==================== block 1
Figure 1. Sequential cells colored by netlist name (block 1).
Other cells in gray.
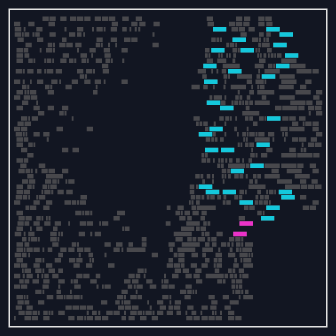

$ cat src/rtl/regfile_wb_arbiter_pkg.sv
// Shared constants and types for the register-file writeback path.
package regfile_wb_arbiter_pkg;
  localparam int REG_AW   = 5;
  localparam int NUM_REGS = 32;
  localparam int XLEN     = 64;

  typedef logic [REG_AW-1:0] reg_idx_t;

  // Requester IDs on the writeback port
  localparam int WB_ALU = 0;
  localparam int WB_LSU = 1;
  localparam int WB_CSR = 2;
endpackage

$ cat src/rtl/regfile_wb_arbiter_rr_arbiter.sv
// Round-robin arbiter: one-hot grant in the same cycle as req, no grant during rst.
// The pointer moves past the winner, so a requester left ungranted waits at most NUM_WB-1 grants.
module rr_arbiter #(
  parameter int NUM_WB = 3
) (
  input  logic              clk,
  input  logic              rst,
  input  logic [NUM_WB-1:0] req,
  output logic [NUM_WB-1:0] grant
);
  localparam int PW = $clog2(NUM_WB);

  logic [PW-1:0] rr_ptr;
  logic [PW-1:0] ptr_nxt;
  logic          found;
  int            idx;

  always_comb begin
    grant   = '0;
    ptr_nxt = rr_ptr;
    found   = 1'b0;
    idx     = 0;
    for (int k = 0; k < NUM_WB; k++) begin
      idx = int'(rr_ptr) + k;
      if (idx >= NUM_WB) idx = idx - NUM_WB;
      if (!found && !rst && req[idx]) begin
        grant[idx] = 1'b1;
        found      = 1'b1;
        ptr_nxt    = (idx == NUM_WB - 1) ? '0 : PW'(idx + 1);
      end
    end
  end

  always_ff @(posedge clk) begin
    if (rst) rr_ptr <= '0;
    else     rr_ptr <= ptr_nxt;
  end
endmodule

$ cat src/rtl/regfile_wb_arbiter.sv
// Register-file write-port arbiter with busy scoreboard: grant, write and hazards are combinational.
// Requesters hold valid until granted; issue stalls while its destination is still pending.
module regfile_wb_arbiter #(
  parameter int NUM_WB = 3,
  parameter int XLEN   = 64,
  parameter int REG_AW = 5
) (
  input  logic                     clk,
  input  logic                     rst,
  input  logic [NUM_WB-1:0]        wb_valid,
  output logic [NUM_WB-1:0]        wb_ready,
  input  logic [NUM_WB*REG_AW-1:0] wb_rd,
  input  logic [NUM_WB*XLEN-1:0]   wb_data,
  input  logic                     issue_valid,
  input  logic [REG_AW-1:0]        issue_rd,
  output logic                     issue_ready,
  input  logic [REG_AW-1:0]        chk_rs1,
  input  logic [REG_AW-1:0]        chk_rs2,
  output logic                     hazard1,
  output logic                     hazard2,
  output logic [REG_AW-1:0]        rf_rd,
  output logic [XLEN-1:0]          rf_write_data,
  output logic                     rf_we,
  output logic [31:0]              busy_vec
);
  import regfile_wb_arbiter_pkg::*;

  logic [NUM_WB-1:0]   grant;
  logic [NUM_REGS-1:0] busy;
  logic [NUM_REGS-1:0] busy_nxt;

  rr_arbiter #(.NUM_WB(NUM_WB)) u_arb (
    .clk   (clk),
    .rst   (rst),
    .req   (wb_valid),
    .grant (grant)
  );

  // Grant is one-hot, so an AND-OR mux selects the winner and yields 0 when idle.
  always_comb begin
    rf_rd         = '0;
    rf_write_data = '0;
    for (int i = 0; i < NUM_WB; i++) begin
      if (grant[i]) begin
        rf_rd         = rf_rd | wb_rd[i*REG_AW +: REG_AW];
        rf_write_data = rf_write_data | wb_data[i*XLEN +: XLEN];
      end
    end
  end

  assign wb_ready    = grant;
  assign rf_we       = |grant;
  assign issue_ready = issue_valid & ~busy[issue_rd] & ~rst;
  assign hazard1     = busy[chk_rs1] & ~rst;
  assign hazard2     = busy[chk_rs2] & ~rst;
  assign busy_vec    = busy;

  // Clear from the writeback first so a same-cycle issue to that index re-marks it busy.
  always_comb begin
    busy_nxt = busy;
    if (rf_we) busy_nxt[rf_rd] = 1'b0;
    if (issue_ready && issue_rd != '0) busy_nxt[issue_rd] = 1'b1;
    busy_nxt[0] = 1'b0;
  end

  always_ff @(posedge clk) begin
    if (rst) busy <= '0;
    else     busy <= busy_nxt;
  end
endmodule

$ cat config.mk
export PLATFORM = sky130hd
export DESIGN_NAME = regfile_wb_arbiter
export DESIGN_NICKNAME = d
export VERILOG_FILES = /design/src/rtl/regfile_wb_arbiter_pkg.sv /design/src/rtl/regfile_wb_arbiter_rr_arbiter.sv /design/src/rtl/regfile_wb_arbiter.sv
export SDC_FILE = /design/constraint.sdc
export NUM_CORES = 1
export LEC_CHECK = 0
export ABC_CLOCK_PERIOD_IN_PS = 4000
export CELL_PAD_IN_SITES_DETAIL_PLACEMENT = 0
export CELL_PAD_IN_SITES_GLOBAL_PLACEMENT = 2
export CORE_MARGIN = 1.5
export CORE_UTILIZATION = 16
export CTS_BUF_LIST = sky130_fd_sc_hd__clkbuf_4 sky130_fd_sc_hd__clkbuf_8 sky130_fd_sc_hd__clkbuf_16
export DETAILED_ROUTE_END_ITERATION = 10
export PLACE_DENSITY = 0.81
export SETUP_SLACK_MARGIN = 0.2
export SLEW_MARGIN = 20
export SYNTH_ARGS = -nofsm -noshare
export SYNTH_HDL_FRONTEND = slang
export SYNTH_SLANG_ARGS = --single-unit
$ cat constraint.sdc
create_clock -name clk -period 4 [get_ports clk]
set_input_delay 0.4 -clock clk [delete_from_list [all_inputs] [get_ports clk]]
set_output_delay 0.4 -clock clk [all_outputs]
set_load 0.005 [all_outputs]
==================== block 2
--- src/rtl/add_subtract_arbiter_if.sv ---
// add_subtract_arbiter_if
//   Bundles the request, response and add_subtract-side signals of the
//   add_subtract_arbiter. Signal suffixes (_i/_o) are from the arbiter's view.
//   Modports:
//     slave  - the arbiter itself
//     master - the clients plus the attached add_subtract unit
//   Signals:
//     req_valid_i/req_ready_o   per-requester request handshake (NREQ bits)
//     req_a_i/req_b_i           packed operands, requester n at [n*WIDTH +: WIDTH]
//     req_sub_i                 per-requester op select (1 = A-B)
//     rsp_valid_o/rsp_ready_i   per-requester response handshake
//     rsp_result_o/rsp_cout_o   registered result and carry/borrow
//     rsp_id_o                  index of the requester owning the response
//     alu_a_o/alu_b_o/alu_cin_o operands to add_subtract
//     alu_result_i/alu_cout_i   result from add_subtract
interface add_subtract_arbiter_if #(
  parameter int NREQ  = 4,
  parameter int WIDTH = 32
);
  localparam int IDW = (NREQ > 1) ? $clog2(NREQ) : 1;

  logic [NREQ-1:0]       req_valid_i;
  logic [NREQ-1:0]       req_ready_o;
  logic [NREQ*WIDTH-1:0] req_a_i;
  logic [NREQ*WIDTH-1:0] req_b_i;
  logic [NREQ-1:0]       req_sub_i;
  logic [NREQ-1:0]       rsp_valid_o;
  logic [NREQ-1:0]       rsp_ready_i;
  logic [WIDTH-1:0]      rsp_result_o;
  logic                  rsp_cout_o;
  logic [IDW-1:0]        rsp_id_o;
  logic [WIDTH-1:0]      alu_a_o;
  logic [WIDTH-1:0]      alu_b_o;
  logic                  alu_cin_o;
  logic [WIDTH-1:0]      alu_result_i;
  logic                  alu_cout_i;

  modport slave (
    input  req_valid_i, req_a_i, req_b_i, req_sub_i, rsp_ready_i,
           alu_result_i, alu_cout_i,
    output req_ready_o, rsp_valid_o, rsp_result_o, rsp_cout_o, rsp_id_o,
           alu_a_o, alu_b_o, alu_cin_o
  );

  modport master (
    output req_valid_i, req_a_i, req_b_i, req_sub_i, rsp_ready_i,
           alu_result_i, alu_cout_i,
    input  req_ready_o, rsp_valid_o, rsp_result_o, rsp_cout_o, rsp_id_o,
           alu_a_o, alu_b_o, alu_cin_o
  );
endinterface

--- src/rtl/add_subtract_arbiter.sv ---
// add_subtract_arbiter
//   Shares one combinational add_subtract unit between NREQ requesters using
//   round-robin arbitration. The winner's operands are registered and driven
//   to the adder for one cycle; the registered result is returned to the
//   winner tagged with its index.
//   Ports:
//     clk_i  - clock, rising edge
//     rst_i  - asynchronous reset, active-high
//     bus    - add_subtract_arbiter_if.slave (request/response/adder signals)
//     done_cnt_o[15:0] - completed-response counter, present only when
//                        ADDSUB_ARB_CNT_EN is defined
//
//   state | meaning
//   IDLE  | grant the round-robin winner and latch its operands
//   EXEC  | operands on the adder; capture result at end of cycle
//   RESP  | hold response for the owner until it accepts
module add_subtract_arbiter #(
  parameter int NREQ  = 4,
  parameter int WIDTH = 32
) (
  input  logic                  clk_i,
  input  logic                  rst_i,
  add_subtract_arbiter_if.slave bus
`ifdef ADDSUB_ARB_CNT_EN
  ,
  output logic [15:0]           done_cnt_o
`endif
);
  localparam int IDW = (NREQ > 1) ? $clog2(NREQ) : 1;
  localparam logic [IDW:0]   NREQ_W = NREQ[IDW:0];
  localparam logic [IDW-1:0] LAST_ID = IDW'(NREQ - 1);

  typedef enum logic [1:0] {IDLE, EXEC, RESP} state_t;

  state_t           state_q, state_d;
  logic [IDW-1:0]   ptr_q, ptr_d;
  logic [IDW-1:0]   id_q, id_d;
  logic [WIDTH-1:0] a_q, a_d, b_q, b_d;
  logic             sub_q, sub_d;
  logic [WIDTH-1:0] result_q, result_d;
  logic             cout_q, cout_d;

  logic             grant_found;
  logic [IDW-1:0]   grant_idx;
  logic [IDW:0]     cand;
  logic             rsp_hs;
  logic [NREQ-1:0]  req_ready;
  logic [NREQ-1:0]  rsp_valid;

  // Round-robin scan starting at ptr_q; the extra bit of cand absorbs ptr+i
  // before the modulo fold.
  always_comb begin
    grant_found = 1'b0;
    grant_idx   = '0;
    cand        = '0;
    for (int i = 0; i < NREQ; i++) begin
      cand = {1'b0, ptr_q} + i[IDW:0];
      if (cand >= NREQ_W) cand = cand - NREQ_W;
      if (!grant_found && bus.req_valid_i[cand[IDW-1:0]]) begin
        grant_found = 1'b1;
        grant_idx   = cand[IDW-1:0];
      end
    end
  end

  assign rsp_hs = (state_q == RESP) && bus.rsp_ready_i[id_q];

  always_comb begin
    state_d   = state_q;
    ptr_d     = ptr_q;
    id_d      = id_q;
    a_d       = a_q;
    b_d       = b_q;
    sub_d     = sub_q;
    result_d  = result_q;
    cout_d    = cout_q;
    req_ready = '0;
    rsp_valid = '0;
    case (state_q)
      IDLE: begin
        // rst_i gate keeps ready low while reset holds the FSM in IDLE
        if (grant_found && !rst_i) begin
          req_ready = NREQ'(1) << grant_idx;
          a_d       = bus.req_a_i[int'(grant_idx)*WIDTH +: WIDTH];
          b_d       = bus.req_b_i[int'(grant_idx)*WIDTH +: WIDTH];
          sub_d     = bus.req_sub_i[grant_idx];
          id_d      = grant_idx;
          state_d   = EXEC;
        end
      end
      EXEC: begin
        result_d = bus.alu_result_i;
        cout_d   = bus.alu_cout_i;
        state_d  = RESP;
      end
      RESP: begin
        rsp_valid = NREQ'(1) << id_q;
        if (rsp_hs) begin
          ptr_d   = (id_q == LAST_ID) ? '0 : id_q + IDW'(1);
          state_d = IDLE;
        end
      end
      default: state_d = IDLE;
    endcase
  end

  always_ff @(posedge clk_i or posedge rst_i) begin
    if (rst_i) begin
      state_q  <= IDLE;
      ptr_q    <= '0;
      id_q     <= '0;
      a_q      <= '0;
      b_q      <= '0;
      sub_q    <= 1'b0;
      result_q <= '0;
      cout_q   <= 1'b0;
    end else begin
      state_q  <= state_d;
      ptr_q    <= ptr_d;
      id_q     <= id_d;
      a_q      <= a_d;
      b_q      <= b_d;
      sub_q    <= sub_d;
      result_q <= result_d;
      cout_q   <= cout_d;
    end
  end

  // Adder inputs come straight from the operand registers, so they hold the
  // last operation's values outside EXEC.
  assign bus.req_ready_o  = req_ready;
  assign bus.rsp_valid_o  = rsp_valid;
  assign bus.rsp_result_o = result_q;
  assign bus.rsp_cout_o   = cout_q;
  assign bus.rsp_id_o     = id_q;
  assign bus.alu_a_o      = a_q;
  assign bus.alu_b_o      = b_q;
  assign bus.alu_cin_o    = sub_q;

`ifdef ADDSUB_ARB_CNT_EN
  logic [15:0] done_cnt_q;

  always_ff @(posedge clk_i or posedge rst_i) begin
    if (rst_i)       done_cnt_q <= '0;
    else if (rsp_hs) done_cnt_q <= done_cnt_q + 16'd1;
  end

  assign done_cnt_o = done_cnt_q;
`endif
endmodule

--- src/flat_wrapper.sv ---
// flat-port wrapper written by rule: the top's interface ports become plain ports
module add_subtract_arbiter_flat 
#(
  parameter int NREQ  = 4,
  parameter int WIDTH = 32
)
  (clk_i, rst_i, bus_req_valid_i, bus_req_a_i, bus_req_b_i, bus_req_sub_i, bus_rsp_ready_i, bus_alu_result_i, bus_alu_cout_i, bus_req_ready_o, bus_rsp_valid_o, bus_rsp_result_o, bus_rsp_cout_o, bus_rsp_id_o, bus_alu_a_o, bus_alu_b_o, bus_alu_cin_o);
  add_subtract_arbiter_if #(.NREQ(NREQ), .WIDTH(WIDTH)) bus_i ();
  input  logic clk_i;
  input  logic rst_i;
  input wire logic [$bits(bus_i.req_valid_i)-1:0] bus_req_valid_i;
  input wire logic [$bits(bus_i.req_a_i)-1:0] bus_req_a_i;
  input wire logic [$bits(bus_i.req_b_i)-1:0] bus_req_b_i;
  input wire logic [$bits(bus_i.req_sub_i)-1:0] bus_req_sub_i;
  input wire logic [$bits(bus_i.rsp_ready_i)-1:0] bus_rsp_ready_i;
  input wire logic [$bits(bus_i.alu_result_i)-1:0] bus_alu_result_i;
  input wire logic [$bits(bus_i.alu_cout_i)-1:0] bus_alu_cout_i;
  output wire logic [$bits(bus_i.req_ready_o)-1:0] bus_req_ready_o;
  output wire logic [$bits(bus_i.rsp_valid_o)-1:0] bus_rsp_valid_o;
  output wire logic [$bits(bus_i.rsp_result_o)-1:0] bus_rsp_result_o;
  output wire logic [$bits(bus_i.rsp_cout_o)-1:0] bus_rsp_cout_o;
  output wire logic [$bits(bus_i.rsp_id_o)-1:0] bus_rsp_id_o;
  output wire logic [$bits(bus_i.alu_a_o)-1:0] bus_alu_a_o;
  output wire logic [$bits(bus_i.alu_b_o)-1:0] bus_alu_b_o;
  output wire logic [$bits(bus_i.alu_cin_o)-1:0] bus_alu_cin_o;
  assign bus_i.req_valid_i = bus_req_valid_i;
  assign bus_i.req_a_i = bus_req_a_i;
  assign bus_i.req_b_i = bus_req_b_i;
  assign bus_i.req_sub_i = bus_req_sub_i;
  assign bus_i.rsp_ready_i = bus_rsp_ready_i;
  assign bus_i.alu_result_i = bus_alu_result_i;
  assign bus_i.alu_cout_i = bus_alu_cout_i;
  assign bus_req_ready_o = bus_i.req_ready_o;
  assign bus_rsp_valid_o = bus_i.rsp_valid_o;
  assign bus_rsp_result_o = bus_i.rsp_result_o;
  assign bus_rsp_cout_o = bus_i.rsp_cout_o;
  assign bus_rsp_id_o = bus_i.rsp_id_o;
  assign bus_alu_a_o = bus_i.alu_a_o;
  assign bus_alu_b_o = bus_i.alu_b_o;
  assign bus_alu_cin_o = bus_i.alu_cin_o;
  add_subtract_arbiter #(.NREQ(NREQ), .WIDTH(WIDTH)) u_core (.clk_i(clk_i), .rst_i(rst_i), .bus(bus_i));
endmodule
--- config.mk ---
export PLATFORM = sky130hd
export DESIGN_NAME = add_subtract_arbiter_flat
export DESIGN_NICKNAME = d
export VERILOG_FILES = /design/src/rtl/add_subtract_arbiter_if.sv /design/src/rtl/add_subtract_arbiter.sv /design/src/flat_wrapper.sv
export SDC_FILE = /design/constraint.sdc
export NUM_CORES = 1
export LEC_CHECK = 0
export CELL_PAD_IN_SITES_DETAIL_PLACEMENT = 0
export CELL_PAD_IN_SITES_GLOBAL_PLACEMENT = 1
export CORE_MARGIN = 10
export CORE_UTILIZATION = 25
export DETAILED_ROUTE_END_ITERATION = 10
export PLACE_DENSITY = 0.83
export SYNTH_ARGS = -nofsm -noshare
export SYNTH_HDL_FRONTEND = slang
export SYNTH_SLANG_ARGS = --single-unit
--- constraint.sdc ---
create_clock -name clk_i -period 4.6 [get_ports clk_i]
set_input_delay 0.92 -clock clk_i [delete_from_list [all_inputs] [get_ports clk_i]]
set_output_delay 0.92 -clock clk_i [all_outputs]
set_load 0.02 [all_outputs]
==================== block 3
### config.mk
export PLATFORM = sky130hd
export DESIGN_NAME = mii64_tx_framer_flat
export DESIGN_NICKNAME = d
export VERILOG_FILES = /design/src/rtl/mii64_tx_framer_if.sv /design/src/rtl/mii64_tx_framer.sv /design/src/flat_wrapper.sv
export SDC_FILE = /design/constraint.sdc
export NUM_CORES = 1
export LEC_CHECK = 0
export ABC_AREA = 1
export CORE_ASPECT_RATIO = 1.25
export CORE_MARGIN = 2
export CORE_UTILIZATION = 25
export CTS_CLUSTER_DIAMETER = 120
export DETAILED_ROUTE_END_ITERATION = 12
export SLEW_MARGIN = 20
export SYNTH_ARGS = -nofsm -noshare
export SYNTH_HDL_FRONTEND = slang
export SYNTH_SLANG_ARGS = --single-unit
### constraint.sdc
create_clock -name Clk -period 12.85 [get_ports Clk]
set_input_delay 1.9275 -clock Clk [delete_from_list [all_inputs] [get_ports Clk]]
set_output_delay 1.9275 -clock Clk [all_outputs]
set_load 0.02 [all_outputs]
### src/rtl/mii64_tx_framer_if.sv
// mii64 TX framer stream bundle.
// Upstream words in (In*, InRdy), framed mii64 words out (Tx*).
interface mii64_tx_framer_if;
  logic        InDv;
  logic [63:0] InD;
  logic        InSof;
  logic        InEof;
  logic [2:0]  InMod;
  logic        InRdy;
  logic        Txdv;
  logic [63:0] Txd;
  logic        TxSof;
  logic        TxEof;
  logic [2:0]  TxMod;

  modport master (
    output InDv, InD, InSof, InEof, InMod,
    input  InRdy,
    input  Txdv, Txd, TxSof, TxEof, TxMod
  );

  modport slave (
    input  InDv, InD, InSof, InEof, InMod,
    output InRdy,
    output Txdv, Txd, TxSof, TxEof, TxMod
  );
endinterface

### src/rtl/mii64_tx_framer.sv
// mii64 TX framer: prepends preamble, passes data words through,
// aborts on underrun/oversize and enforces the inter-frame gap.
module mii64_tx_framer #(
  parameter int IFG_CYC   = 2,
  parameter int MAX_WORDS = 1200
) (
  input  logic             Clk,
  input  logic             Reset_n,
  input  logic             TxEn,
  mii64_tx_framer_if.slave mii,
  output logic [31:0]      PktCnt,
  output logic [15:0]      UnderrunCnt
);
  localparam logic [1:0] IDLE = 2'd0;
  localparam logic [1:0] DATA = 2'd1;
  localparam logic [1:0] DROP = 2'd2;
  localparam logic [1:0] IFG  = 2'd3;

  localparam logic [63:0] PREAMBLE =
    64'h5555_5555_5555_55D5;
  localparam logic [10:0] LAST_WORD =
    11'(MAX_WORDS - 1);
  localparam logic [3:0]  IFG_LAST =
    4'(IFG_CYC - 1);

  logic [1:0]  rst_sync;
  logic        rst_n;

  logic [1:0]  state, state_nx;
  logic [10:0] wcnt, wcnt_nx;
  logic [3:0]  ifg_cnt, ifg_nx;

  logic        dv_q, sof_q, eof_q;
  logic [2:0]  mod_q;
  logic [63:0] d_q;

  logic        dv_nx, sof_nx, eof_nx;
  logic [2:0]  mod_nx;
  logic [63:0] d_nx;

  logic        rdy, pkt_inc, abort;

  // Assert immediately, release two edges later.
  always_ff @(posedge Clk or negedge Reset_n) begin
    if (!Reset_n) rst_sync <= '0;
    else          rst_sync <= {rst_sync[0], 1'b1};
  end

  assign rst_n = rst_sync[1];

  always_comb begin
    state_nx = state;
    wcnt_nx  = wcnt;
    ifg_nx   = ifg_cnt;
    dv_nx    = 1'b0;
    sof_nx   = 1'b0;
    eof_nx   = 1'b0;
    mod_nx   = 3'd0;
    d_nx     = '0;
    rdy      = 1'b0;
    pkt_inc  = 1'b0;
    abort    = 1'b0;
    unique case (state)
      IDLE: begin
        rdy = mii.InDv & ~mii.InSof;
        if (mii.InDv & mii.InSof & TxEn) begin
          dv_nx    = 1'b1;
          sof_nx   = 1'b1;
          d_nx     = PREAMBLE;
          wcnt_nx  = '0;
          state_nx = DATA;
        end
      end
      DATA: begin
        rdy = 1'b1;
        if (!mii.InDv) begin
          abort = 1'b1;
        end else begin
          wcnt_nx = wcnt + 11'd1;
          if (mii.InEof) begin
            dv_nx    = 1'b1;
            d_nx     = mii.InD;
            eof_nx   = 1'b1;
            mod_nx   = mii.InMod;
            pkt_inc  = 1'b1;
            ifg_nx   = '0;
            state_nx = IFG;
          end else if (wcnt == LAST_WORD) begin
            abort = 1'b1;
          end else begin
            dv_nx = 1'b1;
            d_nx  = mii.InD;
          end
        end
      end
      DROP: begin
        rdy = 1'b1;
        if (mii.InDv & mii.InEof) begin
          ifg_nx   = '0;
          state_nx = IFG;
        end
      end
      IFG: begin
        ifg_nx = ifg_cnt + 4'd1;
        if (ifg_cnt == IFG_LAST) begin
          ifg_nx   = '0;
          state_nx = IDLE;
        end
      end
    endcase
    // Abort word: Txdv=1, TxEof=1, TxMod=1, Txd=0.
    if (abort) begin
      dv_nx    = 1'b1;
      eof_nx   = 1'b1;
      mod_nx   = 3'd1;
      d_nx     = '0;
      state_nx = DROP;
    end
  end

  always_ff @(posedge Clk or negedge rst_n) begin
    if (!rst_n) begin
      state       <= IDLE;
      wcnt        <= '0;
      ifg_cnt     <= '0;
      dv_q        <= 1'b0;
      sof_q       <= 1'b0;
      eof_q       <= 1'b0;
      mod_q       <= 3'd0;
      d_q         <= '0;
      PktCnt      <= '0;
      UnderrunCnt <= '0;
    end else begin
      state   <= state_nx;
      wcnt    <= wcnt_nx;
      ifg_cnt <= ifg_nx;
      dv_q    <= dv_nx;
      sof_q   <= sof_nx;
      eof_q   <= eof_nx;
      mod_q   <= mod_nx;
      d_q     <= d_nx;
      if (pkt_inc)
        PktCnt <= PktCnt + 32'd1;
      if (abort && UnderrunCnt != 16'hFFFF)
        UnderrunCnt <= UnderrunCnt + 16'd1;
    end
  end

  assign mii.InRdy = rdy & rst_n;
  assign mii.Txdv  = dv_q;
  assign mii.Txd   = d_q;
  assign mii.TxSof = sof_q;
  assign mii.TxEof = eof_q;
  assign mii.TxMod = mod_q;
endmodule

### src/flat_wrapper.sv
// flat-port wrapper written by rule: the top's interface ports become plain ports
module mii64_tx_framer_flat 
#(
  parameter int IFG_CYC   = 2,
  parameter int MAX_WORDS = 1200
)
  (Clk, Reset_n, TxEn, PktCnt, UnderrunCnt, mii_InDv, mii_InD, mii_InSof, mii_InEof, mii_InMod, mii_InRdy, mii_Txdv, mii_Txd, mii_TxSof, mii_TxEof, mii_TxMod);
  mii64_tx_framer_if mii_i ();
  input  logic Clk;
  input  logic Reset_n;
  input  logic TxEn;
  output logic [31:0] PktCnt;
  output logic [15:0] UnderrunCnt;
  input wire logic [$bits(mii_i.InDv)-1:0] mii_InDv;
  input wire logic [$bits(mii_i.InD)-1:0] mii_InD;
  input wire logic [$bits(mii_i.InSof)-1:0] mii_InSof;
  input wire logic [$bits(mii_i.InEof)-1:0] mii_InEof;
  input wire logic [$bits(mii_i.InMod)-1:0] mii_InMod;
  output wire logic [$bits(mii_i.InRdy)-1:0] mii_InRdy;
  output wire logic [$bits(mii_i.Txdv)-1:0] mii_Txdv;
  output wire logic [$bits(mii_i.Txd)-1:0] mii_Txd;
  output wire logic [$bits(mii_i.TxSof)-1:0] mii_TxSof;
  output wire logic [$bits(mii_i.TxEof)-1:0] mii_TxEof;
  output wire logic [$bits(mii_i.TxMod)-1:0] mii_TxMod;
  assign mii_i.InDv = mii_InDv;
  assign mii_i.InD = mii_InD;
  assign mii_i.InSof = mii_InSof;
  assign mii_i.InEof = mii_InEof;
  assign mii_i.InMod = mii_InMod;
  assign mii_InRdy = mii_i.InRdy;
  assign mii_Txdv = mii_i.Txdv;
  assign mii_Txd = mii_i.Txd;
  assign mii_TxSof = mii_i.TxSof;
  assign mii_TxEof = mii_i.TxEof;
  assign mii_TxMod = mii_i.TxMod;
  mii64_tx_framer #(.IFG_CYC(IFG_CYC), .MAX_WORDS(MAX_WORDS)) u_core (.Clk(Clk), .Reset_n(Reset_n), .TxEn(TxEn), .mii(mii_i), .PktCnt(PktCnt), .UnderrunCnt(UnderrunCnt));
endmodule

==> screenshots <==
Floorplan with the power grid.
Pins as bars on the die edge.
panel A
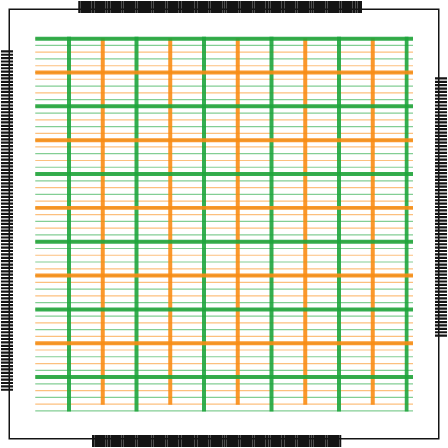
panel B
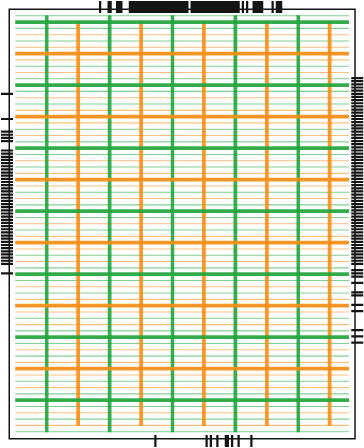
panel C
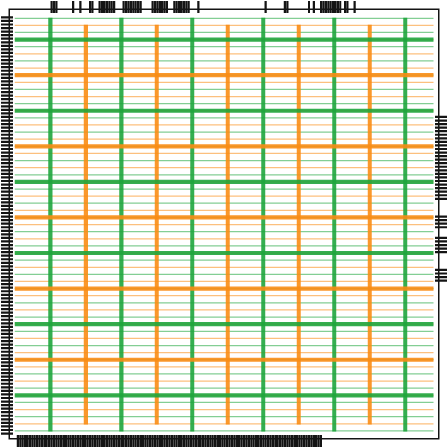
Of these, most pins: panel A
Of these, fewest pins: panel B
- block 3 = panel B
- block 1 = panel C
- block 2 = panel A

Key to panel C:
net	color
VDD	orange
VSS	green
met5 straps	11
met1 rails	59

Figure 2. Clock routing (block 2).
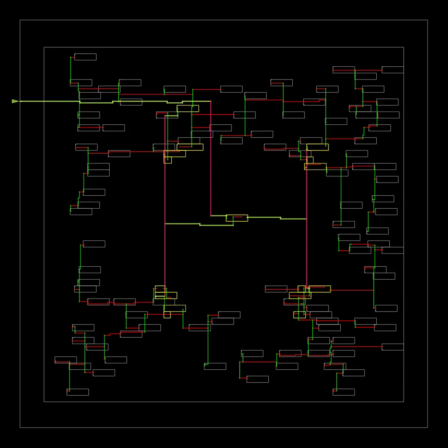
Late-Pin Clk Latency: 0.35 ns
CTS Buf Count: 9

==> impl_metrics.csv, block 2 <==
group,metric,value,unit
finish,layout_top_cell,"clkdlybuf4s50_1",
setup_path,r2r_slack,1.69,ns
synth,top_area_frac,0.451,
synth,synth_cell_types,32,
run,tool_warnings,29,
synth,synth_seq_share,0.451,
finish,design_area,10400,um^2
synth,syn_area,5780,um^2
setup_path,end_kind,"primary output",
setup_path,r2r_cells,6,
die,core_area,22700,um^2
finish,drive_above_1_share,0.144,
clock_network,hold_buffers,0,
clock_network,clkSinkCount,104,
timing,hold_viol_final,0,
pwr,p_int,3.59,mW
clock_network,tritoncts,"done",
clock_network,path_clk_slew,0.07,ns
finish,logic_gate_count,353,
setup_path,r2r-start,"u_core.ptr_q[1]",
synth,ff_type,"dfrtp_1",
setup_path,arrival,3.11,ns
grt,grt_use_met3,0.0563,
placement,dp_cells,1170,
setup_path,cp.depth,6,
finish,final_cells,1186,
synth,edf_count,0,
synth,yosysCellCount,515,
synth,synth_top_cell_by_area,"dfrtp_1",
grt,grt.busiest_layer,"met2",
finish,nNetsFinal,1203,
setup_path,worstPathMaxFanout,9,
pwr,p_clk_frac,0.137,
timing,finalClockPeriodUsage,0.877,
placement,port_buffers,410,
timing,fin_tns_setup,0,ns
pwr,pwr-share-comb,0.588,
finish,clock_area_frac,0.0300,
setup_path,cp_slowest_cell,"clkdlybuf4s50_1",
clock_network,root_buffer,"clkbuf_16",
run,drv_cap,0,
timing,setup_viol,0,
die,ios,411,
die,initial_core_util,0.254,
status,status,"complete, no violations",
die,die_area,29600,um^2
clock_network,htree_levels,3,
block 2: cell usage after synthesis (5+ instances only):
library cell  count
clkbuf_1         34
o21ai_0           7
a221oi_1          5
or2_1             5
nand2_1           7
buf_6             7
a21oi_1          70
mux2_2           49
buf_2             6
dfrtp_1         104
mux2i_1           6
inv_1             6
nor2_1           68
mux2_4           45
a222oi_1         60
and2_1            7
block 2: cells by family (layout without fill, tap and decap cells):
group / Yosys count / in the layout / synth area share
mux: 101 / 101 / 0.227
compound gates: 150 / 150 / 0.192
buf+inv: 58 / 444 / 0.0483
fa+ha+maj: 4 / 4 / 0.00867
simple gates: 98 / 98 / 0.0739
flops: 104 / 104 / 0.451
block 2: power by group through the flow:
stage / Clock, mW / Sequential, mW / Combinational [mW]
global route: 0.890 / 1.72 / 3.78
detailed placement: 0 / 1.66 / 3.57
floorplan: 0 / 2.17 / 1.44
CTS: 0.854 / 1.65 / 3.58
global placement: 0 / 1.64 / 3.56
finish: 0.821 / 1.65 / 3.53
block 2: stage by stage:
stage	worst slack, ns	utilization
final	0.567	0.459
after global routing	0.436	0.459
after CTS	0.541	0.459
after detailed placement	0.558	0.445
after global placement	0.554	0.445
after floorplan	0.948	-
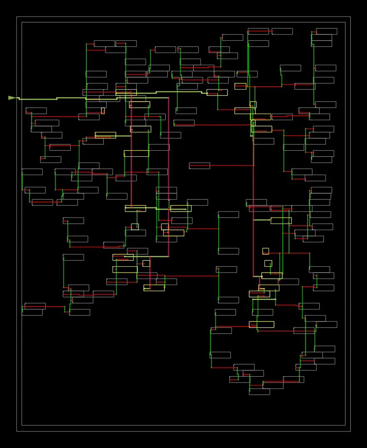
Figure 3: block 3, clock routing.
CTS sink count: 137
clkbuf count: 19
Clk. pwr: 0.502 mW
CTS Buf Count: 17

==> impl_metrics.csv, block 3 <==
group,metric,value,unit
clock_network,path_clk_slew,0.06,ns
die,die_h,185,um
finish,design_area,9360,um^2
finish,nFillCells,2685,
finish,comb_share,0.281,
setup_path,end_kind,"primary output",
drt,ant_nets,0,
hold_path,hold_class,"flip-flop to async pin",
synth,synth_seq_share,0.525,
status,status,"complete, no violations",
synth,edf_count,0,
timing,grt_setup_unrepaired,"false",
finish,logic_gate_count,548,
grt,grtUsageTotal,0.134,
drt,wl,18500,um
pwr,total_power,1.47,mW
run,drv_cap,0,
die,ios,192,
placement,dpl.hpwl,13100,um
synth,adder_share,0.0191,
finish,n_all_inverters,92,
clock_network,clk_latency,0.42,ns
grt,grt_start_max_net_pins,69,
timing,final.setup.worst_slack,7.38,ns
synth,yosys.area_share.xor_xnor,0.0402,
finish,buffers,196,
setup_path,critPathKind,"primary input to primary output",
timing,finalCriticalPeriod,5.47,ns
grt,antenna_found_initial,2,
finish,nNetsFinal,1075,
placement,port_buffers,191,
timing,max_slew.worst_pin.slew,0.925,ns
synth,async_flop_share,1.00,
synth,synth_dominant_cell_count,"nand2_1",
finish,largest_register_ff_count,64,
drt,wl_per_cell,13.8,um
clock_network,hold_buffers,0,
placement,dpl_cell_area,8780,um^2
synth,yosysCellCount,803,
drt,via_per_inst,4.38,
finish,final_util,0.362,
timing,hold_viol_final,0,
die,std_cell_rows,66,
finish,final-nonclk-buf-share,0.208,
setup_path,r2r_cells,9,
timing,finalClockPeriodUsage,0.426,
finish,clock_area_frac,0.0628,
[block 3: per-layer routing]
metal  wire (um)  vias up  track usage
met2        8980      176        0.228
met5          27        -            0
li1            -     2904            -
met4         344        4       0.0480
met3        1170       29       0.0334
met1        7980     2769        0.164
[block 3: worst max-delay path, cell delays in order]
cell and delay [ns]:
buf_2 0.63, nand3b_1 0.14, nand2_1 0.09, nand2_1 0.04, nor2_1 0.10, clkdlybuf4s50_1 0.61
[block 3: worst paths after layout]
check / startpoint / endpoint / slack (ns)
setup / recovery: mii_InDv / mii_InRdy / 7.38
hold / removal: u_core.rst_sync[1] / u_core.mii.Txd[62] / 0.22
setup reg to reg: u_core.state[1] / u_core.PktCnt[23] / 9.71
hold reg to reg: u_core.rst_sync[1] / u_core.mii.Txd[62] / 0.22
max in group asynchronous: u_core.rst_sync[1] / u_core.mii.Txd[42] / 10.85
min in group Clk: u_core.rst_sync[0] / u_core.rst_sync[1] / 0.36
[block 3: power breakdown]
group | internal (mW) | leakage [nW] | switching (mW)
registers | 0.496 | 1.87 | 0.0429
logic | 0.170 | 2.14 | 0.257
clock network | 0.309 | 0.282 | 0.193
Figure 4. Gate-type map (block 1).
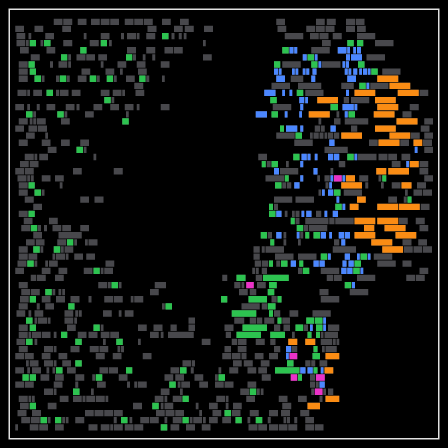
family	color	cells
nor cells	blue	101
non-inverting ao/oa cells	magenta	6
mux cells	orange	39
aoi and oai cells	green	132
Cell Count, Final, Fillers Out: 1219
combinational fraction of the cell area: 0.399

## Picture notes: Figure 1
netlist name	color	sequential cells
`u_arb.rr_ptr`	magenta	2
`busy_vec`	cyan	31

==> impl_metrics.csv, block 1 <==
group,metric,value,unit
timing,fmax,273,MHz
synth,yosys.area_share.xor_xnor,0,
finish,largestClassByArea,"non-clock buffers",
clock_network,hold_buffers,0,
timing,setup_viol,0,
synth,yosys-stat-area,4130,um^2
clock_network,clk_latency,0.28,ns
pwr,power_density,463,nW/um^2
setup_path,slowest_delay,0.54,ns
synth,logic_family,"simple AND/OR/NAND/NOR gates",
status,status,"complete, no violations",
finish,seq_share,0.0815,
clock_network,clkSinkCount,33,
timing,final.setup.worst_slack,0.333,ns
finish,drive_above_1_share,0.104,
synth,top_cells_by_count,"154 x nand2_1, 65 x a22oi_1, 54 x nor2_1",
grt,grt_start_max_net_pins,45,
hold_path,hold_class,"flip-flop to flip-flop",
timing,finalCriticalPeriod,3.67,ns
clock_network,clockBufferDepth,2,
timing,drv_slew,0,
finish,nFillCells,2705,
synth,adder_share,0.0121,
finish,clock_area_frac,0.0195,
setup_path,startpoint,"u_arb.rr_ptr[0]",
finish,flop_area,661,um^2
synth,synth.top_cells.by_area,"dfxtp_1 16%, nand2_1 14%, mux4_2 14%",
finish,final_util,0.321,
finish,seq_cells,33,
clock_network,path_clk_slew,0.05,ns
synth,mux_share,0.174,
timing,skew,0.00365,ns
synth,async_flop_share,0,
synth,synth_top_cell_by_area,"dfxtp_1",
timing,whs,0.542,ns
setup_path,cp_slowest_cell,"clkdlybuf4s50_1",
placement,dpl.hpwl,19700,um
drt,wl,24700,um
synth,ys_sh_simple,0.323,
## block 1: layer usage
layer	vias to the layer above	global-route usage	wire, um
met3	33	0.0455	1980
met5	-	0	12
li1	2722	-	-
met2	260	0.324	12600
met4	2	0.0550	595
met1	2662	0.206	9550
## block 1: critical path: cells and delay by family (launching register included)
family | cells | cell delay (ns)
AOI/OAI and AO/OA | 3 | 0.49
buffers and inverters | 5 | 1.17
DFF | 1 | 0.38
adders and majority gates | 1 | 0.37
and+or+nand+nor | 2 | 0.58
## block 1: registers in the layout (all words and copies together) (netlist names)
register and flops:
u_arb.rr_ptr 2, busy_vec 31
## block 1: path summary, 6_finish.rpt
path	slack, ns	to	cells after the start
worst max register to register	0.80	busy_vec[8]	11
worst min-delay path	0.54	busy_vec[20]	2
worst min register to register	0.54	busy_vec[20]	2
worst max-delay path	0.33	rf_rd[1]	11
## block 1: power breakdown
part	total [mW]	switching [mW]	leakage (nW)	internal, mW
clock	0.408	0.145	0.0799	0.263
sequential	0.386	0.0327	0.267	0.353
combinational	2.96	1.45	2.64	1.51
## block 1: timing repair
action / CTS / global route
setup buffers: 6 / 0
gates cloned: 0 / 1
setup endpoints to repair: 63 / 42
pin swaps: 1 / 1
gates resized: 2 / 8

==================== block 4
Figure 5. Floorplan with the power grid (block 4).
Pins as bars on the die edge.
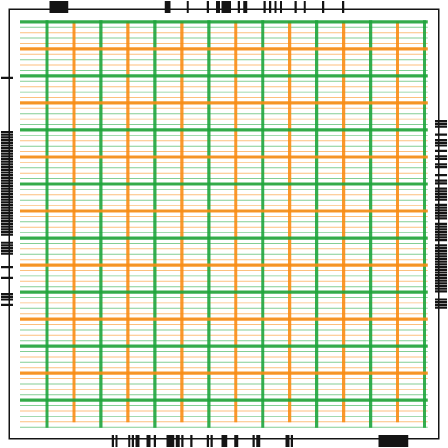

File: config.mk
export PLATFORM = sky130hd
export DESIGN_NAME = e203_ifu_predec_queue
export DESIGN_NICKNAME = d
export VERILOG_FILES = /design/src/rtl/e203_ifu_pkg.sv /design/src/rtl/e203_ifu_predec_core.sv /design/src/rtl/e203_ifu_predec_queue.sv
export SDC_FILE = /design/constraint.sdc
export NUM_CORES = 1
export LEC_CHECK = 0
export ABC_CLOCK_PERIOD_IN_PS = 15470
export CORE_MARGIN = 5
export CORE_UTILIZATION = 23
export DETAILED_ROUTE_END_ITERATION = 12
export PLACE_DENSITY = 0.42
export SLEW_MARGIN = 0
export SYNTH_ARGS = -nofsm -noshare
export SYNTH_HDL_FRONTEND = slang
export SYNTH_SLANG_ARGS = --single-unit
File: constraint.sdc
create_clock -name clk -period 15.47 [get_ports clk]
set_input_delay 3.8675 -clock clk [delete_from_list [all_inputs] [get_ports clk]]
set_output_delay 3.8675 -clock clk [all_outputs]
set_load 0.1 [all_outputs]
File: src/rtl/e203_ifu_pkg.sv
// e203_ifu_pkg
// Shared constants and types for the IFU pre-decode path.
//   - RV32 opcode constants used by the mini-decoder.
//   - RVC quadrant / funct3 constants.
//   - predec_info_t: decoded side-band info stored with each queued instruction.
package e203_ifu_pkg;

  localparam int PD_XLEN    = 32;
  localparam int PD_RFIDX_W = 5;

  // RV32 major opcodes
  localparam logic [6:0] OPC_JAL    = 7'b1101111;
  localparam logic [6:0] OPC_JALR   = 7'b1100111;
  localparam logic [6:0] OPC_BRANCH = 7'b1100011;
  localparam logic [6:0] OPC_OP     = 7'b0110011;
  localparam logic [6:0] F7_MULDIV  = 7'b0000001;

  // RVC quadrants
  localparam logic [1:0] RVC_Q1 = 2'b01;
  localparam logic [1:0] RVC_Q2 = 2'b10;

  // RVC funct3 values
  localparam logic [2:0] RVC_F3_JAL  = 3'b001;  // c.jal, quadrant 1
  localparam logic [2:0] RVC_F3_J    = 3'b101;  // c.j, quadrant 1
  localparam logic [2:0] RVC_F3_BEQZ = 3'b110;  // c.beqz, quadrant 1
  localparam logic [2:0] RVC_F3_BNEZ = 3'b111;  // c.bnez, quadrant 1
  localparam logic [2:0] RVC_F3_JR   = 3'b100;  // c.jr/c.jalr family, quadrant 2

  typedef struct packed {
    logic                  rv32;
    logic                  jal;
    logic                  jalr;
    logic                  bxx;
    logic [PD_RFIDX_W-1:0] jalr_rs1idx;
    logic [PD_XLEN-1:0]    bjp_imm;
    logic [5:0]            muldiv;  // {mulhsu,mul,div,rem,divu,remu}
  } predec_info_t;

endpackage

File: src/rtl/e203_ifu_predec_core.sv
// e203_ifu_predec_core
// Purely combinational mini-decoder: classifies one fetched instruction
// (RV32 or RVC) into jal/jalr/bxx/muldiv and extracts the jalr base register
// and the sign-extended branch/jump offset.
// Ports:
//   instr_i  in  32  fetched instruction (only [15:0] meaningful for RVC)
//   info_o   out     decoded info
module e203_ifu_predec_core
  import e203_ifu_pkg::*;
(
  input  logic [31:0]  instr_i,
  output predec_info_t info_o
);

  logic [6:0]  opc;
  logic [2:0]  f3_32;
  logic [1:0]  quad;
  logic [2:0]  f3_16;
  logic [20:0] imm_j;
  logic [11:0] imm_i;
  logic [12:0] imm_b;
  logic [11:0] imm_cj;
  logic [8:0]  imm_cb;

  assign opc   = instr_i[6:0];
  assign f3_32 = instr_i[14:12];
  assign quad  = instr_i[1:0];
  assign f3_16 = instr_i[15:13];

  assign imm_j  = {instr_i[31], instr_i[19:12], instr_i[20], instr_i[30:21], 1'b0};
  assign imm_i  = instr_i[31:20];
  assign imm_b  = {instr_i[31], instr_i[7], instr_i[30:25], instr_i[11:8], 1'b0};
  assign imm_cj = {instr_i[12], instr_i[8], instr_i[10:9], instr_i[6], instr_i[7],
                   instr_i[2], instr_i[11], instr_i[5:3], 1'b0};
  assign imm_cb = {instr_i[12], instr_i[6:5], instr_i[2], instr_i[11:10],
                   instr_i[4:3], 1'b0};

  always_comb begin
    info_o      = '0;
    info_o.rv32 = (quad == 2'b11);
    if (info_o.rv32) begin
      unique case (opc)
        OPC_JAL: begin
          info_o.jal     = 1'b1;
          info_o.bjp_imm = PD_XLEN'($signed(imm_j));
        end
        OPC_JALR: begin
          info_o.jalr        = 1'b1;
          info_o.jalr_rs1idx = instr_i[19:15];
          info_o.bjp_imm     = PD_XLEN'($signed(imm_i));
        end
        OPC_BRANCH: begin
          info_o.bxx     = 1'b1;
          info_o.bjp_imm = PD_XLEN'($signed(imm_b));
        end
        OPC_OP: begin
          if (instr_i[31:25] == F7_MULDIV) begin
            unique case (f3_32)
              3'b010:  info_o.muldiv = 6'b100000;
              3'b000:  info_o.muldiv = 6'b010000;
              3'b100:  info_o.muldiv = 6'b001000;
              3'b110:  info_o.muldiv = 6'b000100;
              3'b101:  info_o.muldiv = 6'b000010;
              3'b111:  info_o.muldiv = 6'b000001;
              default: info_o.muldiv = 6'b000000;  // mulh / mulhu not tracked
            endcase
          end
        end
        default: ;
      endcase
    end else if (quad == RVC_Q1) begin
      if (f3_16 == RVC_F3_J || f3_16 == RVC_F3_JAL) begin
        info_o.jal     = 1'b1;
        info_o.bjp_imm = PD_XLEN'($signed(imm_cj));
      end else if (f3_16 == RVC_F3_BEQZ || f3_16 == RVC_F3_BNEZ) begin
        info_o.bxx     = 1'b1;
        info_o.bjp_imm = PD_XLEN'($signed(imm_cb));
      end
    end else if (quad == RVC_Q2) begin
      // rs2==0 separates c.jr/c.jalr from c.mv/c.add; rs1!=0 excludes c.ebreak.
      if (f3_16 == RVC_F3_JR && instr_i[11:7] != 5'd0 && instr_i[6:2] == 5'd0) begin
        info_o.jalr        = 1'b1;
        info_o.jalr_rs1idx = instr_i[11:7];
      end
    end
  end

endmodule

File: src/rtl/e203_ifu_predec_queue.sv
// e203_ifu_predec_queue
// DEPTH-entry FIFO of fetched instructions plus their pre-decode info.
// Decoding happens on entry so the head outputs are purely registered.
// Ports:
//   clk, rst           clock, async active-high reset
//   flush              drop all entries (beats push/pop)
//   i_valid/i_ready    input handshake; i_instr, i_pc payload
//   o_valid/o_ready    output handshake; o_* head payload and decode info
//   o_count            current occupancy
// Handshake: a transfer happens on a clock edge where valid && ready are both
// high; ready never depends on the same-side valid. i_ready is low while full
// even if the head is being popped, and both readies drop during flush. Head
// outputs read zero whenever the queue is empty.
module e203_ifu_predec_queue
  import e203_ifu_pkg::*;
#(
  parameter int DEPTH       = 2,
  parameter int INSTR_SIZE  = 32,
  parameter int PC_SIZE     = 32,
  parameter int XLEN        = 32,
  parameter int RFIDX_WIDTH = 5
) (
  input  logic                     clk,
  input  logic                     rst,
  input  logic                     flush,
  input  logic                     i_valid,
  output logic                     i_ready,
  input  logic [INSTR_SIZE-1:0]    i_instr,
  input  logic [PC_SIZE-1:0]       i_pc,
  output logic                     o_valid,
  input  logic                     o_ready,
  output logic [INSTR_SIZE-1:0]    o_instr,
  output logic [PC_SIZE-1:0]       o_pc,
  output logic                     o_rv32,
  output logic                     o_bjp,
  output logic                     o_jal,
  output logic                     o_jalr,
  output logic                     o_bxx,
  output logic [RFIDX_WIDTH-1:0]   o_jalr_rs1idx,
  output logic [XLEN-1:0]          o_bjp_imm,
  output logic [5:0]               o_muldiv,
  output logic [$clog2(DEPTH):0]   o_count
);

  localparam int PW = $clog2(DEPTH);
  localparam int CW = PW + 1;

  logic [PW-1:0]         wptr_q, wptr_d, rptr_q, rptr_d;
  logic [CW-1:0]         count_q, count_d;
  logic [INSTR_SIZE-1:0] instr_q [DEPTH];
  logic [PC_SIZE-1:0]    pc_q    [DEPTH];
  predec_info_t          info_q  [DEPTH];

  predec_info_t in_info;
  predec_info_t head_info;
  logic         push, pop;

  e203_ifu_predec_core u_core (
    .instr_i (32'(i_instr)),
    .info_o  (in_info)
  );

  assign i_ready = (count_q < CW'(DEPTH)) && !flush;
  assign o_valid = (count_q != '0);
  assign push    = i_valid && i_ready;
  assign pop     = o_valid && o_ready && !flush;

  always_comb begin
    wptr_d  = wptr_q;
    rptr_d  = rptr_q;
    count_d = count_q;
    if (flush) begin
      wptr_d  = '0;
      rptr_d  = '0;
      count_d = '0;
    end else begin
      if (push) wptr_d = wptr_q + PW'(1);
      if (pop)  rptr_d = rptr_q + PW'(1);
      unique case ({push, pop})
        2'b10:   count_d = count_q + CW'(1);
        2'b01:   count_d = count_q - CW'(1);
        default: count_d = count_q;
      endcase
    end
  end

  always_ff @(posedge clk or posedge rst) begin
    if (rst) begin
      wptr_q  <= '0;
      rptr_q  <= '0;
      count_q <= '0;
      for (int i = 0; i < DEPTH; i++) begin
        instr_q[i] <= '0;
        pc_q[i]    <= '0;
        info_q[i]  <= '0;
      end
    end else begin
      wptr_q  <= wptr_d;
      rptr_q  <= rptr_d;
      count_q <= count_d;
      if (push) begin
        instr_q[wptr_q] <= i_instr;
        pc_q[wptr_q]    <= i_pc;
        info_q[wptr_q]  <= in_info;
      end
    end
  end

  // Entry data survives a flush, so the head is masked while empty.
  assign head_info     = o_valid ? info_q[rptr_q] : '0;
  assign o_instr       = o_valid ? instr_q[rptr_q] : '0;
  assign o_pc          = o_valid ? pc_q[rptr_q] : '0;
  assign o_rv32        = head_info.rv32;
  assign o_jal         = head_info.jal;
  assign o_jalr        = head_info.jalr;
  assign o_bxx         = head_info.bxx;
  assign o_bjp         = head_info.jal | head_info.jalr | head_info.bxx;
  assign o_jalr_rs1idx = RFIDX_WIDTH'(head_info.jalr_rs1idx);
  assign o_bjp_imm     = XLEN'($signed(head_info.bjp_imm));
  assign o_muldiv      = head_info.muldiv;
  assign o_count       = count_q;

endmodule

==================== block 5
File: config.mk
export PLATFORM = sky130hd
export DESIGN_NAME = uart_rx
export DESIGN_NICKNAME = d
export VERILOG_FILES = /design/src/rtl/uart_rx.sv
export SDC_FILE = /design/constraint.sdc
export NUM_CORES = 1
export LEC_CHECK = 0
export CORE_MARGIN = 2
export CORE_UTILIZATION = 45
export DETAILED_ROUTE_END_ITERATION = 10
export GPL_TIMING_DRIVEN = 0
export SKIP_LAST_GASP = 1
export SLEW_MARGIN = 0
export SYNTH_ARGS = -nofsm -noshare
export SYNTH_HDL_FRONTEND = slang
export SYNTH_SLANG_ARGS = --single-unit
File: constraint.sdc
create_clock -name clk -period 2.05 [get_ports clk]
set_input_delay 0.205 -clock clk [delete_from_list [all_inputs] [get_ports clk]]
set_output_delay 0.205 -clock clk [all_outputs]
set_load 0.02 [all_outputs]
File: src/rtl/uart_rx.sv
// uart_rx: 8E1 serial receiver with mid-bit sampling, parity/framing flags and a one-cycle valid strobe.
module uart_rx #(
  parameter int freq = 347
) (
  input  logic       clk,
  input  logic       rst,
  input  logic       RxD,
  output logic [7:0] data,
  output logic       valid,
  output logic       parity_err,
  output logic       frame_err,
  output logic       busy
);
  typedef enum logic [2:0] {IDLE, START, DATA, PARITY, STOP} state_t;
  localparam logic [8:0] full = 9'(freq);
  localparam logic [8:0] half = 9'(freq >> 1);
  state_t state, next;
  logic [8:0] cnt;
  logic [2:0] bitidx;
  logic [7:0] shreg;
  logic       par, rx_m, rx_s, rx_d, hit, edge_seen;
  assign hit = cnt == (state == START ? half : full);
  assign edge_seen = !rx_s && rx_d;
  assign busy = state != IDLE;
  always_ff @(posedge clk or posedge rst)
    if (rst) state <= IDLE;
    else state <= next;
  always_comb begin
    next = state;
    case (state)
      IDLE:    next = edge_seen ? START : IDLE;
      START:   next = hit ? (rx_s ? IDLE : DATA) : START;
      DATA:    next = (hit && bitidx == 3'd7) ? PARITY : DATA;
      PARITY:  next = hit ? STOP : PARITY;
      STOP:    next = hit ? IDLE : STOP;
      default: next = IDLE;
    endcase
  end
  always_ff @(posedge clk or posedge rst)
    if (rst) begin
      {rx_m, rx_s, rx_d} <= 3'b111;
      cnt <= '0;
      bitidx <= '0;
      shreg <= '0;
      par <= 1'b0;
      data <= '0;
      valid <= 1'b0;
      parity_err <= 1'b0;
      frame_err <= 1'b0;
    end else begin
      {rx_m, rx_s, rx_d} <= {RxD, rx_m, rx_s};
      valid <= 1'b0;
      cnt <= (state == IDLE || hit) ? 9'd0 : cnt + 9'd1;
      if (state == START) bitidx <= '0;
      if (state == DATA && hit) begin
        shreg[bitidx] <= rx_s;
        bitidx <= bitidx + 3'd1;
      end
      if (state == PARITY && hit) par <= rx_s;
      // Outputs land one cycle after the stop sample, together with the strobe.
      if (state == STOP && hit) begin
        data <= shreg;
        parity_err <= ^shreg ^ par;
        frame_err <= ~rx_s;
        valid <= 1'b1;
      end
    end
endmodule

==================== block 6
### config.mk
export PLATFORM = sky130hd
export DESIGN_NAME = mdr_load_unit
export DESIGN_NICKNAME = d
export VERILOG_FILES = /design/src/rtl/mdr_load_unit.sv
export SDC_FILE = /design/constraint.sdc
export NUM_CORES = 1
export LEC_CHECK = 0
export CAP_MARGIN = 0
export CORE_MARGIN = 5
export CORE_UTILIZATION = 46
export DETAILED_ROUTE_END_ITERATION = 7
export PLACE_DENSITY = 0.82
export SYNTH_ARGS = -nofsm -noshare
export SYNTH_HDL_FRONTEND = slang
export SYNTH_SLANG_ARGS = --single-unit
### constraint.sdc
create_clock -name clk -period 4.4 [get_ports clk]
set_input_delay 0.66 -clock clk [delete_from_list [all_inputs] [get_ports clk]]
set_output_delay 0.66 -clock clk [all_outputs]
set_load 0.01 [all_outputs]
### src/rtl/mdr_load_unit.sv
// Load unit: captures an aligned, sign/zero-extended memory read result and holds it until acknowledged.
// Optional WAIT timeout is enabled by defining MDR_TIMEOUT_EN.
module mdr_load_unit #(
  parameter int DATA_W  = 32,
  parameter int TIMEOUT = 16
) (
  input  logic                        clk,
  input  logic                        rst_n,
  input  logic                        req_valid,
  output logic                        req_ready,
  input  logic [$clog2(DATA_W/8)-1:0] req_offset,
  input  logic [1:0]                  req_size,
  input  logic                        req_signed,
  input  logic                        mem_rvalid,
  input  logic [DATA_W-1:0]           mem_rdata,
  output logic [DATA_W-1:0]           out_data,
  output logic                        out_valid,
  input  logic                        out_ack,
  output logic                        busy,
  output logic                        timeout_err
);

  localparam int OFF_W = $clog2(DATA_W/8);

  typedef enum logic [1:0] {S_IDLE, S_WAIT, S_HOLD} state_t;

  state_t              state_q, state_d;
  logic [OFF_W-1:0]    off_q, off_d;
  logic [1:0]          size_q, size_d;
  logic                sgn_q, sgn_d;
  logic [DATA_W-1:0]   out_data_q, out_data_d;
  logic                out_valid_q, out_valid_d;

  logic [1:0]          eff_size;
  logic [OFF_W-1:0]    eff_off;
  logic [DATA_W-1:0]   lane;
  logic [DATA_W-1:0]   keep;
  logic                sign_bit;
  logic [DATA_W-1:0]   ext;

  // Narrow accesses keep the selected lane and fill the rest with zero or the lane's sign bit.
  always_comb begin
    eff_size = (DATA_W == 32 && size_q == 2'd3) ? 2'd2 : size_q;
    eff_off  = off_q & ({OFF_W{1'b1}} << eff_size);
    lane     = mem_rdata >> {eff_off, 3'b000};
    keep     = '1;
    sign_bit = lane[DATA_W-1];
    case (eff_size)
      2'd0: begin keep = DATA_W'(8'hFF);         sign_bit = lane[7];  end
      2'd1: begin keep = DATA_W'(16'hFFFF);      sign_bit = lane[15]; end
      2'd2: begin keep = DATA_W'(32'hFFFF_FFFF); sign_bit = lane[31]; end
      default: begin keep = '1;                  sign_bit = lane[DATA_W-1]; end
    endcase
    ext = (lane & keep) | ({DATA_W{sgn_q & sign_bit}} & ~keep);
  end

`ifdef MDR_TIMEOUT_EN
  localparam int CNT_W = $clog2(TIMEOUT + 1);
  logic [CNT_W-1:0] cnt_q, cnt_d;
  logic             err_q, err_d;
`endif

  always_comb begin
    state_d     = state_q;
    off_d       = off_q;
    size_d      = size_q;
    sgn_d       = sgn_q;
    out_data_d  = out_data_q;
    out_valid_d = out_valid_q;
`ifdef MDR_TIMEOUT_EN
    cnt_d       = cnt_q;
    err_d       = err_q;
`endif
    case (state_q)
      S_IDLE: begin
        if (req_valid) begin
          off_d   = req_offset;
          size_d  = req_size;
          sgn_d   = req_signed;
          state_d = S_WAIT;
`ifdef MDR_TIMEOUT_EN
          cnt_d   = '0;
`endif
        end
      end
      S_WAIT: begin
        if (mem_rvalid) begin
          out_data_d  = ext;
          out_valid_d = 1'b1;
          state_d     = S_HOLD;
`ifdef MDR_TIMEOUT_EN
          err_d       = 1'b0;
        end else if (cnt_q == CNT_W'(TIMEOUT - 1)) begin
          // Last permitted WAIT edge passed with no data: deliver a zero result flagged as an error.
          out_data_d  = '0;
          out_valid_d = 1'b1;
          err_d       = 1'b1;
          state_d     = S_HOLD;
        end else begin
          cnt_d = cnt_q + CNT_W'(1);
`endif
        end
      end
      S_HOLD: begin
        if (out_ack) begin
          out_valid_d = 1'b0;
          state_d     = S_IDLE;
`ifdef MDR_TIMEOUT_EN
          err_d       = 1'b0;
`endif
        end
      end
      default: state_d = S_IDLE;
    endcase
  end

  always_ff @(posedge clk) begin
    if (!rst_n) begin
      state_q     <= S_IDLE;
      off_q       <= '0;
      size_q      <= '0;
      sgn_q       <= 1'b0;
      out_data_q  <= '0;
      out_valid_q <= 1'b0;
`ifdef MDR_TIMEOUT_EN
      cnt_q       <= '0;
      err_q       <= 1'b0;
`endif
    end else begin
      state_q     <= state_d;
      off_q       <= off_d;
      size_q      <= size_d;
      sgn_q       <= sgn_d;
      out_data_q  <= out_data_d;
      out_valid_q <= out_valid_d;
`ifdef MDR_TIMEOUT_EN
      cnt_q       <= cnt_d;
      err_q       <= err_d;
`endif
    end
  end

  assign req_ready = (state_q == S_IDLE);
  assign busy      = (state_q != S_IDLE);
  assign out_data  = out_data_q;
  assign out_valid = out_valid_q;
`ifdef MDR_TIMEOUT_EN
  assign timeout_err = err_q;
`else
  assign timeout_err = 1'b0;
`endif

endmodule

==================== block 7
File: src/rtl/coin_event_capture_if.sv
// Bundle between one coin beam sensor capture block and its CPU wrapper.
// The slave modport is the capture side; the master modport is the wrapper side.
interface coin_event_capture_if #(
    parameter int COUNT_W = 8
);
    logic               reading;
    logic               ack;
    logic               beamBroken;
    logic               coinEvent;
    logic [COUNT_W-1:0] coinCount;
    logic               coinPending;
    logic               overflow;
    logic [31:0]        mmioData;

    modport master (
        output reading,
        output ack,
        input  beamBroken,
        input  coinEvent,
        input  coinCount,
        input  coinPending,
        input  overflow,
        input  mmioData
    );

    modport slave (
        input  reading,
        input  ack,
        output beamBroken,
        output coinEvent,
        output coinCount,
        output coinPending,
        output overflow,
        output mmioData
    );
endinterface

File: src/rtl/coin_event_capture.sv
// Coin beam-break capture: sync, debounce, one event per break,
// saturating coin count with sticky overflow and an MMIO read word.
module coin_event_capture #(
    parameter int   DEBOUNCE_CYCLES = 30000,
    parameter int   COUNT_W         = 8,
    parameter logic BROKEN_LEVEL    = 1'b0
) (
    input logic                  clock,
    input logic                  reset,
    coin_event_capture_if.slave  bus
);
    localparam int DB_W = $clog2(DEBOUNCE_CYCLES + 1);
    localparam logic [DB_W-1:0] DB_MAX = DB_W'(DEBOUNCE_CYCLES - 1);
    localparam logic [COUNT_W-1:0] CNT_MAX = '1;

    logic               sync1;
    logic               sync2;
    logic               brk_s;
    logic [DB_W-1:0]    db_cnt;
    logic               brk;
    logic               db_done;
    logic               evt;
    logic               evt_q;
    logic [COUNT_W-1:0] count;
    logic               ovf;

    always_ff @(posedge clock or posedge reset) begin
        if (reset) begin
            sync1 <= ~BROKEN_LEVEL;
            sync2 <= ~BROKEN_LEVEL;
        end else begin
            sync1 <= bus.reading;
            sync2 <= sync1;
        end
    end

    assign brk_s   = (sync2 == BROKEN_LEVEL);
    assign db_done = (brk_s != brk) && (db_cnt == DB_MAX);
    // Only the clear-to-broken transition counts as a coin
    assign evt     = db_done && !brk;

    always_ff @(posedge clock or posedge reset) begin
        if (reset) begin
            db_cnt <= '0;
            brk    <= 1'b0;
        end else if (brk_s == brk) begin
            db_cnt <= '0;
        end else if (db_done) begin
            db_cnt <= '0;
            brk    <= ~brk;
        end else begin
            db_cnt <= db_cnt + 1'b1;
        end
    end

    always_ff @(posedge clock or posedge reset) begin
        if (reset) begin
            evt_q <= 1'b0;
            count <= '0;
            ovf   <= 1'b0;
        end else begin
            evt_q <= evt;
            // A coin landing on the ack edge survives the clear
            if (bus.ack) begin
                count <= evt ? COUNT_W'(1) : '0;
                ovf   <= 1'b0;
            end else if (evt) begin
                if (count == CNT_MAX) ovf <= 1'b1;
                else count <= count + 1'b1;
            end
        end
    end

    assign bus.beamBroken  = brk;
    assign bus.coinEvent   = evt_q;
    assign bus.coinCount   = count;
    assign bus.coinPending = (count != '0);
    assign bus.overflow    = ovf;
    assign bus.mmioData    = {ovf, 14'b0, bus.coinPending,
                              {(16-COUNT_W){1'b0}}, count};
endmodule

File: src/flat_wrapper.sv
// flat-port wrapper written by rule: the top's interface ports become plain ports
module coin_event_capture_flat 
#(
    parameter int   DEBOUNCE_CYCLES = 30000,
    parameter int   COUNT_W         = 8,
    parameter logic BROKEN_LEVEL    = 1'b0
)
  (clock, reset, bus_reading, bus_ack, bus_beamBroken, bus_coinEvent, bus_coinCount, bus_coinPending, bus_overflow, bus_mmioData);
  coin_event_capture_if #(.COUNT_W(COUNT_W)) bus_i ();
  input logic clock;
  input logic reset;
  input wire logic [$bits(bus_i.reading)-1:0] bus_reading;
  input wire logic [$bits(bus_i.ack)-1:0] bus_ack;
  output wire logic [$bits(bus_i.beamBroken)-1:0] bus_beamBroken;
  output wire logic [$bits(bus_i.coinEvent)-1:0] bus_coinEvent;
  output wire logic [$bits(bus_i.coinCount)-1:0] bus_coinCount;
  output wire logic [$bits(bus_i.coinPending)-1:0] bus_coinPending;
  output wire logic [$bits(bus_i.overflow)-1:0] bus_overflow;
  output wire logic [$bits(bus_i.mmioData)-1:0] bus_mmioData;
  assign bus_i.reading = bus_reading;
  assign bus_i.ack = bus_ack;
  assign bus_beamBroken = bus_i.beamBroken;
  assign bus_coinEvent = bus_i.coinEvent;
  assign bus_coinCount = bus_i.coinCount;
  assign bus_coinPending = bus_i.coinPending;
  assign bus_overflow = bus_i.overflow;
  assign bus_mmioData = bus_i.mmioData;
  coin_event_capture #(.DEBOUNCE_CYCLES(DEBOUNCE_CYCLES), .COUNT_W(COUNT_W), .BROKEN_LEVEL(BROKEN_LEVEL)) u_core (.clock(clock), .reset(reset), .bus(bus_i));
endmodule
File: config.mk
export PLATFORM = sky130hd
export DESIGN_NAME = coin_event_capture_flat
export DESIGN_NICKNAME = d
export VERILOG_FILES = /design/src/rtl/coin_event_capture_if.sv /design/src/rtl/coin_event_capture.sv /design/src/flat_wrapper.sv
export SDC_FILE = /design/constraint.sdc
export NUM_CORES = 1
export LEC_CHECK = 0
export CORE_MARGIN = 2
export CORE_UTILIZATION = 49
export CTS_BUF_LIST = sky130_fd_sc_hd__clkbuf_8
export DETAILED_ROUTE_END_ITERATION = 16
export PLACE_DENSITY = 0.82
export SLEW_MARGIN = 20
export SYNTH_ARGS = -nofsm -noshare
export SYNTH_HDL_FRONTEND = slang
export SYNTH_SLANG_ARGS = --single-unit
File: constraint.sdc
create_clock -name clock -period 2.5 [get_ports clock]
set_input_delay 0.25 -clock clock [delete_from_list [all_inputs] [get_ports clock]]
set_output_delay 0.25 -clock clock [all_outputs]
set_load 0.005 [all_outputs]
==================== block 8
[config.mk]
export PLATFORM = sky130hd
export DESIGN_NAME = serial_add_ctrl
export DESIGN_NICKNAME = d
export VERILOG_FILES = /design/src/rtl/serial_add_pkg.sv /design/src/rtl/fa_cell.sv /design/src/rtl/serial_add_ctrl.sv
export SDC_FILE = /design/constraint.sdc
export NUM_CORES = 1
export LEC_CHECK = 0
export ABC_AREA = 1
export CORE_ASPECT_RATIO = 1.1
export CORE_MARGIN = 2
export CORE_UTILIZATION = 51
export DETAILED_ROUTE_END_ITERATION = 8
export HOLD_SLACK_MARGIN = 0.06
export MAX_ROUTING_LAYER = met4
export PLACE_DENSITY = 0.84
export SLEW_MARGIN = 20
export SYNTH_ARGS = -nofsm -noshare
export SYNTH_HDL_FRONTEND = slang
export SYNTH_HIERARCHICAL = 1
export SYNTH_SLANG_ARGS = --single-unit
[constraint.sdc]
create_clock -name clk -period 1.55 [get_ports clk]
set_input_delay 0.465 -clock clk [delete_from_list [all_inputs] [get_ports clk]]
set_output_delay 0.465 -clock clk [all_outputs]
set_load 0.05 [all_outputs]
[src/rtl/serial_add_pkg.sv]
// Shared types and constants for the bit-serial adder controller.
package serial_add_pkg;

   localparam int WIDTH_DEF = 8;

   typedef enum logic [1:0] {
      IDLE = 2'd0,
      RUN  = 2'd1,
      DONE = 2'd2
   } state_t;

endpackage

[src/rtl/fa_cell.sv]
// One-bit full adder built from gate primitives; the only arithmetic in the
// serial adder, reused once per bit over successive cycles.
module fa_cell (
   input  logic a,
   input  logic b,
   input  logic c_in,
   output logic sum,
   output logic c_out
);

   logic ab_x;
   logic ab_a;
   logic cx_a;

   xor g_ab_x  (ab_x, a, b);
   xor g_sum   (sum, ab_x, c_in);
   and g_ab_a  (ab_a, a, b);
   and g_cx_a  (cx_a, ab_x, c_in);
   or  g_c_out (c_out, ab_a, cx_a);

endmodule

[src/rtl/serial_add_ctrl.sv]
// Bit-serial adder: {c_out,sum} = a + b + c_in, one bit per cycle, LSB first.
//
// state | meaning
// ------+-----------------------------------------------------------
// IDLE  | waiting for start; result registers hold the last answer
// RUN   | WIDTH cycles, one full-adder step per cycle
// DONE  | one cycle, done pulses, sum/c_out final
module serial_add_ctrl
   import serial_add_pkg::*;
#(
   parameter int WIDTH = WIDTH_DEF
) (
   input  logic             clk,
   input  logic             rst_n,
   input  logic             start,
   input  logic [WIDTH-1:0] a,
   input  logic [WIDTH-1:0] b,
   input  logic             c_in,
   output logic             busy,
   output logic             done,
   output logic [WIDTH-1:0] sum,
   output logic             c_out
);

   localparam int CW = (WIDTH > 1) ? $clog2(WIDTH) : 1;

   state_t           state_q;
   state_t           state_d;
   logic             load;
   logic             step;
   logic [WIDTH-1:0] a_q;
   logic [WIDTH-1:0] b_q;
   logic             carry_q;
   logic [CW-1:0]    cnt_q;
   logic [WIDTH-1:0] sum_q;
   logic             c_out_q;
   logic             fa_s;
   logic             fa_c;
   logic             last_bit;

   assign last_bit = (cnt_q == CW'(WIDTH - 1));

   fa_cell u_fa (
      .a     (a_q[0]),
      .b     (b_q[0]),
      .c_in  (carry_q),
      .sum   (fa_s),
      .c_out (fa_c)
   );

   // State register.
   always_ff @(posedge clk or negedge rst_n) begin
      if (!rst_n) begin
         state_q <= IDLE;
      end else begin
         state_q <= state_d;
      end
   end

   // Next-state decode plus load/step strobes; busy/done come straight from
   // the state so reset clears them without waiting for a clock.
   always_comb begin
      state_d = state_q;
      load    = 1'b0;
      step    = 1'b0;
      busy    = 1'b0;
      done    = 1'b0;
      unique case (state_q)
         IDLE: begin
            if (start) begin
               load    = 1'b1;
               state_d = RUN;
            end
         end
         RUN: begin
            busy = 1'b1;
            step = 1'b1;
            if (last_bit) begin
               state_d = DONE;
            end
         end
         DONE: begin
            busy    = 1'b1;
            done    = 1'b1;
            state_d = IDLE;
         end
         default: begin
            state_d = IDLE;
         end
      endcase
   end

   // Operand shifters, carry flop, bit counter and result registers.
   // The counter parks on WIDTH-1 instead of wrapping on the final step.
   always_ff @(posedge clk or negedge rst_n) begin
      if (!rst_n) begin
         a_q     <= '0;
         b_q     <= '0;
         carry_q <= 1'b0;
         cnt_q   <= '0;
         sum_q   <= '0;
         c_out_q <= 1'b0;
      end else if (load) begin
         a_q     <= a;
         b_q     <= b;
         carry_q <= c_in;
         cnt_q   <= '0;
         sum_q   <= '0;
         c_out_q <= 1'b0;
      end else if (step) begin
         a_q     <= a_q >> 1;
         b_q     <= b_q >> 1;
         carry_q <= fa_c;
         sum_q   <= {fa_s, sum_q[WIDTH-1:1]};
         if (last_bit) begin
            c_out_q <= fa_c;
         end else begin
            cnt_q <= cnt_q + CW'(1);
         end
      end
   end

   assign sum   = sum_q;
   assign c_out = c_out_q;

endmodule


==> gallery <==
Gate-type map.
shot_01.png
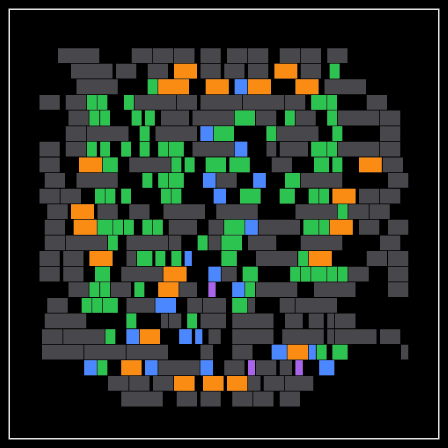
shot_02.png
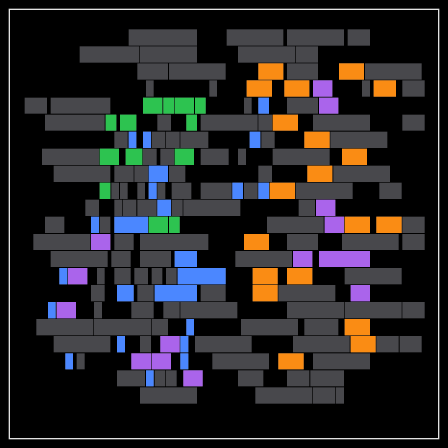
shot_03.png
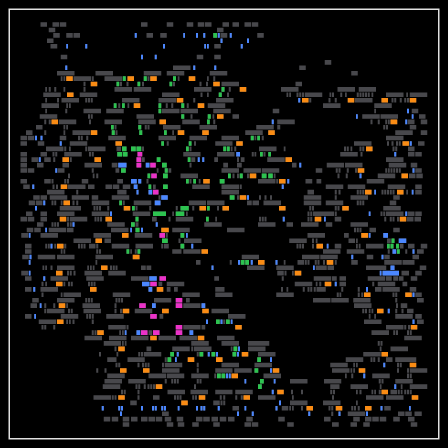
shot_04.png
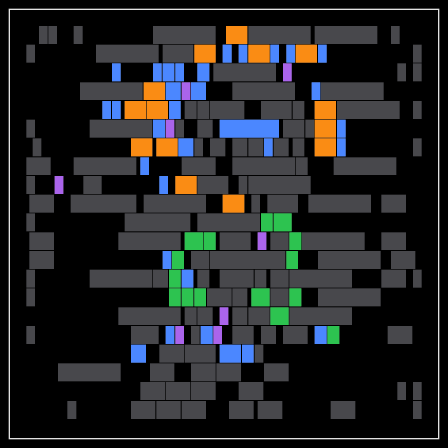
shot_05.png
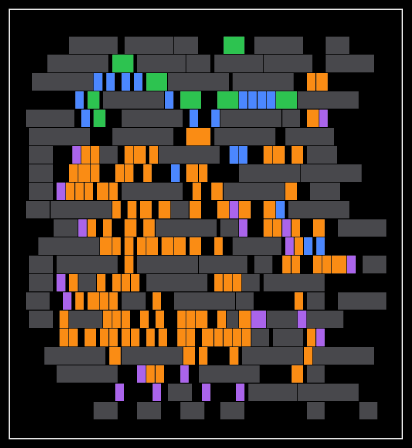
Block 8 is shot_05.png.
Block 5 is shot_02.png.
Block 4 is shot_03.png.
Block 7 is shot_04.png.
Block 6 is shot_01.png.
Of these, most cells: shot_03.png

Figure 6. Clock routing (block 6).
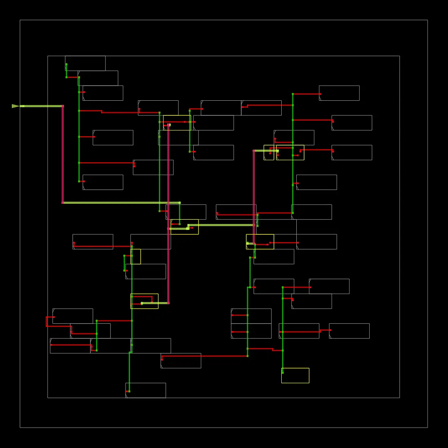
CTS Buf Count: 5
CTS sink count: 40

==> impl_metrics.csv, block 6 <==
group,metric,value,unit
synth,synth_cell_types,34,
finish,comb_share,0.363,
grt,grtUsageTotal,0.201,
drt,via_per_inst,5.66,
timing,fin_tns_setup,0,ns
setup_path,cp-start-kind,"primary input",
run,drv_cap,0,
die,std_cell_rows,23,
die,taps,50,
status,status,"complete, no violations",
timing,finalCriticalPeriod,2.43,ns
finish,drive_above_1_share,0.0766,
synth,ys_sh_simple,0.119,
synth,synth_dominant_cell_count,"dfxtp_1",
synth,yosys-stat-area,1920,um^2
setup_path,slowest_delay,0.67,ns
clock_network,clockBufferDepth,2,
timing,setup_viol,0,
timing,slew_headroom,0.237,
finish,area_delta_synth_final,42.7,%
setup_path,startpoint,"mem_rvalid",
placement,dpl_cell_area,2640,um^2
synth,yosysCellCount,209,
grt,gr-usage-met2,0.315,
drt,wl_met2,2480,um
synth,ys_warn_count,0,
clock_network,hold_buffers,0,
finish,comb_area,993,um^2
finish,diodes,0,
timing,skew,0.00492,ns
clock_network,post-cts-setup-buffer-count,0,
hold_path,hold_class,"flip-flop to flip-flop",
pwr,power_density,305,nW/um^2
finish,design_area,2740,um^2
setup_path,r2r_cells,3,
drt,ant_nets,0,
synth,adder_share,0,
clock_network,root_buffer,"clkbuf_8",
## block 6: worst max-delay path: cells and delay by family
family	cells	cell delay [ns]
compound gates	2	0.84
buf+inv	1	0.50
simple gates	2	0.66
## block 6: layout by cell type, fill, tap and decap left out, drive strengths merged
cell type,instances
a2111o,1
a211oi,16
a21boi,2
a21oi,34
a222oi,7
and2,2
and3,1
and3b,2
buf,2
clkbuf,6
clkdlybuf4s50,76
clkinv,2
conb,1
dfxtp,40
inv,3
mux2,15
mux2i,7
nand2,4
nand2b,1
nand3b,1
nand4,2
nor2,3
nor2b,14
nor3,1
nor3b,2
o21a,1
o21ai,25
or2,2
or4,1
## block 6: per-stage QoR
stage	power, mW	setup slack (ns)	hold slack (ns)
final	0.833	1.97	0.483
after global routing	0.866	1.76	0.508
after CTS	0.832	2.00	0.489
after detailed placement	0.584	1.68	0.475
after global placement	0.582	1.73	0.470
after floorplan	0.494	2.68	0.474
## block 6: report_power, final
| group | switching (mW) | leakage (nW) | internal, mW | total [mW] |
|---|---|---|---|---|
| Combinational | 0.0754 | 0.601 | 0.101 | 0.177 |
| Sequential | 0.0183 | 0.327 | 0.383 | 0.402 |
| Clock | 0.130 | 0.0510 | 0.125 | 0.255 |
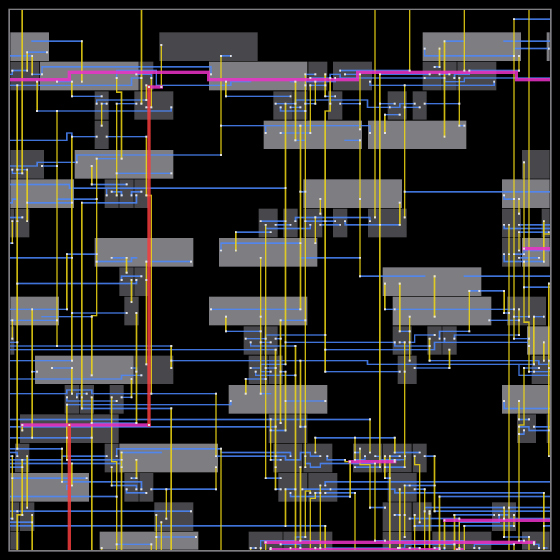
Figure 7: block 4, zoomed window.
Region (29, 137) to (79, 187) um. Cells in gray, sequential cells in the stronger gray; small squares are vias.
layer	color
M3	magenta
M2	yellow
M1	blue
M4	red
most frequent	nand2_1 (30), dfrtp_1 (18), o21ai_0 (14)
cells with their middle in the window	90
sequential cells in the window	18
netlist names of flops here include	`info_q` (10), `instr_q` (8)

## Picture notes: Figure 5
net	color
VSS	green
VDD	orange
met4 straps	15
met1 rails	76
signal pins	185
rows	75

==> impl_metrics.csv, block 4 <==
group,metric,value,unit
status,status,"complete, no violations",
run,drv_cap,0,
die,die_h,215,um
timing,skew,0.0203,ns
grt,grt.busiest_layer,"met2",
placement,post-place-ws,5.61,ns
drt,wl_met2,14500,um
clock_network,clkSinkCount,204,
drt,met1_length,15500,um
timing,grt_setup_unrepaired,"false",
clock_network,cts_resized,0,
timing,setup_viol,0,
pwr,power_density,143,nW/um^2
clock_network,hold_buffers,0,
setup_path,path_buffers,2,
grt,grtUsageTotal,0.141,
drt,via_per_inst,4.40,
synth,synth_dominant_cell_count,"nand2_1",
synth,netlist_instances,1119,
finish,comb_area,4260,um^2
drt,via_count,7989,
setup_path,cp_top_family,"buffers and inverters",
grt,grt_pass1_vias,8552,
clock_network,root_buffer,"clkbuf_16",
grt,grt-ovfl-total,0,
setup_path,required,11.60,ns
finish,area_delta_synth_final,32.9,%
setup_path,r2r-start,"o_count[1]",
synth,synth_seq_share,0.526,
timing,finalClockPeriodUsage,0.638,
pwr,power.static_leakage,5.64,nW
synth,ys_warn_count,0,
setup_path,crit_chain,"clkdlybuf4s50_1 -> nor2_1 -> clkdlybuf4s50_1",
grt,grtUsageMet1,0.194,
grt,grt_start_max_net_pins,79,
timing,final.setup.worst_slack,5.61,ns
grt,antenna_found_initial,1,
placement,place_congestion,0.749,
drt,wl_per_cell,18.0,um
die,std_cell_rows,75,
clock_network,path_clk_slew,0.05,ns
clock_network,numCtsBuffers,26,
finish,flop_area,5110,um^2
setup_path,arrival,6.00,ns
finish,design_area,12900,um^2
setup_path,critPathKind,"primary input to primary output",
timing,max_slew.worst_pin.slew,1.08,ns
die,die_area,46400,um^2
[block 4: state kept, by name (all words and copies together) (netlist names)]
name	cells
rptr_q	1
info_q	72
instr_q	64
o_count	2
wptr_q	1
pc_q	64
[block 4: worst max path at each step]
stage	from	endpoint	depth (start not counted)
floorplan	rst	info_q[0]	1
global placement	flush	i_ready	3
detailed placement	flush	i_ready	3
CTS	flush	i_ready	3
global route	flush	i_ready	3
finish	flush	i_ready	3
[block 4: worst min-delay path, delay by kind of cell, from the launching register on]
| kind | cells | cell delay (ns) |
|---|---|---|
| DFF | 1 | 0.33 |
| and+or+nand+nor | 2 | 0.11 |
[block 4: area by class of cell]
class	count	share of cell area
flip-flops and latches	204	0.396
multi-input cells	828	0.330
repair buffers	197	0.150
clock buffers	38	0.0578
well taps	539	0.0523
clock inverters	6	0.0110
inverters	4	0.00175
[block 4: power breakdown]
group          total (mW)  switching [mW]  leakage (nW)  internal [mW]
logic               0.501           0.357          2.60          0.144
registers           0.703          0.0600          2.61          0.643
clock network       0.635           0.237         0.432          0.398
total                1.84           0.655          5.64           1.18
[block 4: cell families after synthesis]
family,synth area share
simple gates,0.257
flops,0.526
compound gates,0.0717
mux,0.104
buf+inv,0.0389
xor+xnor,0.00181
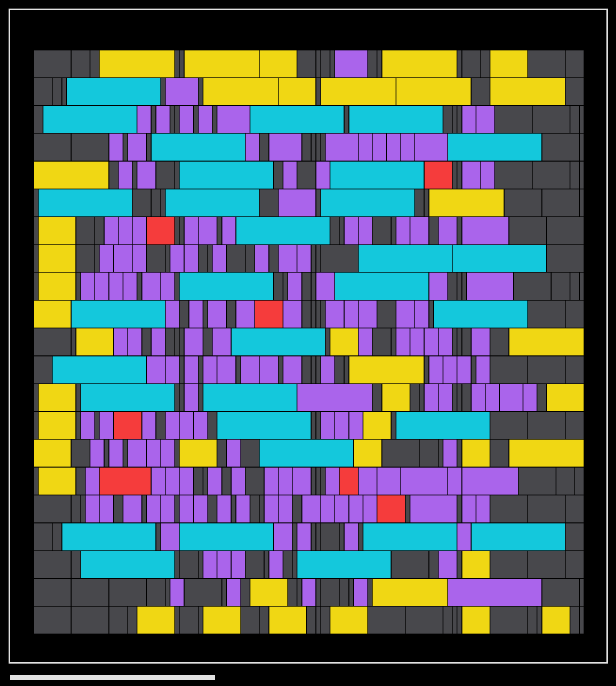
Figure 8: block 8, placed cells, one color a class.
The bar under the picture is 20 um long. Fill, decap, tap and diode cells in gray.
class	color	cells
clock drivers and dummy loads	red	7
remaining logic cells	purple	164
registers	cyan	31
remaining buffers and delay cells	yellow	40

Figure 9. Floorplan with the power grid (block 8).
Pins as bars on the die edge.
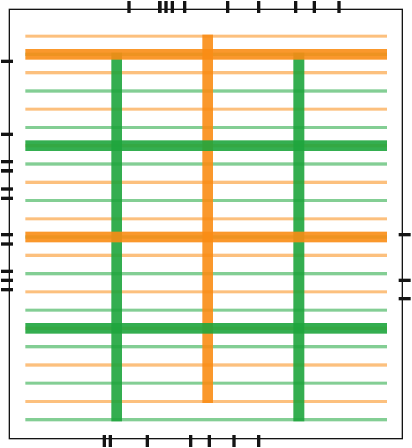
net	color
VDD	orange
VSS	green
signal pins	31
met4 straps	3
rows	21
met1 rails	22

==> impl_metrics.csv, block 8 <==
group,metric,value,unit
timing,final.setup.worst_slack,-0.0959,ns
die,die_w,58.3,um
clock_network,clk_latency,0.33,ns
setup_path,worstPathMaxFanout,2,
die,ios,31,
setup_path,r2r-start,"state_q[1]",
synth,mux_share,0,
clock_network,post-cts-setup-buffer-count,3,
status,failed_checks,"negative setup slack",
finish,design_area,2170,um^2
status,status,"finished, violations left",
placement,place_congestion,0.804,
synth,ys_warn_count,6,
clock_network,cts_resized,4,
timing,finalClockPeriodUsage,1.06,
setup_path,cp_top_family,"flip-flops",
die,initial_core_util,0.538,
clock_network,numCtsBuffers,5,
clock_network,path_clk_slew,0.09,ns
finish,final_cells,276,
timing,setup_viol,2,
timing,grt_setup_unrepaired,"true",
timing,whs,0.493,ns
grt,grtUsageTotal,0.218,
block 8: cell type report:
class	count	area (um^2)
flip-flops and latches	31	776
fillers	247	906
clock inverters	1	5.00
well taps	34	42.5
repair buffers	40	510
inverters	20	77.6
clock buffers	6	51.3
multi-input cells	144	706
block 8: kinds of logic after synthesis:
logic type | count (synthesis)
buf+inv | 31
fa+ha+maj | 7
simple gates | 129
compound gates | 8
flops | 31
block 8: where the power goes:
group	switching (mW)	internal [mW]	total (mW)
clock	0.263	0.210	0.472
combinational	1.36	1.07	2.43
sequential	0.299	1.18	1.47
total	1.92	2.45	4.38
block 8: synth_stat cells (all sizes together):
cell / number / area share
nor2: 19 / 0.043
nand2: 77 / 0.18
inv: 20 / 0.047
buf: 11 / 0.067
o21ai: 8 / 0.038
dfrtp: 31 / 0.47
ha: 6 / 0.045
nand3: 33 / 0.10
fa: 1 / 0.012
block 8: layer usage:
metal	GRT usage	wire length, um	vias to the layer above
li1	-	-	706
met1	0.254	1420	697
met2	0.346	1690	39
met3	0.0688	162	6
met4	0.0901	45	0
met5	-	0	-
block 8: sequential cells by signal, indices dropped and copies added, names as in the netlist:
name	flops
sum	8
carry_q	1
state_q	2
cnt_q	3
c_out	1
a_q	8
b_q	8
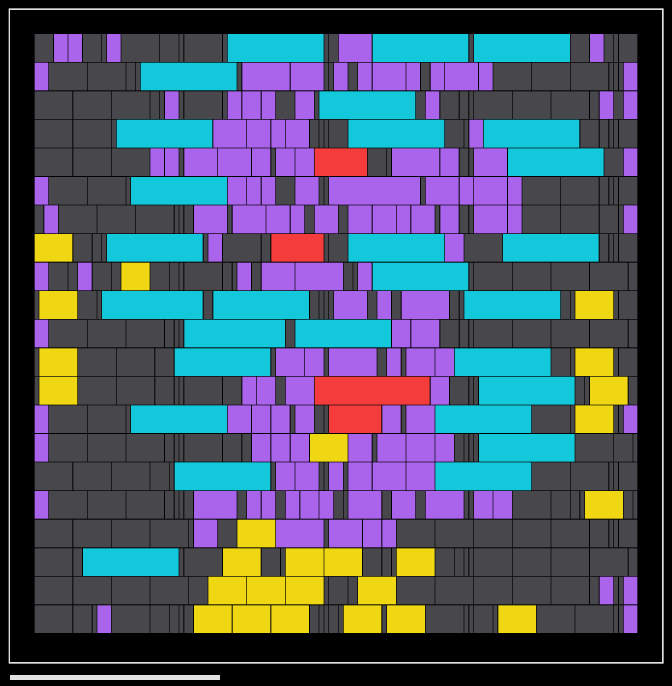
Figure 10: block 7, placed cells, one color a class.
The bar under the picture is 20 um long. Fill, decap, tap and diode cells in gray.
class	color	cells
registers	cyan	28
remaining logic cells	purple	131
remaining buffers and delay cells	yellow	26
clock drivers and dummy loads	red	4

Figure 11. Sequential cells colored by netlist name (block 7).
Other sequential cells in the stronger gray, the rest of the logic in the fainter gray.
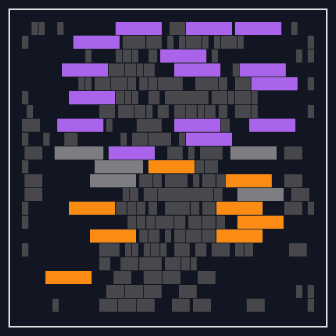
netlist name	color	sequential cells
`u_core.bus.coinCount`	orange	8
`u_core.db_cnt`	purple	15

==> impl_metrics.csv, block 7 <==
group,metric,value,unit
timing,drv_slew,0,
finish,drive_above_1_share,0.0688,
status,status,"complete, no violations",
synth,synth_area_per_cell,9.51,um^2
timing,grt_setup_unrepaired,"false",
drt,drt-initial-drc-count,93,
synth,ys_sh_aoi,0.0514,
finish,seq_cells,28,
clock_network,root_buffer,"clkbuf_8",
setup_path,end_kind,"primary output",
grt,grt_pass1_wl,4980,um
synth,synth_top_cell_by_area,"dfrtp_1",
synth,mux_share,0.00681,
die,die_h,62.1,um
die,taps,46,
clock_network,clk_latency,0.27,ns
run,drv_cap,0,
synth,synth-seq-cells,28,
placement,place_congestion,0.788,
finish,flop_area,703,um^2
grt,grt_use_met3,0.0181,
synth,yosys-stat-area,1650,um^2
timing,fin_tns_setup,0,ns
setup_path,arrival,1.81,ns
synth,ff_type,"dfrtp_1",
placement,post-place-ws,0.616,ns
drt,firstDrtPassIters,5,
setup_path,startpoint,"u_core.bus.coinCount[0]",
==> block 7: kinds of logic (layout without fill, tap and decap cells) <==
family                   after synthesis  in the layout
AND/OR/NAND/NOR                       68             68
AND-OR/OR-AND                         15             15
XOR/XNOR                              14             14
flip-flops                            28             28
multiplexers                           1              1
other                                  1             22
buffers and inverters                 44             38
adder cells (fa/ha/maj)                3              3
==> block 7: flip-flops by register name, indices dropped and copies added, names as in the netlist <==
name                   count
u_core.db_cnt             15
u_core.bus.coinCount       8
u_core.bus.beamBroken      1
u_core.bus.coinEvent       1
u_core.bus.overflow        1
u_core.sync1               1
u_core.sync2               1
==> block 7: critical path, delay by kind of cell, from the launching register on <==
kind / cells / cell delay, ns
flops: 1 / 0.47
fa+ha+maj: 1 / 0.14
buf+inv: 2 / 0.57
simple gates: 2 / 0.36
==> block 7: through the flow <==
stage	cell area (um^2)	std cells	util
6_report	1860	235	0.565
5_1_grt	1860	235	0.565
4_1_cts	1860	235	0.565
3_5_place_dp	1790	231	0.544
3_3_place_gp	1790	231	0.544
2_1_floorplan	1730	195	-
==> block 7: power by group <==
group / internal, mW / switching (mW)
sequential: 0.459 / 0.00493
clock: 0.214 / 0.133
combinational: 0.0103 / 0.0254
Figure 12. Placed cells, one color a class (block 5).
The bar under the picture is 20 um long. Fill, decap, tap and diode cells in gray.
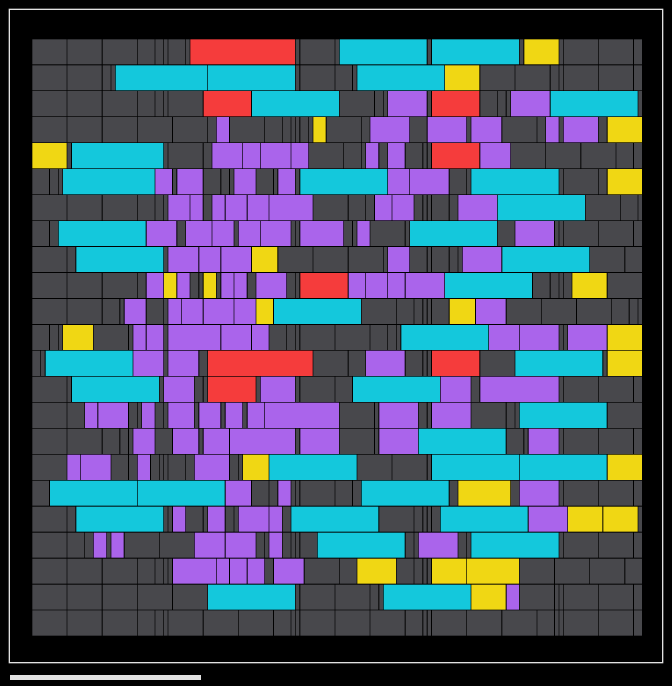
class	color	cells
registers	cyan	38
remaining buffers and delay cells	yellow	24
clock drivers and dummy loads	red	8
remaining logic cells	purple	114

==> impl_metrics.csv, block 5 <==
group,metric,value,unit
drt,drcViolationCount,0,
placement,post-place-ws,0.0649,ns
finish,largestClassByArea,"registers",
timing,fmax,498,MHz
synth,synth.net_count,164,
synth,synth_seq_share,0.513,
synth,synth_dominant_cell_count,"dfrtp_1",
finish,n_all_inverters,6,
finish,buffers,24,
grt,grt_pass1_wl,5810,um
drt,wl_per_cell,14.8,um
timing,slew_headroom,0.708,
finish,clock_area_frac,0.0631,
status,status,"complete, no violations",
synth,ys_sh_simple,0.202,
setup_path,timing.rr.end,"data[3]",
setup_path,arrival,2.19,ns
grt,grt_use_met3,0.0592,
synth,edf_count,0,
finish,flop_area,955,um^2
setup_path,cp-start-kind,"flip-flop",
timing,whs,0.202,ns
setup_path,path_buffers,1,
[block 5: flip-flops by register name (all words and copies together) (netlist names)]
| signal | cells |
|---|---|
| data | 8 |
| rx_s | 1 |
| state | 3 |
| parity_err | 1 |
| shreg | 8 |
| rx_d | 1 |
| par | 1 |
| rx_m | 1 |
| frame_err | 1 |
| bitidx | 3 |
| valid | 1 |
| cnt | 9 |
[block 5: where the power goes]
part	internal [mW]	total [mW]	switching, mW
logic	0.148	0.294	0.146
clock network	0.519	0.784	0.265
registers	0.823	0.925	0.103
total	1.49	2.00	0.514
[block 5: what timing repair did]
| action | in CTS | in global routing |
|---|---|---|
| hold buffers | 0 | 0 |
| setup buffers | 0 | 2 |
| setup endpoints to repair | 2 | 9 |
| pin swaps | 0 | 1 |
| hold endpoints to repair | 0 | 0 |
| gates resized | 2 | 1 |
[block 5: worst register-to-register path: cells and delay by family, from the launching register on]
kind | cells | cell delay (ns)
AND/OR/NAND/NOR | 2 | 0.60
flip-flops | 1 | 0.46
multiplexers | 1 | 0.34
AND-OR/OR-AND | 1 | 0.26
buffers and inverters | 1 | 0.23

==================== block 9
### config.mk
export PLATFORM = sky130hd
export DESIGN_NAME = freq_meter
export DESIGN_NICKNAME = d
export VERILOG_FILES = /design/src/rtl/freq_meter_pkg.sv /design/src/rtl/sync_edge_det.sv /design/src/rtl/freq_meter.sv
export SDC_FILE = /design/constraint.sdc
export NUM_CORES = 1
export LEC_CHECK = 0
export ABC_AREA = 1
export CELL_PAD_IN_SITES_DETAIL_PLACEMENT = 0
export CELL_PAD_IN_SITES_GLOBAL_PLACEMENT = 1
export CORE_MARGIN = 4
export CORE_UTILIZATION = 47
export DETAILED_ROUTE_END_ITERATION = 10
export PLACE_DENSITY = 0.95
export SYNTH_ARGS = -nofsm -noshare
export SYNTH_HDL_FRONTEND = slang
export SYNTH_SLANG_ARGS = --single-unit
### constraint.sdc
create_clock -name clk -period 9.8 [get_ports clk]
set_input_delay 1.96 -clock clk [delete_from_list [all_inputs] [get_ports clk]]
set_output_delay 1.96 -clock clk [all_outputs]
set_load 0.01 [all_outputs]
### src/rtl/freq_meter_pkg.sv
// Shared types for the gated frequency/period meter.
package freq_meter_pkg;

  typedef enum logic [1:0] {
    IDLE = 2'd0,
    GATE = 2'd1,
    DONE = 2'd2
  } state_t;

endpackage

### src/rtl/sync_edge_det.sv
// Synchronizes an asynchronous input into clk and flags its rising edges.
module sync_edge_det #(
  parameter int SYNC_STAGES = 2
) (
  input  logic clk,
  input  logic rst,
  input  logic d,
  output logic rise
);

  logic [SYNC_STAGES-1:0] sync_q;
  logic                   dly_q;

  // Synchronizer chain plus one delay flop for edge detection.
  always_ff @(posedge clk) begin
    if (rst) begin
      sync_q <= '0;
      dly_q  <= 1'b0;
    end else begin
      sync_q <= {sync_q[SYNC_STAGES-2:0], d};
      dly_q  <= sync_q[SYNC_STAGES-1];
    end
  end

  assign rise = sync_q[SYNC_STAGES-1] & ~dly_q;

endmodule

### src/rtl/freq_meter.sv
// Gated edge counter: counts rising edges of sig_in over a fixed window
// and reports the cycle span between the first and last edge.
//
// state | meaning
// IDLE  | waiting for start; results hold
// GATE  | window open, gate_cnt running, edges counted
// DONE  | one-cycle dead time; results and meas_valid presented
module freq_meter
  import freq_meter_pkg::*;
#(
  parameter int GATE_CYCLES = 1_000_000,
  parameter int CNT_W       = 32,
  parameter int EDGE_W      = 32,
  parameter int SYNC_STAGES = 2
) (
  input  logic              clk,
  input  logic              rst,
  input  logic              sig_in,
  input  logic              start,
  input  logic              cont,
  output logic              busy,
  output logic              meas_valid,
  output logic [EDGE_W-1:0] edge_cnt,
  output logic [CNT_W-1:0]  span,
  output logic              ovf
);

  localparam logic [CNT_W-1:0] GATE_LAST = CNT_W'(GATE_CYCLES - 1);

  state_t            state;
  logic              rise;
  logic [CNT_W-1:0]  gate_cnt;
  logic [CNT_W-1:0]  first_t, last_t, first_nx, last_nx;
  logic [EDGE_W-1:0] edge_w, edge_nx;
  logic              seen, seen_nx;
  logic              ovf_w, ovf_nx;

  sync_edge_det #(
    .SYNC_STAGES(SYNC_STAGES)
  ) u_sync (
    .clk (clk),
    .rst (rst),
    .d   (sig_in),
    .rise(rise)
  );

  // Working-counter update for this cycle; the final gate cycle's edge is
  // folded straight into the results so they appear in the DONE cycle.
  always_comb begin
    edge_nx  = edge_w;
    ovf_nx   = ovf_w;
    first_nx = first_t;
    last_nx  = last_t;
    seen_nx  = seen;
    if (state == GATE && rise) begin
      if (&edge_w) ovf_nx = 1'b1;
      else         edge_nx = edge_w + EDGE_W'(1);
      if (!seen) begin
        first_nx = gate_cnt;
        seen_nx  = 1'b1;
      end
      last_nx = gate_cnt;
    end
  end

  // Measurement FSM with working counters and registered results.
  always_ff @(posedge clk) begin
    if (rst) begin
      state      <= IDLE;
      busy       <= 1'b0;
      meas_valid <= 1'b0;
      edge_cnt   <= '0;
      span       <= '0;
      ovf        <= 1'b0;
      gate_cnt   <= '0;
      edge_w     <= '0;
      first_t    <= '0;
      last_t     <= '0;
      seen       <= 1'b0;
      ovf_w      <= 1'b0;
    end else begin
      meas_valid <= 1'b0;
      case (state)
        IDLE: begin
          if (start) begin
            state    <= GATE;
            busy     <= 1'b1;
            gate_cnt <= '0;
            edge_w   <= '0;
            first_t  <= '0;
            last_t   <= '0;
            seen     <= 1'b0;
            ovf_w    <= 1'b0;
          end
        end
        GATE: begin
          gate_cnt <= gate_cnt + CNT_W'(1);
          edge_w   <= edge_nx;
          first_t  <= first_nx;
          last_t   <= last_nx;
          seen     <= seen_nx;
          ovf_w    <= ovf_nx;
          if (gate_cnt == GATE_LAST) begin
            state      <= DONE;
            meas_valid <= 1'b1;
            edge_cnt   <= edge_nx;
            span       <= (edge_nx > EDGE_W'(1)) ? (last_nx - first_nx) : '0;
            ovf        <= ovf_nx;
          end
        end
        DONE: begin
          if (cont) begin
            state    <= GATE;
            gate_cnt <= '0;
            edge_w   <= '0;
            first_t  <= '0;
            last_t   <= '0;
            seen     <= 1'b0;
            ovf_w    <= 1'b0;
          end else begin
            state <= IDLE;
            busy  <= 1'b0;
          end
        end
        default: begin
          state <= IDLE;
          busy  <= 1'b0;
        end
      endcase
    end
  end

endmodule

==================== block 10
`src/rtl/mips_multicycle_ctrl.sv`:
```
`default_nettype none
// ============================================================================
// Module      : mips_multicycle_ctrl
// Description : Main control FSM of the multicycle MIPS core; sequences
//               fetch/decode/execute/memory/writeback and drives datapath strobes.
// Revision    : 1.0 - initial release
// ============================================================================
module mips_multicycle_ctrl #(
    parameter logic [31:0] EXC_VECTOR = 32'h0000_0080
) (
    input  logic       clk,
    input  logic       rstb,
    input  logic [5:0] opcode,
    input  logic [5:0] funct,
    input  logic       zero,
    input  logic       mem_ready,
    output logic       pc_we,
    output logic       ir_we,
    output logic       mem_rd,
    output logic       mem_we,
    output logic       iord,
    output logic       reg_we,
    output logic [1:0] reg_dst,
    output logic [1:0] mem_to_reg,
    output logic       alu_src_a,
    output logic [2:0] alu_src_b,
    output logic [1:0] alu_op,
    output logic [2:0] pc_src,
    output logic [3:0] state
);

    typedef enum logic [3:0] {
        ST_FETCH   = 4'd0,
        ST_DECODE  = 4'd1,
        ST_MEMADR  = 4'd2,
        ST_MEMRD   = 4'd3,
        ST_MEMWB   = 4'd4,
        ST_MEMWR   = 4'd5,
        ST_RTEX    = 4'd6,
        ST_ALUWB   = 4'd7,
        ST_BRANCH  = 4'd8,
        ST_ITEX    = 4'd9,
        ST_JUMP    = 4'd10,
        ST_JR      = 4'd11,
        ST_ILLEGAL = 4'd12,
        ST_IDLE    = 4'd13
    } state_t;

    localparam logic [5:0] c_OP_RTYPE = 6'h00;
    localparam logic [5:0] c_OP_J     = 6'h02;
    localparam logic [5:0] c_OP_JAL   = 6'h03;
    localparam logic [5:0] c_OP_BEQ   = 6'h04;
    localparam logic [5:0] c_OP_BNE   = 6'h05;
    localparam logic [5:0] c_OP_ADDI  = 6'h08;
    localparam logic [5:0] c_OP_SLTI  = 6'h0A;
    localparam logic [5:0] c_OP_ANDI  = 6'h0C;
    localparam logic [5:0] c_OP_ORI   = 6'h0D;
    localparam logic [5:0] c_OP_LW    = 6'h23;
    localparam logic [5:0] c_OP_SW    = 6'h2B;
    localparam logic [5:0] c_FN_JR    = 6'h08;

    // The exception vector feeds the PC directly, so it must be word aligned.
    generate
        if (EXC_VECTOR[1:0] != 2'b00) begin : g_exc_vector_misaligned
            $error("EXC_VECTOR must be word aligned");
        end
    endgenerate

    state_t r_state;
    state_t w_next;

    logic w_is_lw;
    logic w_is_mem;
    logic w_is_rtype;
    logic w_is_branch;
    logic w_is_itype;
    logic w_is_jump;
    logic w_is_zext;

    assign w_is_lw     = (opcode == c_OP_LW);
    assign w_is_mem    = w_is_lw || (opcode == c_OP_SW);
    assign w_is_rtype  = (opcode == c_OP_RTYPE);
    assign w_is_branch = (opcode == c_OP_BEQ) || (opcode == c_OP_BNE);
    assign w_is_itype  = (opcode == c_OP_ADDI) || (opcode == c_OP_SLTI) ||
                         (opcode == c_OP_ANDI) || (opcode == c_OP_ORI);
    assign w_is_jump   = (opcode == c_OP_J) || (opcode == c_OP_JAL);
    assign w_is_zext   = (opcode == c_OP_ANDI) || (opcode == c_OP_ORI);

    always_ff @(posedge clk or negedge rstb) begin
        if (!rstb) begin
            r_state <= ST_IDLE;
        end else begin
            r_state <= w_next;
        end
    end

    always_comb begin
        w_next = ST_FETCH;
        case (r_state)
            ST_IDLE:   w_next = ST_FETCH;
            ST_FETCH:  w_next = mem_ready ? ST_DECODE : ST_FETCH;
            ST_DECODE: begin
                if (w_is_mem)                             w_next = ST_MEMADR;
                else if (w_is_rtype && funct == c_FN_JR)  w_next = ST_JR;
                else if (w_is_rtype)                      w_next = ST_RTEX;
                else if (w_is_branch)                     w_next = ST_BRANCH;
                else if (w_is_itype)                      w_next = ST_ITEX;
                else if (w_is_jump)                       w_next = ST_JUMP;
                else                                      w_next = ST_ILLEGAL;
            end
            ST_MEMADR: w_next = w_is_lw ? ST_MEMRD : ST_MEMWR;
            ST_MEMRD:  w_next = mem_ready ? ST_MEMWB : ST_MEMRD;
            ST_MEMWR:  w_next = mem_ready ? ST_FETCH : ST_MEMWR;
            ST_RTEX:   w_next = ST_ALUWB;
            ST_ITEX:   w_next = ST_ALUWB;
            default:   w_next = ST_FETCH;
        endcase
    end

    always_comb begin
        pc_we      = 1'b0;
        ir_we      = 1'b0;
        mem_rd     = 1'b0;
        mem_we     = 1'b0;
        iord       = 1'b0;
        reg_we     = 1'b0;
        reg_dst    = 2'd0;
        mem_to_reg = 2'd0;
        alu_src_a  = 1'b0;
        alu_src_b  = 3'd0;
        alu_op     = 2'd0;
        pc_src     = 3'd0;
        case (r_state)
            ST_FETCH: begin
                mem_rd    = 1'b1;
                alu_src_b = 3'd1;
                ir_we     = mem_ready;
                pc_we     = mem_ready;
            end
            // PC+4 is already in the PC, so this adds the branch offset to it.
            ST_DECODE: alu_src_b = 3'd3;
            ST_MEMADR: begin
                alu_src_a = 1'b1;
                alu_src_b = 3'd2;
            end
            ST_MEMRD: begin
                mem_rd = 1'b1;
                iord   = 1'b1;
            end
            ST_MEMWB: begin
                reg_we     = 1'b1;
                mem_to_reg = 2'd1;
            end
            ST_MEMWR: begin
                mem_we = 1'b1;
                iord   = 1'b1;
            end
            ST_RTEX: begin
                alu_src_a = 1'b1;
                alu_op    = 2'd2;
            end
            ST_ITEX: begin
                alu_src_a = 1'b1;
                alu_src_b = w_is_zext ? 3'd4 : 3'd2;
                alu_op    = 2'd3;
            end
            ST_ALUWB: begin
                reg_we  = 1'b1;
                reg_dst = w_is_rtype ? 2'd1 : 2'd0;
            end
            ST_BRANCH: begin
                alu_src_a = 1'b1;
                alu_op    = 2'd1;
                pc_src    = 3'd1;
                pc_we     = (opcode == c_OP_BNE) ? ~zero : zero;
            end
            ST_JUMP: begin
                pc_src = 3'd2;
                pc_we  = 1'b1;
                if (opcode == c_OP_JAL) begin
                    reg_we     = 1'b1;
                    reg_dst    = 2'd2;
                    mem_to_reg = 2'd2;
                end
            end
            ST_JR: begin
                pc_src = 3'd3;
                pc_we  = 1'b1;
            end
            ST_ILLEGAL: begin
                pc_src = 3'd4;
                pc_we  = 1'b1;
            end
            default: ;
        endcase
    end

    assign state = r_state;

endmodule
`default_nettype wire
```
`config.mk`:
```
export PLATFORM = sky130hd
export DESIGN_NAME = mips_multicycle_ctrl
export DESIGN_NICKNAME = d
export VERILOG_FILES = /design/src/rtl/mips_multicycle_ctrl.sv
export SDC_FILE = /design/constraint.sdc
export NUM_CORES = 1
export LEC_CHECK = 0
export CAP_MARGIN = 20
export CORE_MARGIN = 5
export CORE_UTILIZATION = 37
export CTS_CLUSTER_DIAMETER = 120
export CTS_CLUSTER_SIZE = 12
export DETAILED_ROUTE_END_ITERATION = 8
export PLACE_DENSITY = 0.79
export SLEW_MARGIN = 20
export SYNTH_ARGS = -nofsm -noshare
export SYNTH_HDL_FRONTEND = slang
export SYNTH_SLANG_ARGS = --single-unit
```
`constraint.sdc`:
```
create_clock -name clk -period 2.63 [get_ports clk]
set_clock_uncertainty 0.2 [all_clocks]
set_input_delay 0.6575 -clock clk [delete_from_list [all_inputs] [get_ports clk]]
set_output_delay 0.6575 -clock clk [all_outputs]
set_load 0.01 [all_outputs]
```
Figure 13. Placed cells, one color a class (block 10).
The bar under the picture is 20 um long. Fill, decap, tap and diode cells in gray.
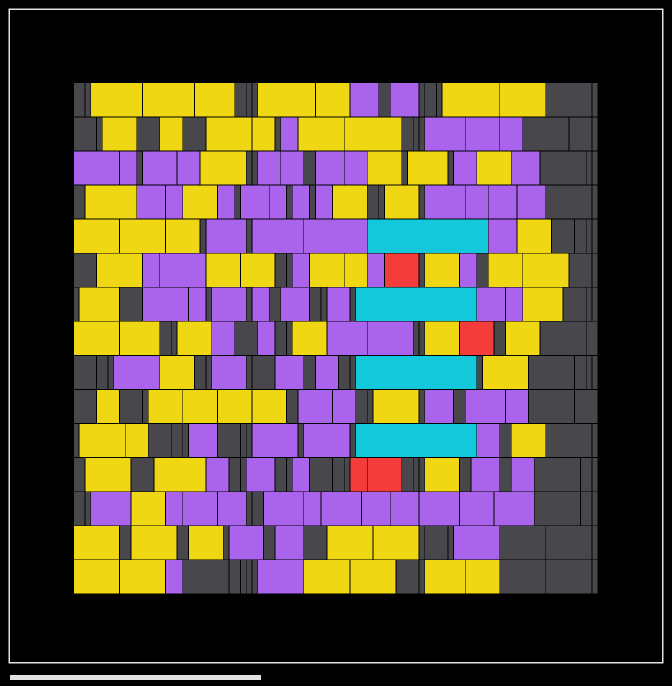
class	color	cells
registers	cyan	4
remaining logic cells	purple	83
remaining buffers and delay cells	yellow	67
clock drivers and dummy loads	red	4

==> impl_metrics.csv, block 10 <==
group,metric,value,unit
status,status,"complete, no violations",
finish,design_area,1280,um^2
placement,dpl_cell_area,1190,um^2
clock_network,post-cts-setup-buffer-count,2,
synth,ff_type,"dfstp_2",
finish,final-nonclk-buf-share,0.454,
finish,clockBufferCount,4,
timing,fmax,383,MHz
synth,ys_sh_simple,0.495,
die,taps,25,
timing,grt_setup_unrepaired,"true",
die,std_cell_rows,15,
timing,hold_viol_final,0,
setup_path,startpoint,"opcode[1]",
placement,dpl.hpwl,1930,um
placement,post-place-ws,-0.546,ns
setup_path,r2r_slack,0.87,ns
finish,n_all_inverters,1,
==> block 10: cell usage after synthesis, drive strengths merged, types with 2 or more instances <==
cell type | number | area [um^2]
o21a | 3 | 22.5
nand3 | 4 | 25.0
o21ai | 3 | 15.0
nor2 | 13 | 48.8
a21oi | 4 | 20.0
o21bai | 2 | 15.0
clkbuf | 3 | 11.3
buf | 6 | 32.5
nor3 | 8 | 45.0
nor4b | 2 | 17.5
nor2b | 2 | 12.5
o22ai | 3 | 18.8
dfstp | 3 | 78.8
and2 | 2 | 12.5
nand2 | 6 | 22.5
nor3b | 2 | 15.0
and3 | 3 | 18.8
nand2b | 10 | 62.6
==> block 10: worst max-delay path, delay by kind of cell <==
family / cells / cell delay, ns
AND-OR/OR-AND: 1 / 0.17
XOR/XNOR: 1 / 0.17
buffers and inverters: 2 / 0.38
AND/OR/NAND/NOR: 2 / 0.37
==> block 10: power breakdown <==
group | total (mW) | internal, mW | switching (mW) | leakage (nW)
Combinational | 0.835 | 0.448 | 0.387 | 0.528
Sequential | 0.153 | 0.106 | 0.0473 | 0.0434
Clock | 0.0839 | 0.0570 | 0.0269 | 0.0150
Total | 1.07 | 0.611 | 0.461 | 0.586
Figure 14. Zoomed window (block 9).
Region (17, 101) to (67, 151) um. Cells in gray, sequential cells in the stronger gray; small squares are vias.
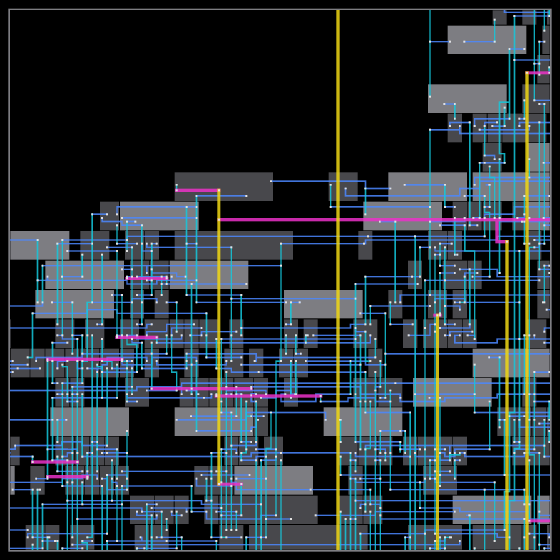
layer	color
M3	magenta
M4	yellow
M2	cyan
M1	blue
netlist names of flops here include	`gate_cnt` (10), `last_t` (3), `first_t` (2)
cells with their middle in the window	145
sequential cells in the window	18
most frequent	nand2_1 (30), inv_1 (21), dfxtp_1 (18)

==> impl_metrics.csv, block 9 <==
group,metric,value,unit
grt,grt.busiest_layer,"met2",
finish,layout_top_cell,"nand2_1",
finish,drive_above_1_share,0.0898,
finish,diodes,0,
setup_path,crit_end,"span[24]",
pwr,pwr-share-comb,0.061,
synth,mux_share,0.00248,
synth,edf_count,0,
pwr,power_density,139,nW/um^2
synth,top_cells_by_count,"563 x nand2_1, 202 x dfxtp_1, 180 x inv_1",
setup_path,startpoint,"state[1]",
clock_network,cts_resized,0,
timing,max_slew.worst_pin.slew,1.18,ns
setup_path,cp_top_family,"simple AND/OR/NAND/NOR gates",
pwr,switchingPower,0.456,mW
timing,fin_tns_setup,0,ns
synth,ys_sh_aoi,0.160,
die,die_area,28400,um^2
drt,via_count,12000,
status,status,"complete, no violations",
synth,netlist_instances,1836,
synth,synth-seq-cells,202,
synth,synth.top_cells.by_area,"dfxtp_1 33%, nand2_1 17%, a21oi_1 6.3%",
block 9: flip-flops by register name, summed over array words and instances (netlist names):
| name | flops |
|---|---|
| gate_cnt | 32 |
| span | 32 |
| busy | 1 |
| ovf_w | 1 |
| seen | 1 |
| u_sync.dly_q | 1 |
| meas_valid | 1 |
| last_t | 32 |
| u_sync.sync_q | 2 |
| first_t | 32 |
| edge_w | 32 |
| edge_cnt | 32 |
| ovf | 1 |
| state | 2 |
block 9: metrics by stage:
stage | hold WS, ns | std cells
3_5_place_dp | 0.397 | 2167
5_1_grt | 0.439 | 2211
4_1_cts | 0.409 | 2211
6_report | 0.405 | 2211
3_3_place_gp | 0.404 | 2167
2_1_floorplan | 0.388 | 1836
block 9: area by class of cell:
cell class	instances	area (um^2)	area share
clock buffers	35	713	0.0517
flip-flops and latches	202	4040	0.293
multi-input cells	1371	7010	0.508
clock inverters	9	150	0.0109
well taps	330	413	0.0299
repair buffers	79	768	0.0557
inverters	185	694	0.0503
block 9: metal layers:
metal  wire length [um]  vias up
met4                926        0
met1              16800     5546
met2              16100      351
li1                   -     6039
met3               1960       57
met5                  0        -

## Gallery

Clock routing.
(a)
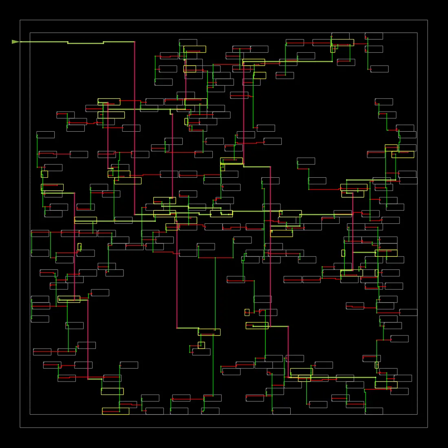
(b)
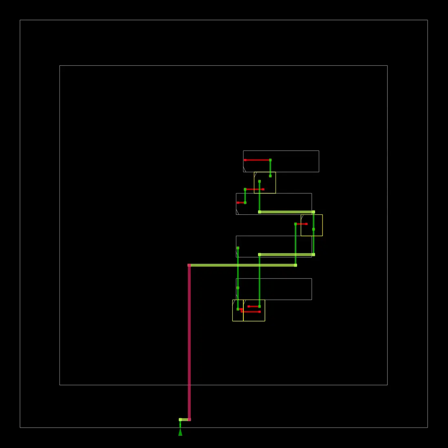
| picture | from |
|---|---|
| (a) | block 9 |
| (b) | block 10 |
Of these, most clock buffers: (a)


==================== block 11
===== config.mk =====
export PLATFORM = sky130hd
export DESIGN_NAME = sync_multiword_fifo
export DESIGN_NICKNAME = d
export VERILOG_FILES = /design/src/rtl/sync_fifo_pkg.sv /design/src/rtl/sync_multiword_fifo_mem.sv /design/src/rtl/sync_multiword_fifo.sv
export SDC_FILE = /design/constraint.sdc
export NUM_CORES = 2
export LEC_CHECK = 0
export CAP_MARGIN = 30
export CORE_UTILIZATION = 41
export CTS_BUF_LIST = sky130_fd_sc_hd__clkbuf_8
export DETAILED_ROUTE_END_ITERATION = 12
export GPL_TIMING_DRIVEN = 0
export PLACE_DENSITY = 0.64
export SLEW_MARGIN = 5
export SYNTH_ARGS = -nofsm -noshare
export SYNTH_HDL_FRONTEND = slang
export SYNTH_SLANG_ARGS = --single-unit

===== constraint.sdc =====
create_clock -name clk -period 7.2 [get_ports clk]
set_input_delay 1.44 -clock clk [delete_from_list [all_inputs] [get_ports clk]]
set_output_delay 1.44 -clock clk [all_outputs]
set_load 0.02 [all_outputs]

===== src/rtl/sync_fifo_pkg.sv =====
// -----------------------------------------------------------------------------
// sync_fifo_pkg
// Shared width helpers and lane-slicing utility for the multi-word FIFO.
//   cnt_w(n)             : bits needed to hold a count 0..n  ($clog2(n+1))
//   addr_w(n)            : pointer width for an n-entry array (min 1)
//   get_lane(bus, k, dw) : word k of a packed multi-word bus, lane 0 at LSBs,
//                          returned zero-extended to LANE_BUS_MAX bits; the
//                          caller narrows the result to its word width.
// -----------------------------------------------------------------------------
package sync_fifo_pkg;

  // Widest packed lane bus the slicing helper accepts (MAX_WR*DATA_WIDTH).
  localparam int unsigned LANE_BUS_MAX = 1024;

  function automatic int unsigned cnt_w(input int unsigned n);
    return $clog2(n + 1);
  endfunction

  function automatic int unsigned addr_w(input int unsigned n);
    return (n <= 1) ? 1 : $clog2(n);
  endfunction

  function automatic logic [LANE_BUS_MAX-1:0] get_lane(
    input logic [LANE_BUS_MAX-1:0] bus,
    input int unsigned             k,
    input int unsigned             dw
  );
    logic [LANE_BUS_MAX-1:0] mask;
    mask = ~({LANE_BUS_MAX{1'b1}} << dw);
    return (bus >> (k * dw)) & mask;
  endfunction

endpackage


===== src/rtl/sync_multiword_fifo_mem.sv =====
// -----------------------------------------------------------------------------
// sync_multiword_fifo_mem
// FIFO_DEPTH x DATA_WIDTH register array with MAX_WR write lanes and MAX_RD
// combinational read lanes. All lane addresses wrap modulo FIFO_DEPTH.
// Storage has no reset; only pointers/occupancy in the parent are reset.
// Ports:
//   clk       in   clock, rising edge
//   wr_en     in   commit this cycle's write (already qualified by the parent)
//   wr_count  in   number of lanes to store, lane 0 first
//   wr_ptr    in   address of lane 0 of the write
//   wr_data   in   packed write lanes, lane k = [k*DATA_WIDTH +: DATA_WIDTH]
//   rd_ptr    in   address of the head word
//   rd_data   out  packed read lanes, lane k = mem[rd_ptr+k]
// -----------------------------------------------------------------------------
module sync_multiword_fifo_mem
  import sync_fifo_pkg::*;
#(
  parameter int unsigned DATA_WIDTH = 32,
  parameter int unsigned FIFO_DEPTH = 16,
  parameter int unsigned MAX_WR     = 4,
  parameter int unsigned MAX_RD     = 4,
  parameter int unsigned ADDR_WIDTH = addr_w(FIFO_DEPTH)
) (
  input  logic                         clk,
  input  logic                         wr_en,
  input  logic [cnt_w(MAX_WR)-1:0]     wr_count,
  input  logic [ADDR_WIDTH-1:0]        wr_ptr,
  input  logic [MAX_WR*DATA_WIDTH-1:0] wr_data,
  input  logic [ADDR_WIDTH-1:0]        rd_ptr,
  output logic [MAX_RD*DATA_WIDTH-1:0] rd_data
);

  logic [DATA_WIDTH-1:0] mem     [FIFO_DEPTH];
  logic [DATA_WIDTH-1:0] wr_lane [MAX_WR];

  for (genvar k = 0; k < MAX_WR; k++) begin : g_wr_lane
    assign wr_lane[k] = DATA_WIDTH'(get_lane(LANE_BUS_MAX'(wr_data), k, DATA_WIDTH));
  end

  always_ff @(posedge clk) begin
    for (int unsigned k = 0; k < MAX_WR; k++) begin
      if (wr_en && (k < 32'(wr_count))) begin
        mem[ADDR_WIDTH'(32'(wr_ptr) + k)] <= wr_lane[k];
      end
    end
  end

  // First-word-fall-through: head lanes are a pure decode of rd_ptr.
  always_comb begin
    rd_data = '0;
    for (int unsigned k = 0; k < MAX_RD; k++) begin
      rd_data[k*DATA_WIDTH +: DATA_WIDTH] = mem[ADDR_WIDTH'(32'(rd_ptr) + k)];
    end
  end

endmodule


===== src/rtl/sync_multiword_fifo.sv =====
// -----------------------------------------------------------------------------
// sync_multiword_fifo
// Synchronous FIFO moving 0..MAX_WR words in and 0..MAX_RD words out per
// cycle, with first-word-fall-through head lanes and exact occupancy/free
// counts. A request is accepted only if it fits entirely (write vs. free
// space, read vs. stored words, both judged on pre-cycle occupancy); a
// rejected request leaves state untouched while the other direction proceeds.
// Optional sticky error flags are built when FIFO_ERR_FLAGS_EN is defined.
// Ports:
//   clk, rst            clock (rising edge), synchronous active-high reset
//   FIFO_wr_en          write request
//   FIFO_wr_count       words in this write, lane 0 first
//   FIFO_wr_data        packed write lanes
//   FIFO_rd_en          read request
//   FIFO_rd_count       words popped this cycle
//   FIFO_rd_data        packed head lanes; lane k valid when k < occupancy
//   FIFO_full/empty     occupancy == FIFO_DEPTH / == 0
//   FIFO_almost_full    occupancy >= AF_LEVEL
//   FIFO_almost_empty   occupancy <= AE_LEVEL
//   FIFO_available      free words
//   FIFO_occupancy      stored words
//   FIFO_overflow       sticky rejected-write flag (FIFO_ERR_FLAGS_EN only)
//   FIFO_underflow      sticky rejected-read flag  (FIFO_ERR_FLAGS_EN only)
// -----------------------------------------------------------------------------
module sync_multiword_fifo
  import sync_fifo_pkg::*;
#(
  parameter int unsigned DATA_WIDTH = 32,
  parameter int unsigned FIFO_DEPTH = 16,
  parameter int unsigned MAX_WR     = 4,
  parameter int unsigned MAX_RD     = 4,
  parameter int unsigned AF_LEVEL   = 12,
  parameter int unsigned AE_LEVEL   = 2,
  parameter int unsigned ADDR_WIDTH = $clog2(FIFO_DEPTH)
) (
  input  logic                         clk,
  input  logic                         rst,
  input  logic                         FIFO_wr_en,
  input  logic [cnt_w(MAX_WR)-1:0]     FIFO_wr_count,
  input  logic [MAX_WR*DATA_WIDTH-1:0] FIFO_wr_data,
  input  logic                         FIFO_rd_en,
  input  logic [cnt_w(MAX_RD)-1:0]     FIFO_rd_count,
  output logic [MAX_RD*DATA_WIDTH-1:0] FIFO_rd_data,
  output logic                         FIFO_full,
  output logic                         FIFO_empty,
  output logic                         FIFO_almost_full,
  output logic                         FIFO_almost_empty,
  output logic [ADDR_WIDTH:0]          FIFO_available,
  output logic [ADDR_WIDTH:0]          FIFO_occupancy
`ifdef FIFO_ERR_FLAGS_EN
  ,
  output logic                         FIFO_overflow,
  output logic                         FIFO_underflow
`endif
);

  localparam int unsigned       OCC_W   = ADDR_WIDTH + 1;
  localparam logic [OCC_W-1:0]  DEPTH_C = OCC_W'(FIFO_DEPTH);
  localparam logic [OCC_W-1:0]  AF_C    = OCC_W'(AF_LEVEL);
  localparam logic [OCC_W-1:0]  AE_C    = OCC_W'(AE_LEVEL);

  logic [ADDR_WIDTH-1:0] wr_ptr;
  logic [ADDR_WIDTH-1:0] rd_ptr;
  logic [OCC_W-1:0]      occupancy;
  logic [OCC_W-1:0]      available;
  logic [OCC_W-1:0]      wr_amt;
  logic [OCC_W-1:0]      rd_amt;
  logic                  wr_accept;
  logic                  rd_accept;

  assign available = DEPTH_C - occupancy;

  // Acceptance uses only registered occupancy, so space freed by a same-cycle
  // read is never handed to a same-cycle write.
  always_comb begin
    wr_accept = FIFO_wr_en && (OCC_W'(FIFO_wr_count) <= available);
    rd_accept = FIFO_rd_en && (OCC_W'(FIFO_rd_count) <= occupancy);
    wr_amt    = wr_accept ? OCC_W'(FIFO_wr_count) : '0;
    rd_amt    = rd_accept ? OCC_W'(FIFO_rd_count) : '0;
  end

  always_ff @(posedge clk) begin
    if (rst) begin
      wr_ptr    <= '0;
      rd_ptr    <= '0;
      occupancy <= '0;
    end else begin
      wr_ptr    <= wr_ptr + ADDR_WIDTH'(wr_amt);
      rd_ptr    <= rd_ptr + ADDR_WIDTH'(rd_amt);
      occupancy <= occupancy + wr_amt - rd_amt;
    end
  end

  // Status is decoded from the occupancy register only.
  always_comb begin
    FIFO_full         = (occupancy == DEPTH_C);
    FIFO_empty        = (occupancy == '0);
    FIFO_almost_full  = (occupancy >= AF_C);
    FIFO_almost_empty = (occupancy <= AE_C);
    FIFO_available    = available;
    FIFO_occupancy    = occupancy;
  end

`ifdef FIFO_ERR_FLAGS_EN
  always_ff @(posedge clk) begin
    if (rst) begin
      FIFO_overflow  <= 1'b0;
      FIFO_underflow <= 1'b0;
    end else begin
      if (FIFO_wr_en && !wr_accept) FIFO_overflow  <= 1'b1;
      if (FIFO_rd_en && !rd_accept) FIFO_underflow <= 1'b1;
    end
  end
`endif

  // Writes during reset must not land in storage either, so gate with rst.
  sync_multiword_fifo_mem #(
    .DATA_WIDTH (DATA_WIDTH),
    .FIFO_DEPTH (FIFO_DEPTH),
    .MAX_WR     (MAX_WR),
    .MAX_RD     (MAX_RD),
    .ADDR_WIDTH (ADDR_WIDTH)
  ) u_mem (
    .clk      (clk),
    .wr_en    (wr_accept && !rst),
    .wr_count (FIFO_wr_count),
    .wr_ptr   (wr_ptr),
    .wr_data  (FIFO_wr_data),
    .rd_ptr   (rd_ptr),
    .rd_data  (FIFO_rd_data)
  );

endmodule


Figure 15. Zoomed window (block 11).
Region (60, 230) to (110, 280) um. Cells in gray, sequential cells in the stronger gray; small squares are vias.
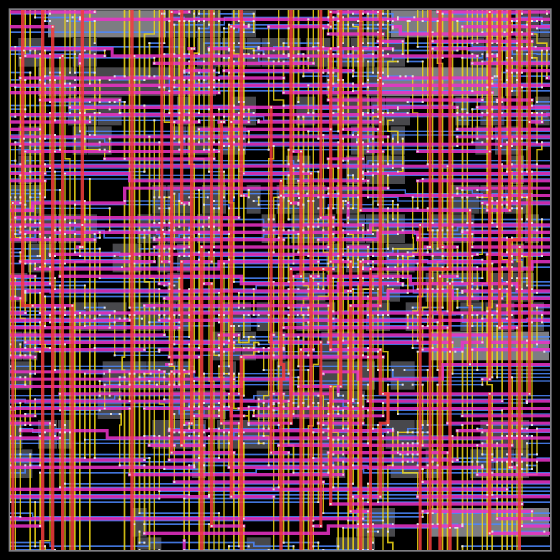
layer	color
M2	yellow
M4	red
M1	blue
M3	magenta
netlist names of flops here include	`u_mem.mem` (5)
most frequent	nand2_1 (52), o22ai_1 (24), a31oi_1 (16)
sequential cells in the window	5
cells with their middle in the window	167

==> impl_metrics.csv <==
group,metric,value,unit
placement,place_congestion,1.09,
finish,n_all_inverters,28,
finish,design_area,56500,um^2
finish,seq_share,0.277,
status,failed_checks,"negative setup slack",
synth,synth_dominant_cell_count,"mux4_2",
pwr,power_density,344,nW/um^2
finish,nFillCells,10100,
synth,synth-seq-cells,525,
setup_path,cp_top_family,"buffers and inverters",
timing,setup_viol,87,
finish,comb_area,28900,um^2
die,initial_core_util,0.415,
synth,adder_share,0.00963,
setup_path,cp_slowest_cell,"clkdlybuf4s50_1",
finish,nNetsFinal,4952,
setup_path,end_kind,"primary output",
setup_path,r2r_cells,15,
timing,final.setup.worst_slack,-0.210,ns
drt,drcViolationCount,0,
timing,fmax,135,MHz
setup_path,arrival,5.97,ns
drt,drt-initial-drc-count,11300,
clock_network,htree_levels,3,
hold_path,min_path_cells,2,
drt,wl,316000,um
timing,max_slew.worst_pin.slew,1.23,ns
finish,drive_above_1_share,0.244,
synth,top_area_frac,0.329,
timing,grt_setup_unrepaired,"false",
finish,largestClassByArea,"logic gates",
setup_path,cp-start-kind,"flip-flop",
timing,drv_slew,0,
status,status,"finished, violations left",
setup_path,worstPathMaxFanout,10,
clock_network,path_clk_slew,0.07,ns
placement,dp_cells,6156,
setup_path,slowest_delay,0.61,ns
Figure 16. Clock routing (block 11).
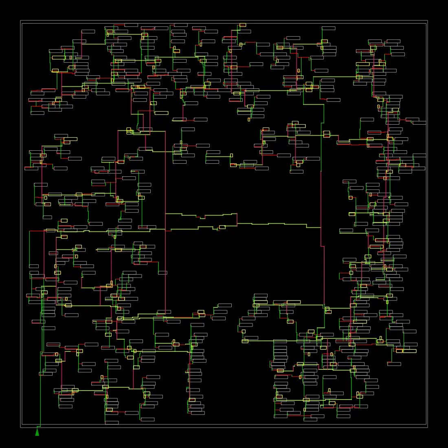
CTS sink count: 525
clkbuf count: 106
registers: 525
worst clock skew: 0.0405 ns
Late-Pin Clk Latency: 0.85 ns

placed cells by master (no fill, tap or decap), types with 11 or more instances in the layout:
cell,n
a211oi_1,186
a21oi_1,124
a31oi_1,157
and2_1,136
and3_1,36
buf_1,51
buf_2,72
buf_4,63
buf_6,45
buf_8,105
bufinv_16,11
clkbuf_1,412
clkbuf_2,35
clkbuf_8,109
clkdlybuf4s50_1,247
clkinv_1,28
clkinv_2,14
dfxtp_1,11
diode_2,13
edfxtp_1,512
ha_1,28
inv_1,46
mux2i_1,127
mux4_2,640
nand2_1,638
nand4_1,12
nor2_1,192
o211a_1,36
o211ai_1,15
o21ai_0,193
o221a_2,16
o22ai_1,278
o31ai_1,125
routing by layer:
layer  GRT usage  up-vias  routed length [um]
met2       0.696     6655              120000
li1            -    18100                   -
met1       0.641    24900              104000
met4       0.405       16               32300
met3       0.297     1816               59200
met5      0.0139        -                 223
final timing paths:
| kind | slack [ns] | start | to |
|---|---|---|---|
| max | -0.21 | rd_ptr[0] | FIFO_rd_data[61] |
| min | 0.83 | rd_ptr[0] | rd_ptr[0] |
| max reg2reg | 0.86 | FIFO_occupancy[0] | u_mem.mem[6][5] |
| min reg2reg | 0.83 | rd_ptr[0] | rd_ptr[0] |


==> layout pictures side by side <==
Gate-type map.
image #1
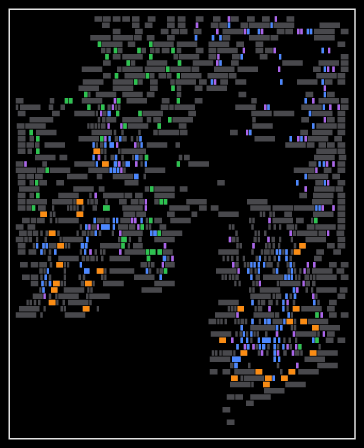
image #2
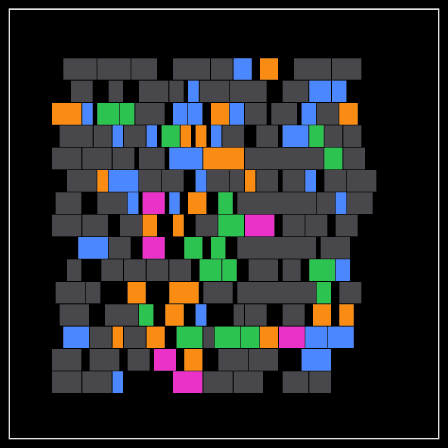
image #3
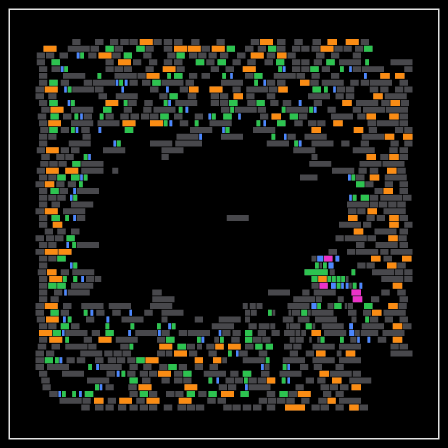
image #4
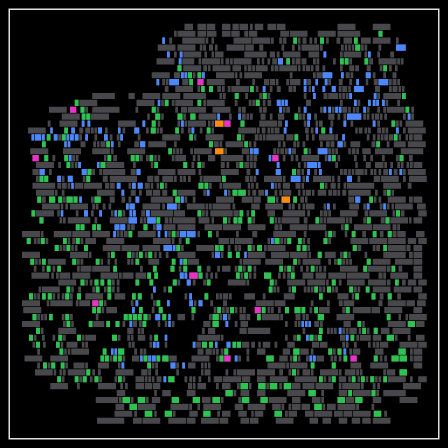
| picture | from |
|---|---|
| image #4 | block 9 |
| image #3 | block 2 |
| image #1 | block 3 |
| image #2 | block 10 |

Key to image #2:
family	color	cells
nor cells	blue	28
nand cells	orange	21
non-inverting ao/oa cells	magenta	6
aoi and oai cells	green	17


==> gallery <==
Sequential cells colored by netlist name.
Other sequential cells in the stronger gray, the rest of the logic in the fainter gray.
Plate I
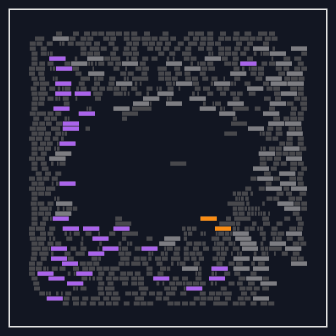
Plate II
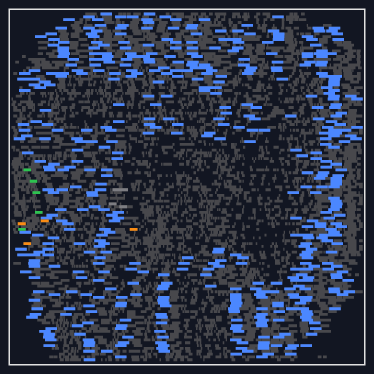
Plate III
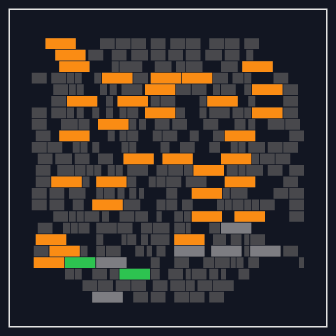
Plate IV
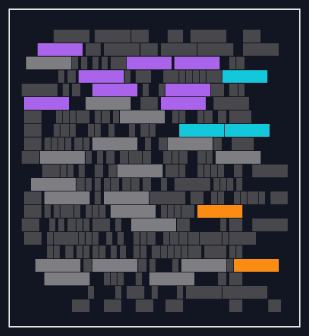
Plate V
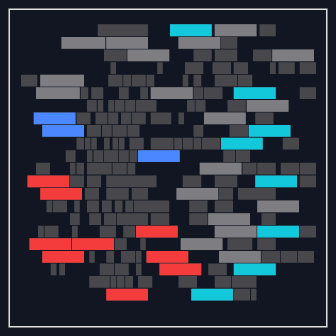
Plate VI
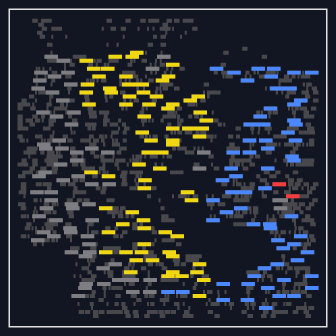
Of these, fewest sequential cells: Plate IV
Of these, fewest cells: Plate V
- block 6 = Plate III
- block 4 = Plate VI
- block 11 = Plate II
- block 2 = Plate I
- block 8 = Plate IV
- block 5 = Plate V

Key to Plate V:
netlist name	color	sequential cells
`data`	cyan	8
`cnt`	red	9
`state`	blue	3

Power and IR drop assume default switching activity.
